==================== block 1
Figure 1. Cell sizes after repair (block 1).
The bar under the picture is 100 um long.
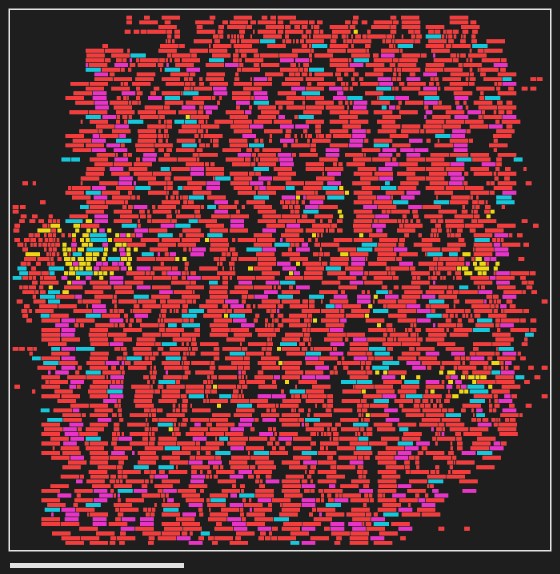

<file path="src/rtl/regfile_pkg.sv">
// regfile_pkg: clear-FSM state type, depth and zero-entry helpers shared by the register file
package regfile_pkg;
  typedef enum logic {CLEAR, RUN} state_t;
  function automatic int depthOf(input int addrWidth);
    return 1 << addrWidth;
  endfunction
  function automatic logic isDiscard(input logic zeroReg, input logic [31:0] addr);
    return zeroReg && addr == '0;
  endfunction
endpackage

</file>
<file path="src/rtl/regfile_mp_if.sv">
// regfile_mp_if: read/write port bundle for regfile_mp
interface regfile_mp_if #(
  parameter int WIDTH = 32,
  parameter int ADDR_WIDTH = 5,
  parameter int NREAD = 2,
  parameter int NWRITE = 1
);
  logic [NWRITE-1:0] regWrite;
  logic [NWRITE*ADDR_WIDTH-1:0] writeAddr;
  logic [NWRITE*WIDTH-1:0] writeData;
  logic [NREAD*ADDR_WIDTH-1:0] readAddr;
  logic [NREAD*WIDTH-1:0] readData;
  logic ready;
  modport master(output regWrite, writeAddr, writeData, readAddr, input readData, ready);
  modport slave(input regWrite, writeAddr, writeData, readAddr, output readData, ready);
endinterface

</file>
<file path="src/rtl/regfile_clear_seq.sv">
// regfile_clear_seq: after reset, walks every entry once to zero it, then raises ready
module regfile_clear_seq import regfile_pkg::*; #(
  parameter int ADDR_WIDTH = 5
) (
  input logic clk,
  input logic reset,
  output logic clrWe,
  output logic [ADDR_WIDTH-1:0] clrAddr,
  output logic ready
);
  state_t state, nextState;
  logic [ADDR_WIDTH-1:0] clrPtr;
  always_ff @(posedge clk)
    if (!reset) begin
      state <= CLEAR;
      clrPtr <= '0;
      ready <= 1'b0;
    end else begin
      state <= nextState;
      clrPtr <= state == CLEAR ? clrPtr + 1'b1 : clrPtr;
      ready <= nextState == RUN;
    end
  always_comb nextState = (state == CLEAR && (&clrPtr)) ? RUN : state;
  always_comb begin
    clrWe = state == CLEAR;
    clrAddr = clrPtr;
  end
endmodule

</file>
<file path="src/rtl/regfile_mp.sv">
// regfile_mp: multi-port register file with optional hardwired-zero entry and post-reset clear
// Define REGFILE_BYPASS_EN to forward same-cycle writes onto matching reads.
module regfile_mp import regfile_pkg::*; #(
  parameter int WIDTH = 32,
  parameter int ADDR_WIDTH = 5,
  parameter int NREAD = 2,
  parameter int NWRITE = 1,
  parameter int ZERO_REG = 1
) (
  input logic clk,
  input logic reset,
  regfile_mp_if.slave bus
);
  localparam int DEPTH = depthOf(ADDR_WIDTH);
  logic [WIDTH-1:0] mem [DEPTH];
  logic [ADDR_WIDTH-1:0] wa [NWRITE];
  logic [WIDTH-1:0] wd [NWRITE];
  logic [ADDR_WIDTH-1:0] ra [NREAD];
  logic clrWe, ready;
  logic [ADDR_WIDTH-1:0] clrAddr;
  regfile_clear_seq #(.ADDR_WIDTH(ADDR_WIDTH)) u_clr (
    .clk(clk),
    .reset(reset),
    .clrWe(clrWe),
    .clrAddr(clrAddr),
    .ready(ready)
  );
  assign bus.ready = ready;
  for (genvar p = 0; p < NWRITE; p++) begin : g_wr
    assign wa[p] = bus.writeAddr[p*ADDR_WIDTH +: ADDR_WIDTH];
    assign wd[p] = bus.writeData[p*WIDTH +: WIDTH];
  end
  // Ascending port order makes the higher-index port win a same-address collision.
  always_ff @(posedge clk)
    if (clrWe) mem[clrAddr] <= '0;
    else if (reset)
      for (int p = 0; p < NWRITE; p++)
        if (bus.regWrite[p] && !isDiscard(ZERO_REG != 0, 32'(wa[p]))) mem[wa[p]] <= wd[p];
  for (genvar r = 0; r < NREAD; r++) begin : g_rd
    logic [WIDTH-1:0] val;
    assign ra[r] = bus.readAddr[r*ADDR_WIDTH +: ADDR_WIDTH];
    always_comb begin
      val = isDiscard(ZERO_REG != 0, 32'(ra[r])) ? '0 : mem[ra[r]];
`ifdef REGFILE_BYPASS_EN
      for (int p = 0; p < NWRITE; p++)
        if (bus.regWrite[p] && wa[p] == ra[r] && !isDiscard(ZERO_REG != 0, 32'(wa[p]))) val = wd[p];
`endif
    end
    assign bus.readData[r*WIDTH +: WIDTH] = ready ? val : '0;
  end
endmodule
</file>
<file path="src/flat_wrapper.sv">
// flat-port wrapper written by rule: the top's interface ports become plain ports
module regfile_mp_flat import regfile_pkg::*;
#(
  parameter int WIDTH = 32,
  parameter int ADDR_WIDTH = 5,
  parameter int NREAD = 2,
  parameter int NWRITE = 1,
  parameter int ZERO_REG = 1
)
  (clk, reset, bus_regWrite, bus_writeAddr, bus_writeData, bus_readAddr, bus_readData, bus_ready);
  regfile_mp_if #(.WIDTH(WIDTH), .ADDR_WIDTH(ADDR_WIDTH), .NREAD(NREAD), .NWRITE(NWRITE)) bus_i ();
  input logic clk;
  input logic reset;
  input wire logic [$bits(bus_i.regWrite)-1:0] bus_regWrite;
  input wire logic [$bits(bus_i.writeAddr)-1:0] bus_writeAddr;
  input wire logic [$bits(bus_i.writeData)-1:0] bus_writeData;
  input wire logic [$bits(bus_i.readAddr)-1:0] bus_readAddr;
  output wire logic [$bits(bus_i.readData)-1:0] bus_readData;
  output wire logic [$bits(bus_i.ready)-1:0] bus_ready;
  assign bus_i.regWrite = bus_regWrite;
  assign bus_i.writeAddr = bus_writeAddr;
  assign bus_i.writeData = bus_writeData;
  assign bus_i.readAddr = bus_readAddr;
  assign bus_readData = bus_i.readData;
  assign bus_ready = bus_i.ready;
  regfile_mp #(.WIDTH(WIDTH), .ADDR_WIDTH(ADDR_WIDTH), .NREAD(NREAD), .NWRITE(NWRITE), .ZERO_REG(ZERO_REG)) u_core (.clk(clk), .reset(reset), .bus(bus_i));
endmodule
</file>
<file path="config.mk">
export PLATFORM = sky130hd
export DESIGN_NAME = regfile_mp_flat
export DESIGN_NICKNAME = d
export VERILOG_FILES = /design/src/rtl/regfile_pkg.sv /design/src/rtl/regfile_mp_if.sv /design/src/rtl/regfile_clear_seq.sv /design/src/rtl/regfile_mp.sv /design/src/flat_wrapper.sv
export SDC_FILE = /design/constraint.sdc
export NUM_CORES = 1
export LEC_CHECK = 0
export CAP_MARGIN = 40
export CORE_UTILIZATION = 50
export CTS_BUF_LIST = sky130_fd_sc_hd__clkbuf_16
export CTS_CLUSTER_DIAMETER = 80
export DETAILED_ROUTE_END_ITERATION = 6
export PLACE_DENSITY = 0.65
export SYNTH_ARGS = -nofsm -noshare
export SYNTH_HDL_FRONTEND = slang
export SYNTH_HIERARCHICAL = 1
export SYNTH_SLANG_ARGS = --single-unit
export TNS_END_PERCENT = 20
</file>
<file path="constraint.sdc">
create_clock -name clk -period 9.6 [get_ports clk]
set_input_delay 1.44 -clock clk [delete_from_list [all_inputs] [get_ports clk]]
set_output_delay 1.44 -clock clk [all_outputs]
set_load 0.02 [all_outputs]
</file>
==================== block 2
<file path="src/rtl/ps2_mouse_cursor.sv">
// PS/2 mouse front end: enables reporting (0xF4/0xFA), decodes 3-byte packets into a clamped cursor.
// Optional ack timeout / 0xFE retry with init_err reporting is built when MOUSE_RETRY_EN is defined.
module ps2_mouse_cursor #(
  parameter int X_MAX       = 639,
  parameter int Y_MAX       = 479,
  parameter int XW          = 10,
  parameter int YW          = 9,
  parameter int X_INIT      = 320,
  parameter int Y_INIT      = 240,
  parameter int SHIFT       = 0,
  parameter int TIMEOUT_CYC = 2500000
) (
  input  logic          clk,
  input  logic          reset,
  input  logic [7:0]    rx_data,
  input  logic          rx_valid,
  input  logic          tx_done,
  output logic [7:0]    tx_data,
  output logic          tx_start,
  output logic [XW-1:0] cursor_x,
  output logic [YW-1:0] cursor_y,
  output logic [2:0]    buttons,
  output logic          click,
  output logic          packet_valid,
  output logic          ready,
  output logic          init_err
);

  localparam int MW = (XW > YW) ? XW : YW;
  localparam int W  = ((MW > 9) ? MW : 9) + 2;
  localparam logic signed [W-1:0] XMAX_W = W'(X_MAX);
  localparam logic signed [W-1:0] YMAX_W = W'(Y_MAX);

  typedef enum logic [2:0] {SEND, WAIT_TX, WAIT_ACK, B1, B2, B3, UPDATE, FAIL} state_t;

  state_t state_q, state_d;
  logic [7:0] b1_q, b2_q, b3_q;
  logic tx_start_d, ld_b1, ld_b2, ld_b3, do_update, ack_ok;
  logic signed [8:0] dx9, dy9, dx_sh, dy_sh;
  logic signed [W-1:0] x_sum, y_sum;
  logic [XW-1:0] x_clamp;
  logic [YW-1:0] y_clamp;

  assign tx_data = 8'hF4;

`ifdef MOUSE_RETRY_EN
  localparam int CW = $clog2(TIMEOUT_CYC + 1);
  logic [CW-1:0] cnt_q;
  logic [1:0]    retry_q;
  logic          attempt_fail;
`endif

  always_comb begin
    state_d    = state_q;
    tx_start_d = 1'b0;
    ld_b1      = 1'b0;
    ld_b2      = 1'b0;
    ld_b3      = 1'b0;
    do_update  = 1'b0;
    ack_ok     = 1'b0;
`ifdef MOUSE_RETRY_EN
    attempt_fail = 1'b0;
`endif
    case (state_q)
      SEND: begin
        tx_start_d = 1'b1;
        state_d    = WAIT_TX;
      end
      WAIT_TX: if (tx_done) state_d = WAIT_ACK;
      WAIT_ACK: begin
        if (rx_valid && rx_data == 8'hFA) begin
          ack_ok  = 1'b1;
          state_d = B1;
        end
`ifdef MOUSE_RETRY_EN
        else if ((rx_valid && rx_data == 8'hFE) || cnt_q == CW'(TIMEOUT_CYC - 1)) begin
          attempt_fail = 1'b1;
          state_d      = (retry_q == 2'd3) ? FAIL : SEND;
        end
`endif
      end
      // bit3 is always set in a header byte; anything else is dropped to resynchronise
      B1: if (rx_valid && rx_data[3]) begin
        ld_b1   = 1'b1;
        state_d = B2;
      end
      B2: if (rx_valid) begin
        ld_b2   = 1'b1;
        state_d = B3;
      end
      B3: if (rx_valid) begin
        ld_b3   = 1'b1;
        state_d = UPDATE;
      end
      UPDATE: begin
        do_update = 1'b1;
        state_d   = B1;
        if (rx_valid && rx_data[3]) begin
          ld_b1   = 1'b1;
          state_d = B2;
        end
      end
      FAIL:    state_d = FAIL;
      default: state_d = SEND;
    endcase
  end

  always_comb begin
    dx9   = b1_q[6] ? 9'sd0 : $signed({b1_q[4], b2_q});
    dy9   = b1_q[7] ? 9'sd0 : $signed({b1_q[5], b3_q});
    dx_sh = dx9 >>> SHIFT;
    dy_sh = dy9 >>> SHIFT;
    // PS/2 +Y points up while screen Y grows downward
    x_sum = $signed({{(W-XW){1'b0}}, cursor_x}) + $signed({{(W-9){dx_sh[8]}}, dx_sh});
    y_sum = $signed({{(W-YW){1'b0}}, cursor_y}) - $signed({{(W-9){dy_sh[8]}}, dy_sh});
    if (x_sum[W-1])          x_clamp = '0;
    else if (x_sum > XMAX_W) x_clamp = XW'(X_MAX);
    else                     x_clamp = x_sum[XW-1:0];
    if (y_sum[W-1])          y_clamp = '0;
    else if (y_sum > YMAX_W) y_clamp = YW'(Y_MAX);
    else                     y_clamp = y_sum[YW-1:0];
  end

  always_ff @(posedge clk or posedge reset) begin
    if (reset) begin
      state_q      <= SEND;
      tx_start     <= 1'b0;
      b1_q         <= '0;
      b2_q         <= '0;
      b3_q         <= '0;
      cursor_x     <= XW'(X_INIT);
      cursor_y     <= YW'(Y_INIT);
      buttons      <= '0;
      click        <= 1'b0;
      packet_valid <= 1'b0;
      ready        <= 1'b0;
    end else begin
      state_q      <= state_d;
      tx_start     <= tx_start_d;
      click        <= 1'b0;
      packet_valid <= 1'b0;
      if (ld_b1)  b1_q  <= rx_data;
      if (ld_b2)  b2_q  <= rx_data;
      if (ld_b3)  b3_q  <= rx_data;
      if (ack_ok) ready <= 1'b1;
      if (do_update) begin
        cursor_x     <= x_clamp;
        cursor_y     <= y_clamp;
        buttons      <= b1_q[2:0];
        click        <= b1_q[0] & ~buttons[0];
        packet_valid <= 1'b1;
      end
    end
  end

`ifdef MOUSE_RETRY_EN
  always_ff @(posedge clk or posedge reset) begin
    if (reset) begin
      cnt_q    <= '0;
      retry_q  <= '0;
      init_err <= 1'b0;
    end else begin
      cnt_q <= (state_q == WAIT_ACK && state_d == WAIT_ACK) ? cnt_q + 1'b1 : '0;
      if (attempt_fail && retry_q != 2'd3) retry_q <= retry_q + 1'b1;
      if (state_d == FAIL) init_err <= 1'b1;
    end
  end
`else
  assign init_err = 1'b0;
`endif

endmodule

</file>
<file path="config.mk">
export PLATFORM = sky130hd
export DESIGN_NAME = ps2_mouse_cursor
export DESIGN_NICKNAME = d
export VERILOG_FILES = /design/src/rtl/ps2_mouse_cursor.sv
export SDC_FILE = /design/constraint.sdc
export NUM_CORES = 1
export LEC_CHECK = 0
export ABC_AREA = 1
export CORE_MARGIN = 4
export CORE_UTILIZATION = 44
export CTS_BUF_LIST = sky130_fd_sc_hd__clkbuf_16
export DETAILED_ROUTE_END_ITERATION = 6
export PLACE_DENSITY = 0.66
export SLEW_MARGIN = 30
export SYNTH_ARGS = -nofsm -noshare
export SYNTH_HDL_FRONTEND = slang
export SYNTH_SLANG_ARGS = --single-unit
</file>
<file path="constraint.sdc">
create_clock -name clk -period 4.4 [get_ports clk]
set_input_delay 0.66 -clock clk [delete_from_list [all_inputs] [get_ports clk]]
set_output_delay 0.66 -clock clk [all_outputs]
set_load 0.03 [all_outputs]
</file>
Figure 2. Metal 2 (block 1).
The bar under the picture is 100 um long. Cells faint in the background.
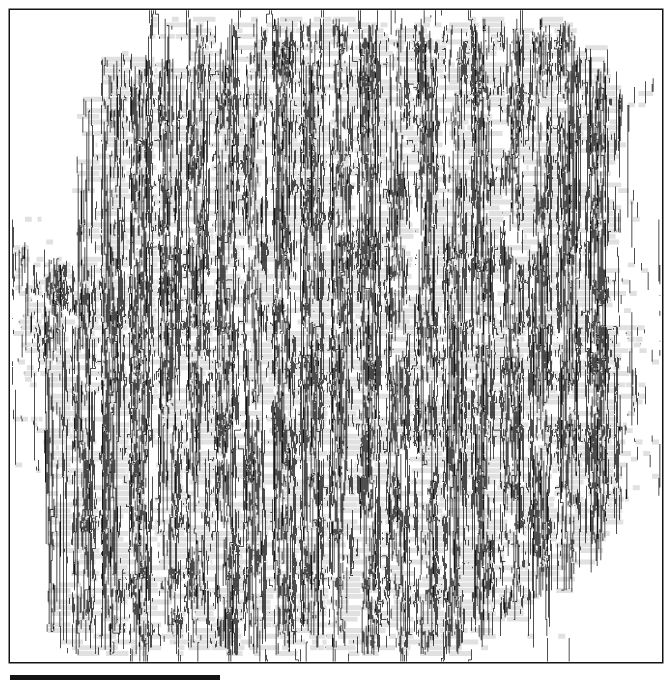
wire length on this layer: 69.9 mm
longest straight run: 103 um
share of all routed wire: 46%
main direction: vertical
via count: 30000
met2 Usage GRT: 48.9%

About Figure 1:
| size | colour | cells |
|---|---|---|
| x3 and x4 | yellow | 124 |
| x2 | magenta | 368 |
| x6 and larger | cyan | 171 |
| x1 and smaller | red | 2313 |

==> job_summary.md, block 1 <==
## Synthesis and layout report

| Metric | Value |
|---|---|
| Clk pwr share | between 40% and 50% |
| Worst path max stage delay | ~0.80 ns |
| M1 WL | ~57000 um |
| Top Layout Cells | edfxtp_1, mux2i_1, mux4_2 |
| Non-clk bufs | 248 |
| Status | complete, no violations |
| CTS root buf | clkbuf_16 |
| Yosys synthesis chip area | 47500 sq um |
| Commonest cells in the netlist | edfxtp_1, mux2i_1, mux4_2, a22oi_1, a21oi_1 |
| Top cells by area | edfxtp_1, mux4_2, mux2i_1 |
| Post-synth EDFFs | 1023 |
| Log Warnings | 36 |
| GR Overflow Total | 0 |
| FF-to-FF setup slack | 5.74 ns |
| Distinct cell type count of the synthesized netlist | around 48 |
| Post-synth mux share | roughly 22% |
| Routed wire length on met3 | 19100 um |
| Synth Area in Simple Gates | 4.31% |
| Critical Path Sink Type | output pin |
| TritonCTS clock tree | built |
| Sequential power | between 0.004 and 0.005 W |
| Inst Count DP | a little over 4000 |
| RSZ-0062 raised after global routing | no |
| Met1 usage | between 40% and 50% |
| Antenna Violating Nets Remaining | 0 |
| Seq area share | 56.7% |
| PnR Total Power | 0.00939 W |
| DR WL/cell | 36.2 um |
| Post-synth seq share | between 60% and 70% |
Figure 3. Cell sizes after repair (block 2).
The bar under the picture is 20 um long.
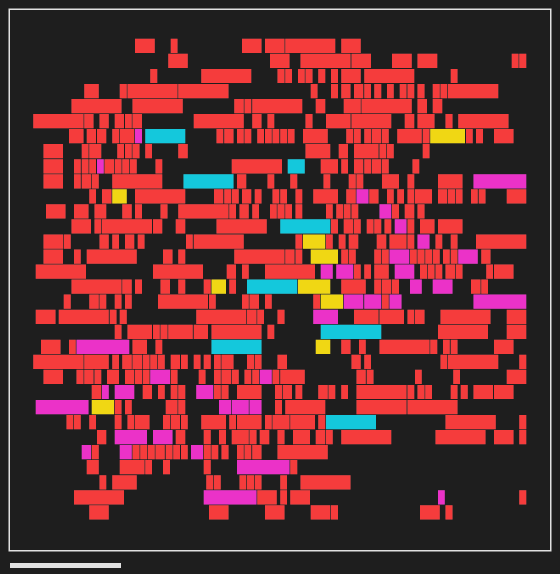
| size | colour | cells |
|---|---|---|
| x1 and smaller | red | 459 |
| x3 and x4 | yellow | 9 |
| x6 and larger | cyan | 8 |
| x2 | magenta | 37 |

Figure 4. A small window of the routed layout (block 2).
The bar under the picture is 10 um long. Window x 29 to 69, y 9 to 49 um. Cells in grey, sequential cells in the stronger grey; small squares are vias.
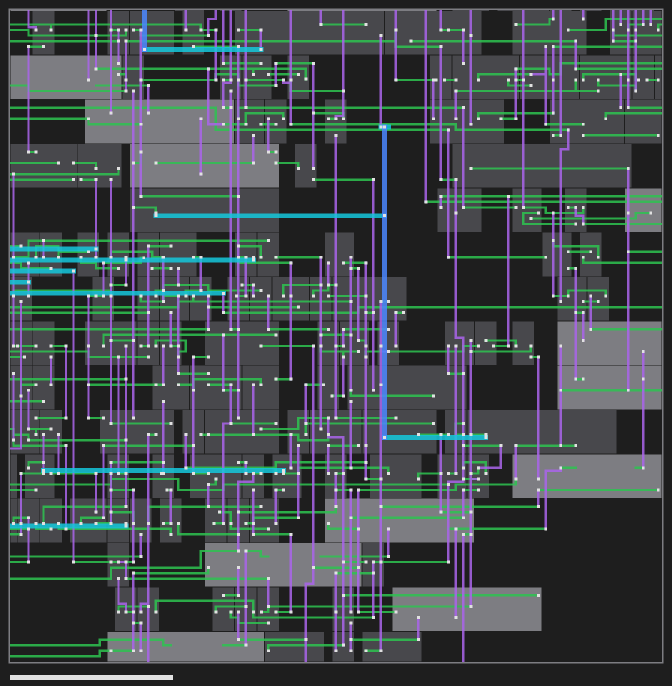
| layer | colour |
|---|---|
| M3 | cyan |
| M2 | purple |
| M4 | blue |
| M1 | green |
most frequent: nand2_1 (50)
sequential cells in the window: 10
cells with their middle in the window: 123
netlist names of flops here include: cursor_y (5), b3_q (3), b1_q (2)

==> job_summary.md, block 2 <==
## Synthesis and layout report

| Metric | Value |
|---|---|
| Status | complete, no violations |
| Sequential power | roughly 0.00085 W |
| Distinct cell type count of the synthesized netlist | around 40 |
| Nonclk inv count | 62 |
| Gates resized, CTS repair | 0 |
| Yosys synthesis chip area | approximately 3500 sq um |
| Post-synth mux share | 0% |
| Inst Count DP | 607 |
| Synth flops | 52 |
| Via count | 3015 |
| Layout fillers | around 770 |
| Top logic family | simple AND/OR/NAND/NOR gates |
| Cell internal pwr | 0.00181 W |
| Power share of the sequential group | 23.7% |
| Xor+xnor area frac | 2.69% |
| Critical Path Sink Type | flop |
| Comb gate area | around 1900 sq um |
| Top layer in use | met4 |
| Leading cell kind | logic gates |
| Area leader share | ~33% |
| Routing usage on met3 | 3.02% |
| #MultiIn Comb | 352 |
| Power density cells | 861 nW/um^2 |
| Synth Warn # | 0 |
| Final worst setup slack | ~2.0 ns |
| Log Warnings | 28 |

==================== block 3
## src/rtl/i2d_core_defines.sv

```systemverilog
// Shared i2d core types: status register layout, processor modes, exception causes
// and the exception controller state encoding.
package i2d_core_defines;

    typedef enum logic [1:0] {
        MODE_USR = 2'd0,
        MODE_SVC = 2'd1
    } mode_t;

    typedef struct packed {
        logic n;
        logic z;
        logic c;
        logic v;
    } flag_t;

    typedef struct packed {
        flag_t flags;
        logic  i;
        mode_t mode;
    } sr_t;

    localparam logic [7:0] EXC_UNDEF    = 8'd1;
    localparam logic [7:0] EXC_SWI      = 8'd2;
    localparam logic [7:0] EXC_IRQ_BASE = 8'd3;

    // Wide enough to index up to 32 interrupt lines.
    localparam int unsigned IRQ_IDX_W = 5;

    typedef enum logic [2:0] {
        StIdle,
        StFlushE,
        StEnter,
        StFlushR,
        StReturn
    } exc_state_t;

endpackage

```

## src/rtl/core_irq_prio.sv

```systemverilog
// Combinational priority encoder over the interrupt lines; bit 0 has the highest priority.
module core_irq_prio
    import i2d_core_defines::*;
#(
    parameter int unsigned NIRQ = 8
) (
    input  logic [NIRQ-1:0]      irq,
    output logic                 valid,
    output logic [IRQ_IDX_W-1:0] idx,
    output logic [NIRQ-1:0]      onehot
);

    always_comb begin
        valid  = 1'b0;
        idx    = '0;
        onehot = '0;
        // Scan downwards so the lowest set bit is the one left standing.
        for (int k = int'(NIRQ) - 1; k >= 0; k--) begin
            if (irq[k]) begin
                valid  = 1'b1;
                idx    = IRQ_IDX_W'(k);
                onehot = NIRQ'(1) << k;
            end
        end
    end

endmodule

```

## src/rtl/core_exc_ctrl.sv

```systemverilog
// Exception/interrupt controller: arbitrates events, saves PC and SR, handshakes a
// pipeline flush, then redirects fetch to a vector or restores state on rfe.
module core_exc_ctrl
    import i2d_core_defines::*;
#(
    parameter logic [31:0] VEC_BASE = 32'h0000_0000,
    parameter int unsigned NIRQ     = 8
) (
    input  logic            clk,
    input  logic            rst,
    input  logic [NIRQ-1:0] irq,
    input  sr_t             sr,
    input  logic            undef,
    input  logic            swi,
    input  logic            rfe,
    input  logic [31:0]     epc_in,
    input  logic            flush_ack,
    output logic            flush_req,
    output logic            write_sr,
    output sr_t             sr_in,
    output logic            write_mode,
    output mode_t           mode,
    output logic            write_i,
    output logic            i,
    output logic            pc_load,
    output logic [31:0]     pc_target,
    output logic [31:0]     epc,
    output sr_t             esr,
    output logic [7:0]      cause,
    output logic [NIRQ-1:0] irq_ack,
    output logic            busy
);

    exc_state_t state_q, state_d;
    logic [31:0] epc_q, epc_d;
    sr_t esr_q, esr_d;
    logic [7:0] cause_q, cause_d;
    logic [NIRQ-1:0] irq_sel_q, irq_sel_d;

    logic                 prio_valid;
    logic [IRQ_IDX_W-1:0] prio_idx;
    logic [NIRQ-1:0]      prio_onehot;

    logic       enter;
    logic [7:0] code;
    logic       rfe_bad;

    core_irq_prio #(
        .NIRQ(NIRQ)
    ) u_prio (
        .irq   (irq),
        .valid (prio_valid),
        .idx   (prio_idx),
        .onehot(prio_onehot)
    );

    assign rfe_bad = rfe && (sr.mode != MODE_SVC);

    always_comb begin
        state_d   = state_q;
        epc_d     = epc_q;
        esr_d     = esr_q;
        cause_d   = cause_q;
        irq_sel_d = irq_sel_q;
        enter     = 1'b0;
        code      = 8'd0;
        unique case (state_q)
            StIdle: begin
                if (undef || rfe_bad) begin
                    enter = 1'b1;
                    code  = EXC_UNDEF;
                end else if (swi) begin
                    enter = 1'b1;
                    code  = EXC_SWI;
                end else if (prio_valid && sr.i) begin
                    enter = 1'b1;
                    code  = EXC_IRQ_BASE + 8'(prio_idx);
                end else if (rfe) begin
                    state_d = StFlushR;
                end
                if (enter) begin
                    state_d   = StFlushE;
                    epc_d     = epc_in;
                    esr_d     = sr;
                    cause_d   = code;
                    // Only an IRQ win leaves a line to acknowledge.
                    irq_sel_d = (code >= EXC_IRQ_BASE) ? prio_onehot : '0;
                end
            end
            StFlushE: if (flush_ack) state_d = StEnter;
            StFlushR: if (flush_ack) state_d = StReturn;
            StEnter:  state_d = StIdle;
            StReturn: state_d = StIdle;
            default:  state_d = StIdle;
        endcase
    end

    always_ff @(posedge clk or negedge rst) begin
        if (!rst) begin
            state_q   <= StIdle;
            epc_q     <= '0;
            esr_q     <= '0;
            cause_q   <= '0;
            irq_sel_q <= '0;
        end else begin
            state_q   <= state_d;
            epc_q     <= epc_d;
            esr_q     <= esr_d;
            cause_q   <= cause_d;
            irq_sel_q <= irq_sel_d;
        end
    end

    always_comb begin
        flush_req  = 1'b0;
        write_sr   = 1'b0;
        sr_in      = '0;
        write_mode = 1'b0;
        mode       = MODE_USR;
        write_i    = 1'b0;
        i          = 1'b0;
        pc_load    = 1'b0;
        pc_target  = '0;
        irq_ack    = '0;
        unique case (state_q)
            StFlushE, StFlushR: flush_req = 1'b1;
            StEnter: begin
                write_mode = 1'b1;
                mode       = MODE_SVC;
                write_i    = 1'b1;
                pc_load    = 1'b1;
                pc_target  = VEC_BASE + {22'd0, cause_q, 2'b00};
                irq_ack    = irq_sel_q;
            end
            StReturn: begin
                write_sr  = 1'b1;
                sr_in     = esr_q;
                pc_load   = 1'b1;
                pc_target = epc_q;
            end
            default: ;
        endcase
    end

    assign epc   = epc_q;
    assign esr   = esr_q;
    assign cause = cause_q;
    assign busy  = (state_q != StIdle);

endmodule

```

## config.mk

```make
export PLATFORM = sky130hd
export DESIGN_NAME = core_exc_ctrl
export DESIGN_NICKNAME = d
export VERILOG_FILES = /design/src/rtl/i2d_core_defines.sv /design/src/rtl/core_irq_prio.sv /design/src/rtl/core_exc_ctrl.sv
export SDC_FILE = /design/constraint.sdc
export NUM_CORES = 1
export LEC_CHECK = 0
export CAP_MARGIN = 20
export CORE_MARGIN = 3
export CORE_UTILIZATION = 40
export CTS_BUF_LIST = sky130_fd_sc_hd__clkbuf_8
export DETAILED_ROUTE_END_ITERATION = 8
export GPL_ROUTABILITY_DRIVEN = 1
export PLACE_DENSITY = 0.84
export SETUP_SLACK_MARGIN = 0.05
export SYNTH_ARGS = -nofsm -noshare
export SYNTH_HDL_FRONTEND = slang
export SYNTH_SLANG_ARGS = --single-unit
export TNS_END_PERCENT = 100
```

## constraint.sdc

```tcl
create_clock -name clk -period 4.7 [get_ports clk]
set_input_delay 0.47 -clock clk [delete_from_list [all_inputs] [get_ports clk]]
set_output_delay 0.47 -clock clk [all_outputs]
set_load 0.05 [all_outputs]
```

==================== block 4
[config.mk]
export PLATFORM = sky130hd
export DESIGN_NAME = score_tally_flat
export DESIGN_NICKNAME = d
export VERILOG_FILES = /design/src/rtl/score_tally_pkg.sv /design/src/rtl/score_tally_if.sv /design/src/rtl/score_tally_bcd_add_sat.sv /design/src/rtl/score_tally.sv /design/src/flat_wrapper.sv
export SDC_FILE = /design/constraint.sdc
export NUM_CORES = 1
export LEC_CHECK = 0
export ABC_AREA = 1
export CORE_AREA = 2 2 141 102
export CTS_CLUSTER_DIAMETER = 50
export DETAILED_ROUTE_END_ITERATION = 8
export DIE_AREA = 0 0 143 104
export SLEW_MARGIN = 40
export SYNTH_ARGS = -nofsm -noshare
export SYNTH_HDL_FRONTEND = slang
export SYNTH_HIERARCHICAL = 1
export SYNTH_SLANG_ARGS = --single-unit
[constraint.sdc]
create_clock -name frame_clk -period 5.9 [get_ports frame_clk]
set_clock_uncertainty 0.1 [all_clocks]
set_input_delay 1.18 -clock frame_clk [delete_from_list [all_inputs] [get_ports frame_clk]]
set_output_delay 1.18 -clock frame_clk [all_outputs]
set_load 0.005 [all_outputs]
[src/rtl/score_tally_pkg.sv]
// tally_pkg: shared types, constants and helpers for the score_tally block.
package tally_pkg;

   localparam int         NUM_LANES    = 4;
   localparam int         BONUS_AT     = 10;
   localparam logic [3:0] FLASH_FRAMES = 4'd15;
   localparam logic [7:0] KEY_START    = 8'h2c;
   localparam logic [7:0] KEY_CLEAR    = 8'h01;

   typedef enum logic [1:0] {
      IDLE = 2'd0,
      PLAY = 2'd1,
      OVER = 2'd2
   } state_t;

   // Internal state made visible for checkers and bring-up.
   typedef struct packed {
      state_t                 state;
      logic [NUM_LANES-1:0]   done_seen;
      logic [NUM_LANES-1:0]   prev_done;
      logic [NUM_LANES-1:0]   prev_score;
      logic [3:0]             flash_timer;
   } dbg_t;

   function automatic logic [2:0] popcount4(input logic [3:0] v);
      return {2'b00, v[0]} + {2'b00, v[1]} + {2'b00, v[2]} + {2'b00, v[3]};
   endfunction

endpackage

[src/rtl/score_tally_if.sv]
// score_tally_if: dropper levels and keycode in, score/overlay state out.
// Bus semantics: there is no valid/ready handshake. Every input is a level
// sampled on each frame_clk edge; every output is registered state that
// changes only on that edge (or immediately on reset).
interface score_tally_if;
   import tally_pkg::*;

   logic [7:0]           keycode;
   logic [NUM_LANES-1:0] score_lvl;
   logic [NUM_LANES-1:0] done_lvl;

   logic [15:0]          score_bcd;
   logic [7:0]           combo;
   logic [7:0]           max_combo;
   logic [7:0]           hits;
   logic [7:0]           misses;
   logic                 flash_hit;
   logic                 flash_miss;
   logic                 playing;
   logic                 game_over;

   modport master (
      output keycode, score_lvl, done_lvl,
      input  score_bcd, combo, max_combo, hits, misses,
             flash_hit, flash_miss, playing, game_over
   );

   modport slave (
      input  keycode, score_lvl, done_lvl,
      output score_bcd, combo, max_combo, hits, misses,
             flash_hit, flash_miss, playing, game_over
   );
endinterface

[src/rtl/score_tally_bcd_add_sat.sv]
// bcd_add_sat: four-digit BCD value plus a small binary addend, clamped at 9999.
module bcd_add_sat
   import tally_pkg::*;
(
   input  logic [15:0] i_bcd,
   input  logic [3:0]  i_addend,
   output logic [15:0] o_bcd
);

   logic [4:0]  w_carry;
   logic [4:0]  w_sum;
   logic [15:0] w_res;

   // Ripple a decimal add across the digits; a carry out of digit 3 means overflow.
   always_comb begin
      w_carry = {1'b0, i_addend};
      w_sum   = 5'd0;
      w_res   = 16'd0;
      for (int i = 0; i < 4; i++) begin
         w_sum = {1'b0, i_bcd[4*i +: 4]} + w_carry;
         if (w_sum > 5'd9) begin
            w_res[4*i +: 4] = 4'(w_sum - 5'd10);
            w_carry         = 5'd1;
         end else begin
            w_res[4*i +: 4] = w_sum[3:0];
            w_carry         = 5'd0;
         end
      end
      o_bcd = (w_carry != 5'd0) ? 16'h9999 : w_res;
   end

endmodule

[src/rtl/score_tally.sv]
// score_tally: turns dropper hit/finish levels into score, combo, counts and flash.
module score_tally
   import tally_pkg::*;
(
   input  logic         frame_clk,
   input  logic         Reset_n,
   score_tally_if.slave bus,
   output dbg_t         o_dbg
);

   state_t               r_state;
   state_t               w_state_nxt;
   logic [NUM_LANES-1:0] r_prev_score;
   logic [NUM_LANES-1:0] r_prev_done;
   logic [NUM_LANES-1:0] r_done_seen;
   logic [15:0]          r_score;
   logic [7:0]           r_combo;
   logic [7:0]           r_max_combo;
   logic [7:0]           r_hits;
   logic [7:0]           r_misses;
   logic [3:0]           r_flash_timer;
   logic                 r_flash_hit;
   logic                 r_flash_miss;

   logic                 w_process;
   logic                 w_clear;
   logic [NUM_LANES-1:0] w_rise;
   logic [NUM_LANES-1:0] w_hit_v;
   logic [NUM_LANES-1:0] w_miss_v;
   logic [NUM_LANES-1:0] w_seen_all;
   logic [2:0]           w_nh;
   logic [2:0]           w_nm;
   logic                 w_any_event;
   logic                 w_any_miss;
   logic                 w_bonus;
   logic [3:0]           w_addend;
   logic [15:0]          w_score_sum;
   logic [8:0]           w_hits_sum;
   logic [8:0]           w_misses_sum;
   logic [8:0]           w_combo_sum;
   logic [7:0]           w_hits_nxt;
   logic [7:0]           w_misses_nxt;
   logic [7:0]           w_combo_nxt;
   logic [3:0]           w_timer_nxt;
   logic                 w_fh_nxt;
   logic                 w_fm_nxt;

   // A lane event is a done rise; score_lvl in the same frame decides hit or miss.
   assign w_rise      = bus.done_lvl & ~r_prev_done;
   assign w_hit_v     = w_rise & bus.score_lvl;
   assign w_miss_v    = w_rise & ~bus.score_lvl;
   assign w_nh        = popcount4(w_hit_v);
   assign w_nm        = popcount4(w_miss_v);
   assign w_any_event = |w_rise;
   assign w_any_miss  = |w_miss_v;
   assign w_seen_all  = r_done_seen | w_rise;

   // Bonus is judged on the combo held before this frame's events.
   assign w_bonus  = (r_combo >= 8'(BONUS_AT));
   assign w_addend = w_bonus ? {w_nh, 1'b0} : {1'b0, w_nh};

   assign w_hits_sum   = {1'b0, r_hits}   + {6'd0, w_nh};
   assign w_misses_sum = {1'b0, r_misses} + {6'd0, w_nm};
   assign w_combo_sum  = {1'b0, r_combo}  + {6'd0, w_nh};
   assign w_hits_nxt   = w_hits_sum[8]   ? 8'hff : w_hits_sum[7:0];
   assign w_misses_nxt = w_misses_sum[8] ? 8'hff : w_misses_sum[7:0];
   assign w_combo_nxt  = w_any_miss ? 8'd0 : (w_combo_sum[8] ? 8'hff : w_combo_sum[7:0]);

   bcd_add_sat u_bcd_add (
      .i_bcd    (r_score),
      .i_addend (w_addend),
      .o_bcd    (w_score_sum)
   );

   // State register.
   always_ff @(posedge frame_clk or negedge Reset_n) begin
      if (!Reset_n) r_state <= IDLE;
      else          r_state <= w_state_nxt;
   end

   // Next state plus the clear/process strobes for the datapath.
   always_comb begin
      w_state_nxt = r_state;
      w_process   = 1'b0;
      w_clear     = 1'b0;
      case (r_state)
         IDLE: begin
            if (bus.keycode == KEY_START) begin
               w_clear     = 1'b1;
               w_state_nxt = PLAY;
            end
         end
         PLAY: begin
            w_process = 1'b1;
            if (bus.keycode == KEY_CLEAR)  w_state_nxt = IDLE;
            else if (&w_seen_all)          w_state_nxt = OVER;
         end
         OVER: begin
            if (bus.keycode == KEY_CLEAR) w_state_nxt = IDLE;
         end
         default: w_state_nxt = IDLE;
      endcase
   end

   // Flash timer: a new event reloads it, otherwise it runs down in every state.
   always_comb begin
      w_timer_nxt = r_flash_timer;
      w_fh_nxt    = r_flash_hit;
      w_fm_nxt    = r_flash_miss;
      if (w_clear) begin
         w_timer_nxt = 4'd0;
         w_fh_nxt    = 1'b0;
         w_fm_nxt    = 1'b0;
      end else if (w_process && w_any_event) begin
         w_timer_nxt = FLASH_FRAMES;
         w_fm_nxt    = w_any_miss;
         w_fh_nxt    = ~w_any_miss;
      end else if (r_flash_timer != 4'd0) begin
         w_timer_nxt = r_flash_timer - 4'd1;
         if (r_flash_timer == 4'd1) begin
            w_fh_nxt = 1'b0;
            w_fm_nxt = 1'b0;
         end
      end
   end

   // Score, combo, counts and edge history; counters only move while playing.
   always_ff @(posedge frame_clk or negedge Reset_n) begin
      if (!Reset_n) begin
         r_prev_score  <= '0;
         r_prev_done   <= '0;
         r_done_seen   <= '0;
         r_score       <= 16'd0;
         r_combo       <= 8'd0;
         r_max_combo   <= 8'd0;
         r_hits        <= 8'd0;
         r_misses      <= 8'd0;
         r_flash_timer <= 4'd0;
         r_flash_hit   <= 1'b0;
         r_flash_miss  <= 1'b0;
      end else begin
         r_prev_score  <= bus.score_lvl;
         r_prev_done   <= bus.done_lvl;
         r_flash_timer <= w_timer_nxt;
         r_flash_hit   <= w_fh_nxt;
         r_flash_miss  <= w_fm_nxt;
         if (w_clear) begin
            r_done_seen <= '0;
            r_score     <= 16'd0;
            r_combo     <= 8'd0;
            r_max_combo <= 8'd0;
            r_hits      <= 8'd0;
            r_misses    <= 8'd0;
         end else if (w_process) begin
            r_done_seen <= w_seen_all;
            r_score     <= w_score_sum;
            r_combo     <= w_combo_nxt;
            r_hits      <= w_hits_nxt;
            r_misses    <= w_misses_nxt;
            if (w_combo_nxt > r_max_combo) r_max_combo <= w_combo_nxt;
         end
      end
   end

   assign bus.score_bcd  = r_score;
   assign bus.combo      = r_combo;
   assign bus.max_combo  = r_max_combo;
   assign bus.hits       = r_hits;
   assign bus.misses     = r_misses;
   assign bus.flash_hit  = r_flash_hit;
   assign bus.flash_miss = r_flash_miss;
   assign bus.playing    = (r_state == PLAY);
   assign bus.game_over  = (r_state == OVER);

   assign o_dbg.state       = r_state;
   assign o_dbg.done_seen   = r_done_seen;
   assign o_dbg.prev_done   = r_prev_done;
   assign o_dbg.prev_score  = r_prev_score;
   assign o_dbg.flash_timer = r_flash_timer;

endmodule

[src/flat_wrapper.sv]
// flat-port wrapper written by rule: the top's interface ports become plain ports
module score_tally_flat import tally_pkg::*;
  (frame_clk, Reset_n, o_dbg, bus_keycode, bus_score_lvl, bus_done_lvl, bus_score_bcd, bus_combo, bus_max_combo, bus_hits, bus_misses, bus_flash_hit, bus_flash_miss, bus_playing, bus_game_over);
  score_tally_if bus_i ();
  input  logic frame_clk;
  input  logic Reset_n;
  output dbg_t o_dbg;
  input wire logic [$bits(bus_i.keycode)-1:0] bus_keycode;
  input wire logic [$bits(bus_i.score_lvl)-1:0] bus_score_lvl;
  input wire logic [$bits(bus_i.done_lvl)-1:0] bus_done_lvl;
  output wire logic [$bits(bus_i.score_bcd)-1:0] bus_score_bcd;
  output wire logic [$bits(bus_i.combo)-1:0] bus_combo;
  output wire logic [$bits(bus_i.max_combo)-1:0] bus_max_combo;
  output wire logic [$bits(bus_i.hits)-1:0] bus_hits;
  output wire logic [$bits(bus_i.misses)-1:0] bus_misses;
  output wire logic [$bits(bus_i.flash_hit)-1:0] bus_flash_hit;
  output wire logic [$bits(bus_i.flash_miss)-1:0] bus_flash_miss;
  output wire logic [$bits(bus_i.playing)-1:0] bus_playing;
  output wire logic [$bits(bus_i.game_over)-1:0] bus_game_over;
  assign bus_i.keycode = bus_keycode;
  assign bus_i.score_lvl = bus_score_lvl;
  assign bus_i.done_lvl = bus_done_lvl;
  assign bus_score_bcd = bus_i.score_bcd;
  assign bus_combo = bus_i.combo;
  assign bus_max_combo = bus_i.max_combo;
  assign bus_hits = bus_i.hits;
  assign bus_misses = bus_i.misses;
  assign bus_flash_hit = bus_i.flash_hit;
  assign bus_flash_miss = bus_i.flash_miss;
  assign bus_playing = bus_i.playing;
  assign bus_game_over = bus_i.game_over;
  score_tally u_core (.frame_clk(frame_clk), .Reset_n(Reset_n), .bus(bus_i), .o_dbg(o_dbg));
endmodule
==================== block 5
## config.mk

```make
export PLATFORM = sky130hd
export DESIGN_NAME = ahbl_sram_test_master_flat
export DESIGN_NICKNAME = d
export VERILOG_FILES = /design/src/rtl/ahbl_pkg.sv /design/src/rtl/ahbl_sram_test_master_if.sv /design/src/rtl/ahbl_sram_test_master.sv /design/src/flat_wrapper.sv
export SDC_FILE = /design/constraint.sdc
export NUM_CORES = 1
export LEC_CHECK = 0
export ABC_AREA = 1
export CAP_MARGIN = 40
export CORE_UTILIZATION = 40
export CTS_BUF_LIST = sky130_fd_sc_hd__clkbuf_8
export DETAILED_ROUTE_END_ITERATION = 12
export PLACE_DENSITY_LB_ADDON = 0.3
export SETUP_SLACK_MARGIN = 0.3
export SYNTH_ARGS = -nofsm -noshare
export SYNTH_HDL_FRONTEND = slang
export SYNTH_SLANG_ARGS = --single-unit
```

## constraint.sdc

```tcl
create_clock -name HCLK -period 4.3 [get_ports HCLK]
set_clock_uncertainty 0.05 [all_clocks]
set_input_delay 0.86 -clock HCLK [delete_from_list [all_inputs] [get_ports HCLK]]
set_output_delay 0.86 -clock HCLK [all_outputs]
set_load 0.1 [all_outputs]
```

## src/rtl/ahbl_pkg.sv

```systemverilog
// Shared AHB-Lite encodings and the SRAM test-master FSM state type.
package ahbl_pkg;

  localparam logic [1:0] HTRANS_IDLE   = 2'b00;
  localparam logic [1:0] HTRANS_NONSEQ = 2'b10;
  localparam logic [1:0] HTRANS_SEQ    = 2'b11;
  localparam logic [2:0] HSIZE_WORD    = 3'b010;
  localparam logic [2:0] HBURST_INCR   = 3'b001;
  localparam logic [1:0] HRESP_OKAY    = 2'b00;
  localparam logic [1:0] HRESP_ERROR   = 2'b01;

  typedef enum logic [1:0] {
    ST_IDLE,
    ST_ADDR,
    ST_DRAIN,
    ST_ERR
  } state_e;

endpackage

```

## src/rtl/ahbl_sram_test_master_if.sv

```systemverilog
// AHB-Lite bus bundle shared by an initiator and a target.
interface ahbl_sram_test_master_if #(
  parameter int unsigned AHB_AWIDTH = 32,
  parameter int unsigned AHB_DWIDTH = 32
) ();

  logic [AHB_AWIDTH-1:0] HADDR;
  logic [1:0]            HTRANS;
  logic                  HWRITE;
  logic [2:0]            HSIZE;
  logic [2:0]            HBURST;
  logic [AHB_DWIDTH-1:0] HWDATA;
  logic [AHB_DWIDTH-1:0] HRDATA;
  logic                  HREADY;
  logic [1:0]            HRESP;

  modport master (
    output HADDR, HTRANS, HWRITE, HSIZE, HBURST, HWDATA,
    input  HRDATA, HREADY, HRESP
  );

  modport slave (
    input  HADDR, HTRANS, HWRITE, HSIZE, HBURST, HWDATA,
    output HRDATA, HREADY, HRESP
  );

endinterface

```

## src/rtl/ahbl_sram_test_master.sv

```systemverilog
// AHB-Lite initiator that fills or verifies an SRAM region with an
// incrementing-word pattern using pipelined INCR word bursts.
module ahbl_sram_test_master
  import ahbl_pkg::*;
#(
  parameter int unsigned AHB_AWIDTH = 32,
  parameter int unsigned AHB_DWIDTH = 32,
  parameter int unsigned LEN_WIDTH  = 16
) (
  input  logic                  HCLK,
  input  logic                  HRESET,
  input  logic                  start,
  input  logic                  cmd_write,
  input  logic [AHB_AWIDTH-1:0] cmd_addr,
  input  logic [LEN_WIDTH-1:0]  cmd_len,
  input  logic [AHB_DWIDTH-1:0] cmd_seed,
  output logic                  busy,
  output logic                  done,
  output logic                  err,
  output logic [LEN_WIDTH-1:0]  mism_cnt,
  output logic [AHB_AWIDTH-1:0] mism_addr,
  ahbl_sram_test_master_if.master bus
);

  state_e                state_q;
  logic [AHB_AWIDTH-1:0] haddr_q;
  logic [1:0]            htrans_q;
  logic                  hwrite_q;
  logic [AHB_DWIDTH-1:0] hwdata_q;
  logic [AHB_DWIDTH-1:0] pat_q;
  logic [LEN_WIDTH-1:0]  remain_q;
  logic                  dvalid_q;
  logic [AHB_AWIDTH-1:0] daddr_q;
  logic [AHB_DWIDTH-1:0] dexp_q;
  logic                  busy_q;
  logic                  done_q;
  logic                  err_q;
  logic [LEN_WIDTH-1:0]  mcnt_q;
  logic [AHB_AWIDTH-1:0] maddr_q;

  logic [AHB_AWIDTH-1:0] addr_inc_d;
  logic                  err_hit_d;
  logic                  rd_miss_d;

  assign addr_inc_d = haddr_q + AHB_AWIDTH'(4);
  // first cycle of a two-cycle ERROR response on the outstanding data phase
  assign err_hit_d  = dvalid_q && !bus.HREADY && (bus.HRESP == HRESP_ERROR);
  assign rd_miss_d  = dvalid_q && bus.HREADY && (bus.HRESP == HRESP_OKAY) &&
                      !hwrite_q && (bus.HRDATA != dexp_q);

  always_ff @(posedge HCLK) begin
    if (HRESET) begin
      state_q  <= ST_IDLE;
      haddr_q  <= '0;
      htrans_q <= HTRANS_IDLE;
      hwrite_q <= 1'b0;
      hwdata_q <= '0;
      pat_q    <= '0;
      remain_q <= '0;
      dvalid_q <= 1'b0;
      daddr_q  <= '0;
      dexp_q   <= '0;
      busy_q   <= 1'b0;
      done_q   <= 1'b0;
      err_q    <= 1'b0;
      mcnt_q   <= '0;
      maddr_q  <= '0;
    end else begin
      done_q <= 1'b0;
      if (rd_miss_d) begin
        if (mcnt_q != '1) mcnt_q <= mcnt_q + LEN_WIDTH'(1);
        if (mcnt_q == '0) maddr_q <= daddr_q;
      end
      unique case (state_q)
        ST_IDLE: begin
          if (start) begin
            err_q   <= 1'b0;
            mcnt_q  <= '0;
            maddr_q <= '0;
            if (cmd_len == '0) begin
              done_q <= 1'b1;
            end else begin
              busy_q   <= 1'b1;
              haddr_q  <= cmd_addr & ~AHB_AWIDTH'(3);
              htrans_q <= HTRANS_NONSEQ;
              hwrite_q <= cmd_write;
              pat_q    <= cmd_seed;
              remain_q <= cmd_len - LEN_WIDTH'(1);
              dvalid_q <= 1'b0;
              state_q  <= ST_ADDR;
            end
          end
        end
        ST_ADDR: begin
          if (err_hit_d) begin
            err_q    <= 1'b1;
            maddr_q  <= daddr_q;
            htrans_q <= HTRANS_IDLE;
            dvalid_q <= 1'b0;
            state_q  <= ST_ERR;
          end else if (bus.HREADY) begin
            dvalid_q <= 1'b1;
            daddr_q  <= haddr_q;
            dexp_q   <= pat_q;
            hwdata_q <= pat_q;
            if (remain_q == '0) begin
              htrans_q <= HTRANS_IDLE;
              state_q  <= ST_DRAIN;
            end else begin
              haddr_q  <= addr_inc_d;
              htrans_q <= (addr_inc_d[9:0] == 10'd0) ? HTRANS_NONSEQ : HTRANS_SEQ;
              pat_q    <= pat_q + AHB_DWIDTH'(1);
              remain_q <= remain_q - LEN_WIDTH'(1);
            end
          end
        end
        ST_DRAIN: begin
          if (err_hit_d) begin
            err_q    <= 1'b1;
            maddr_q  <= daddr_q;
            dvalid_q <= 1'b0;
            state_q  <= ST_ERR;
          end else if (bus.HREADY) begin
            done_q   <= 1'b1;
            busy_q   <= 1'b0;
            dvalid_q <= 1'b0;
            state_q  <= ST_IDLE;
          end
        end
        ST_ERR: begin
          if (bus.HREADY) begin
            done_q  <= 1'b1;
            busy_q  <= 1'b0;
            state_q <= ST_IDLE;
          end
        end
      endcase
    end
  end

  assign bus.HADDR  = haddr_q;
  assign bus.HTRANS = htrans_q;
  assign bus.HWRITE = hwrite_q;
  assign bus.HSIZE  = HSIZE_WORD;
  assign bus.HBURST = HBURST_INCR;
  assign bus.HWDATA = hwdata_q;

  assign busy      = busy_q;
  assign done      = done_q;
  assign err       = err_q;
  assign mism_cnt  = mcnt_q;
  assign mism_addr = maddr_q;

endmodule

```

## src/flat_wrapper.sv

```systemverilog
// flat-port wrapper written by rule: the top's interface ports become plain ports
module ahbl_sram_test_master_flat import ahbl_pkg::*;
#(
  parameter int unsigned AHB_AWIDTH = 32,
  parameter int unsigned AHB_DWIDTH = 32,
  parameter int unsigned LEN_WIDTH  = 16
)
  (HCLK, HRESET, start, cmd_write, cmd_addr, cmd_len, cmd_seed, busy, done, err, mism_cnt, mism_addr, bus_HADDR, bus_HTRANS, bus_HWRITE, bus_HSIZE, bus_HBURST, bus_HWDATA, bus_HRDATA, bus_HREADY, bus_HRESP);
  ahbl_sram_test_master_if #(.AHB_AWIDTH(AHB_AWIDTH), .AHB_DWIDTH(AHB_DWIDTH)) bus_i ();
  input  logic HCLK;
  input  logic HRESET;
  input  logic start;
  input  logic cmd_write;
  input  logic [AHB_AWIDTH-1:0] cmd_addr;
  input  logic [LEN_WIDTH-1:0] cmd_len;
  input  logic [AHB_DWIDTH-1:0] cmd_seed;
  output logic busy;
  output logic done;
  output logic err;
  output logic [LEN_WIDTH-1:0] mism_cnt;
  output logic [AHB_AWIDTH-1:0] mism_addr;
  output wire logic [$bits(bus_i.HADDR)-1:0] bus_HADDR;
  output wire logic [$bits(bus_i.HTRANS)-1:0] bus_HTRANS;
  output wire logic [$bits(bus_i.HWRITE)-1:0] bus_HWRITE;
  output wire logic [$bits(bus_i.HSIZE)-1:0] bus_HSIZE;
  output wire logic [$bits(bus_i.HBURST)-1:0] bus_HBURST;
  output wire logic [$bits(bus_i.HWDATA)-1:0] bus_HWDATA;
  input wire logic [$bits(bus_i.HRDATA)-1:0] bus_HRDATA;
  input wire logic [$bits(bus_i.HREADY)-1:0] bus_HREADY;
  input wire logic [$bits(bus_i.HRESP)-1:0] bus_HRESP;
  assign bus_HADDR = bus_i.HADDR;
  assign bus_HTRANS = bus_i.HTRANS;
  assign bus_HWRITE = bus_i.HWRITE;
  assign bus_HSIZE = bus_i.HSIZE;
  assign bus_HBURST = bus_i.HBURST;
  assign bus_HWDATA = bus_i.HWDATA;
  assign bus_i.HRDATA = bus_HRDATA;
  assign bus_i.HREADY = bus_HREADY;
  assign bus_i.HRESP = bus_HRESP;
  ahbl_sram_test_master #(.AHB_AWIDTH(AHB_AWIDTH), .AHB_DWIDTH(AHB_DWIDTH), .LEN_WIDTH(LEN_WIDTH)) u_core (.HCLK(HCLK), .HRESET(HRESET), .start(start), .cmd_write(cmd_write), .cmd_addr(cmd_addr), .cmd_len(cmd_len), .cmd_seed(cmd_seed), .busy(busy), .done(done), .err(err), .mism_cnt(mism_cnt), .mism_addr(mism_addr), .bus(bus_i));
endmodule
```

Figure 5. A small window of the routed layout (block 5).
The bar under the picture is 10 um long. Window x 65 to 105, y 31 to 71 um. Cells in grey, sequential cells in the stronger grey; small squares are vias.
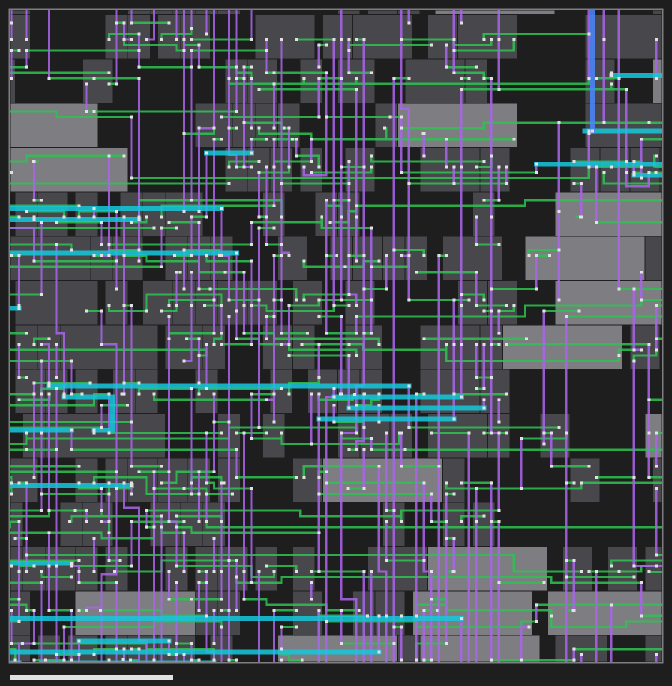
| layer | colour |
|---|---|
| M1 | green |
| M2 | purple |
| M3 | cyan |
| M4 | blue |
cells with their middle in the window: 163
sequential cells in the window: 14
most frequent: nand2_1 (41), nor2_1 (22), o21ai_0 (20)
netlist names of flops here include: u_core.pat_q (8), u_core.dexp_q (6)

==> job_summary.md, block 5 <==
## Synthesis and layout report

| Metric | Value |
|---|---|
| Status | complete, no violations |
| Non-clk bufs | 364 |
| Most common cell in the netlist | nand2_1 |
| CTS root buf | clkbuf_8 |
| Worst path slowest cell | dfxtp_1 |
| GR Overflow Total | 0 |
| Power share of the sequential group | between 20% and 30% |
| Hold Path Cell Cnt | 2 |
| Layout area overhead | 44.0% |
| Nonclk inv count | 152 |
| Dpl ws | 1.06 ns |
| RSZ-0062 raised after global routing | no |
| Row count | 60 |
| N_taps | 372 |
| Final worst setup slack | 1.50 ns |
| Clock latency on the worst-skew pair | roughly 0.49 ns |
| Post-Synth AOI/OAI Area | 18.3% |
| Post-synth mux share | 0.179% |
| Routed wire length on met3 | 2690 um |
| Hold_sp | u_core.daddr_q[15] |
| CP startpoint kind | flop |
| FF-to-FF End | u_core.mism_addr[2] |
| Worst R2R Start | u_core.state_q[0] |
| TritonCTS clock tree | built |
| Die ar. | 28700 sq um |
| Antenna Violating Nets Remaining | 0 |
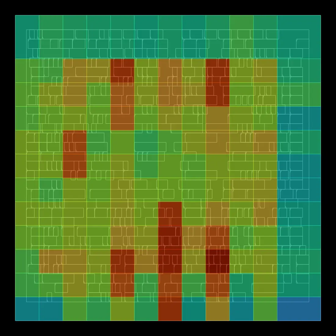
Figure 6: block 3, track usage over the die.
DR WL/cell: 14.6 um
final core utilization: 67.4%

Figure 7. A small window of the routed layout (block 3).
The bar under the picture is 10 um long. Window x 24 to 64, y 7 to 47 um. Cells in grey, sequential cells in the stronger grey; small squares are vias.
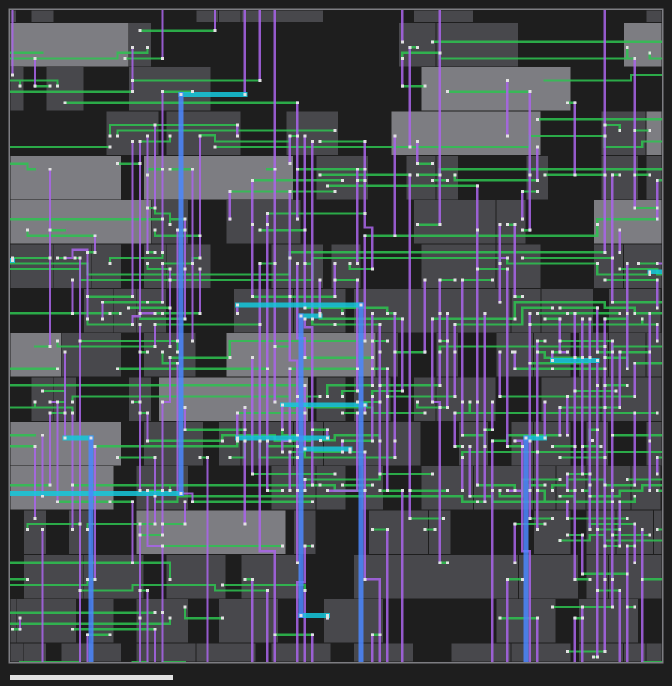
| layer | colour |
|---|---|
| M1 | green |
| M3 | cyan |
| M4 | blue |
| M2 | purple |
cells with their middle in the window: 111
sequential cells in the window: 11
netlist names of flops here include: cause (4), state_q (3), esr (2)
most frequent: clkdlybuf4s50_1 (16), nand2_1 (13), dfrtp_1 (11)

==> job_summary.md, block 3 <==
## Synthesis and layout report

| Metric | Value |
|---|---|
| Max-slew headroom | 36.5% |
| Chip Height | 88.5 um |
| # IOs | 156 |
| Final setup TNS | 0 ns |
| Leakage Power | 1.97 nW |
| Flop area | around 1400 sq um |
| Layout non-clock buf frac | between 30% and 40% |
| FFs & Latches | around 54 |
| Max frequency | ~0.32 GHz |
| Top cells by area | dfrtp_1, nand2_1, and2_1 |
| Top power group | combinational logic |
| Status | complete, no violations |
| Antenna violations before repair | 0 |
| Clock latency on the worst-skew pair | 0.30 ns |
| Most common cell in the netlist | nand2_1 |
| Core area | around 6500 sq um |
| Psw | ~0.0016 W |
| Max Fanout on Critical Path | 11 |
Figure 8. Cell sizes after repair (block 4).
The bar under the picture is 50 um long.
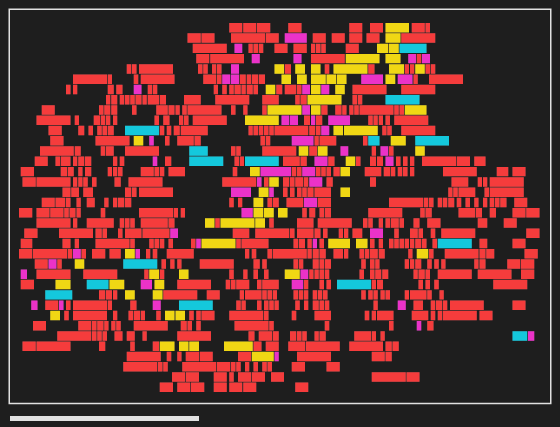
| size | colour | cells |
|---|---|---|
| x6 and larger | cyan | 15 |
| x2 | magenta | 53 |
| x3 and x4 | yellow | 68 |
| x1 and smaller | red | 630 |
cell area after layout: 6530 sq um
final worst setup slack: -0.190 ns
Non-clk bufs: 128
Layout area overhead: 41.7%

Figure 9. Track usage over the die (block 4).
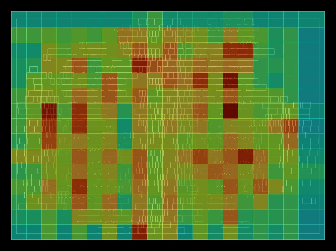
DR WL/cell: 13.2 um
Overall Global Routing Usage: 17.7%

==> job_summary.md, block 4 <==
## Synthesis and layout report

| Metric | Value |
|---|---|
| Top cells by area | dfrtp_1, nand2_1, ha_1 |
| Status | finished, violations left |
| Inst Count DP | 928 |
| Post-synth mux share | 0% |
| Inserted Diodes | 0 |
| # setup viols final | 14 |
| Max reg flops | 16 |
| N_taps | 190 |
| Routing usage on met3 | 5.25% |
| Final worst setup slack | -0.190 ns |
| Largest net degree at the start of global routing | 69 |
| Most common cell on crit path | ha_4 |
| Top layer in use | met4 |
| FF-to-FF setup slack | 0.32 ns |
| Top Layout Cells | nand2_1, inv_1, clkdlybuf4s50_1 |
| Leakage Power | approximately 3.4 nW |
| Antenna Violating Nets Remaining | 0 |
| Most common reg cell | dfrtp_1 |
| Antenna violations before repair | 0 |
| Hold Path Cell Cnt | 2 |
| Failing checks | setup timing |
| Final hold slack | between 0.4 and 0.5 ns |
| Synth Warn # | 6 |
| Crit path DAT | 6.27 ns |


==> notes/layouts.md <==
Pictures saved along the way, in no particular order.

Met1 routing.
picture 1
The bar under the picture is 100 um long. Supply wires on this layer in grey. Cells faint in the background.
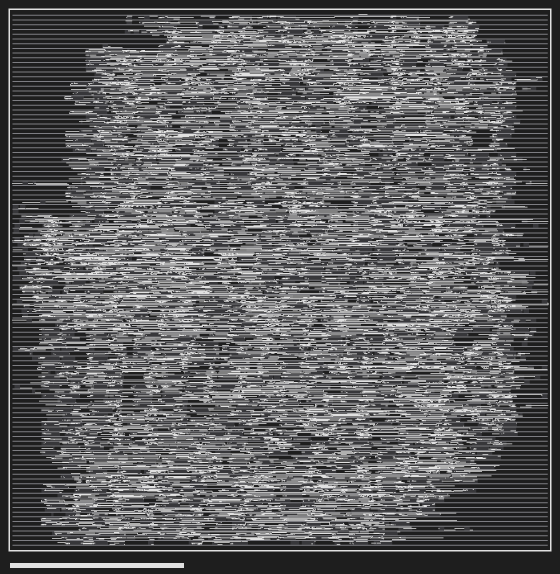
picture 2
The bar under the picture is 20 um long. Supply wires on this layer in grey. Cells faint in the background.
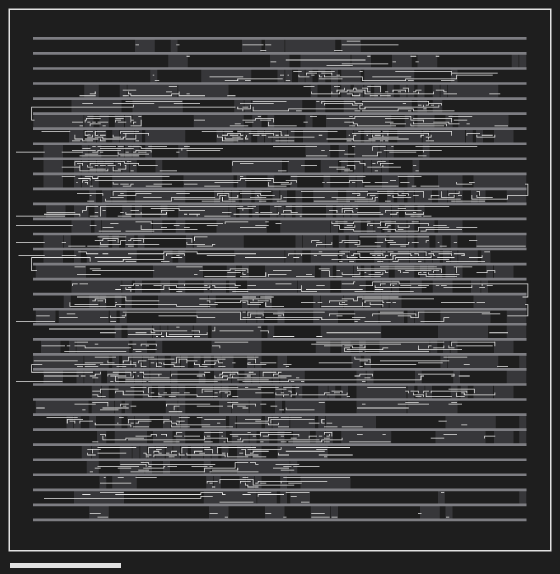
picture 3
The bar under the picture is 20 um long. Supply wires on this layer in grey. Cells faint in the background.
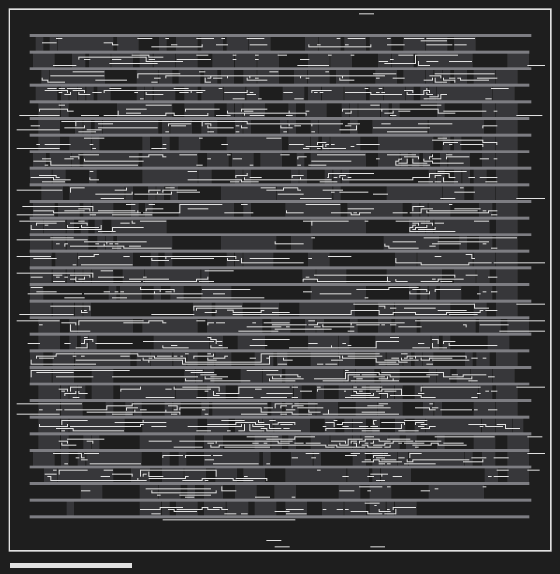
picture 4
The bar under the picture is 50 um long. Supply wires on this layer in grey. Cells faint in the background.
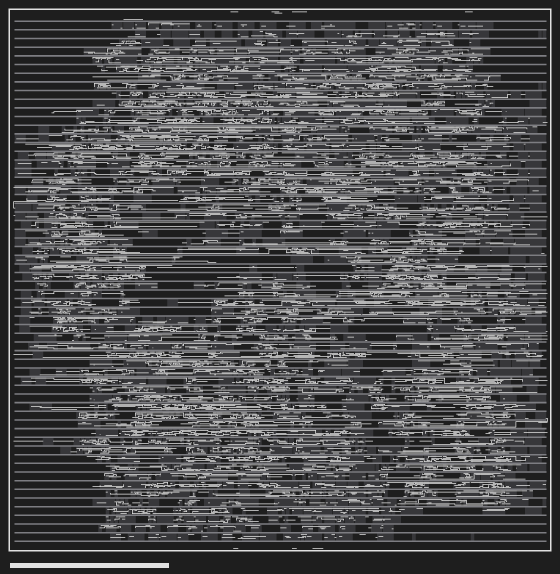
picture 5
The bar under the picture is 50 um long. Supply wires on this layer in grey. Cells faint in the background.
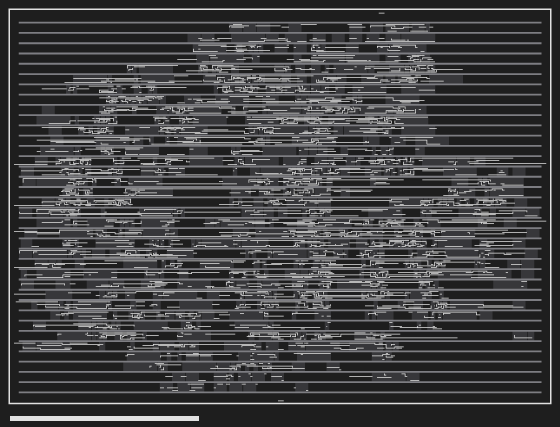
- smallest die: picture 3
- largest die: picture 1
picture 4: block 5
picture 2: block 2
picture 3: block 3
picture 1: block 1
picture 5: block 4


==> layout pictures side by side <==
Metal 2.
panel A
The bar under the picture is 20 um long. Cells faint in the background.
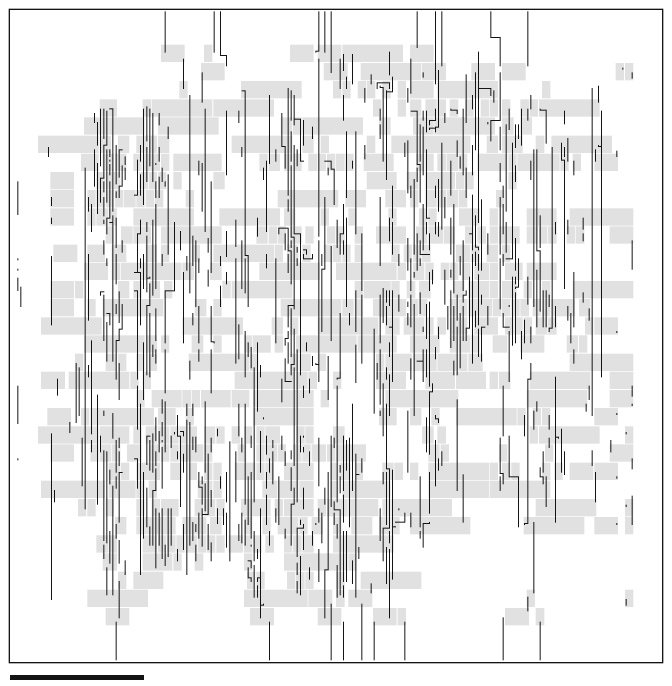
panel B
The bar under the picture is 50 um long. Cells faint in the background.
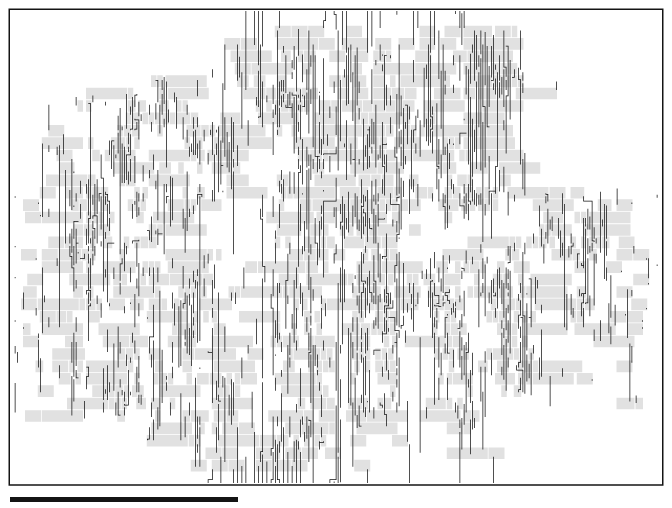
panel C
The bar under the picture is 20 um long. Cells faint in the background.
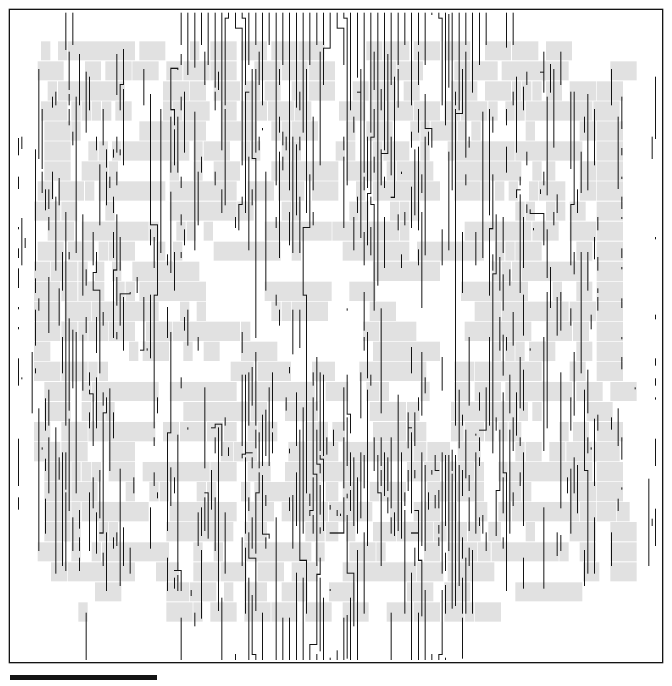
panel D
The bar under the picture is 50 um long. Cells faint in the background.
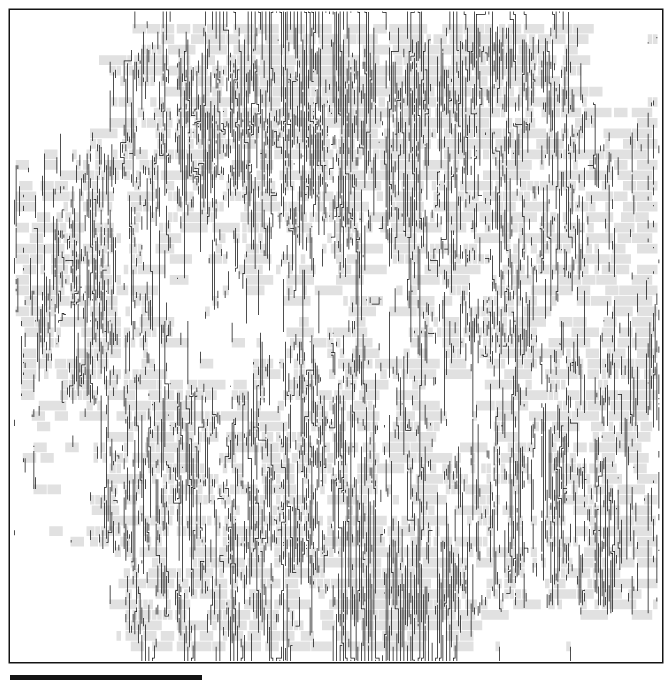
For block 5, see panel D.
For block 3, see panel C.
For block 2, see panel A.
For block 4, see panel B.
Of these, smallest die: panel C
Of these, largest die: panel D

Key to panel C:
nets with wire on the layer: 418
longest straight run: 42.8 um

Power figures rest on the tool's default switching activity, not on a simulated workload.
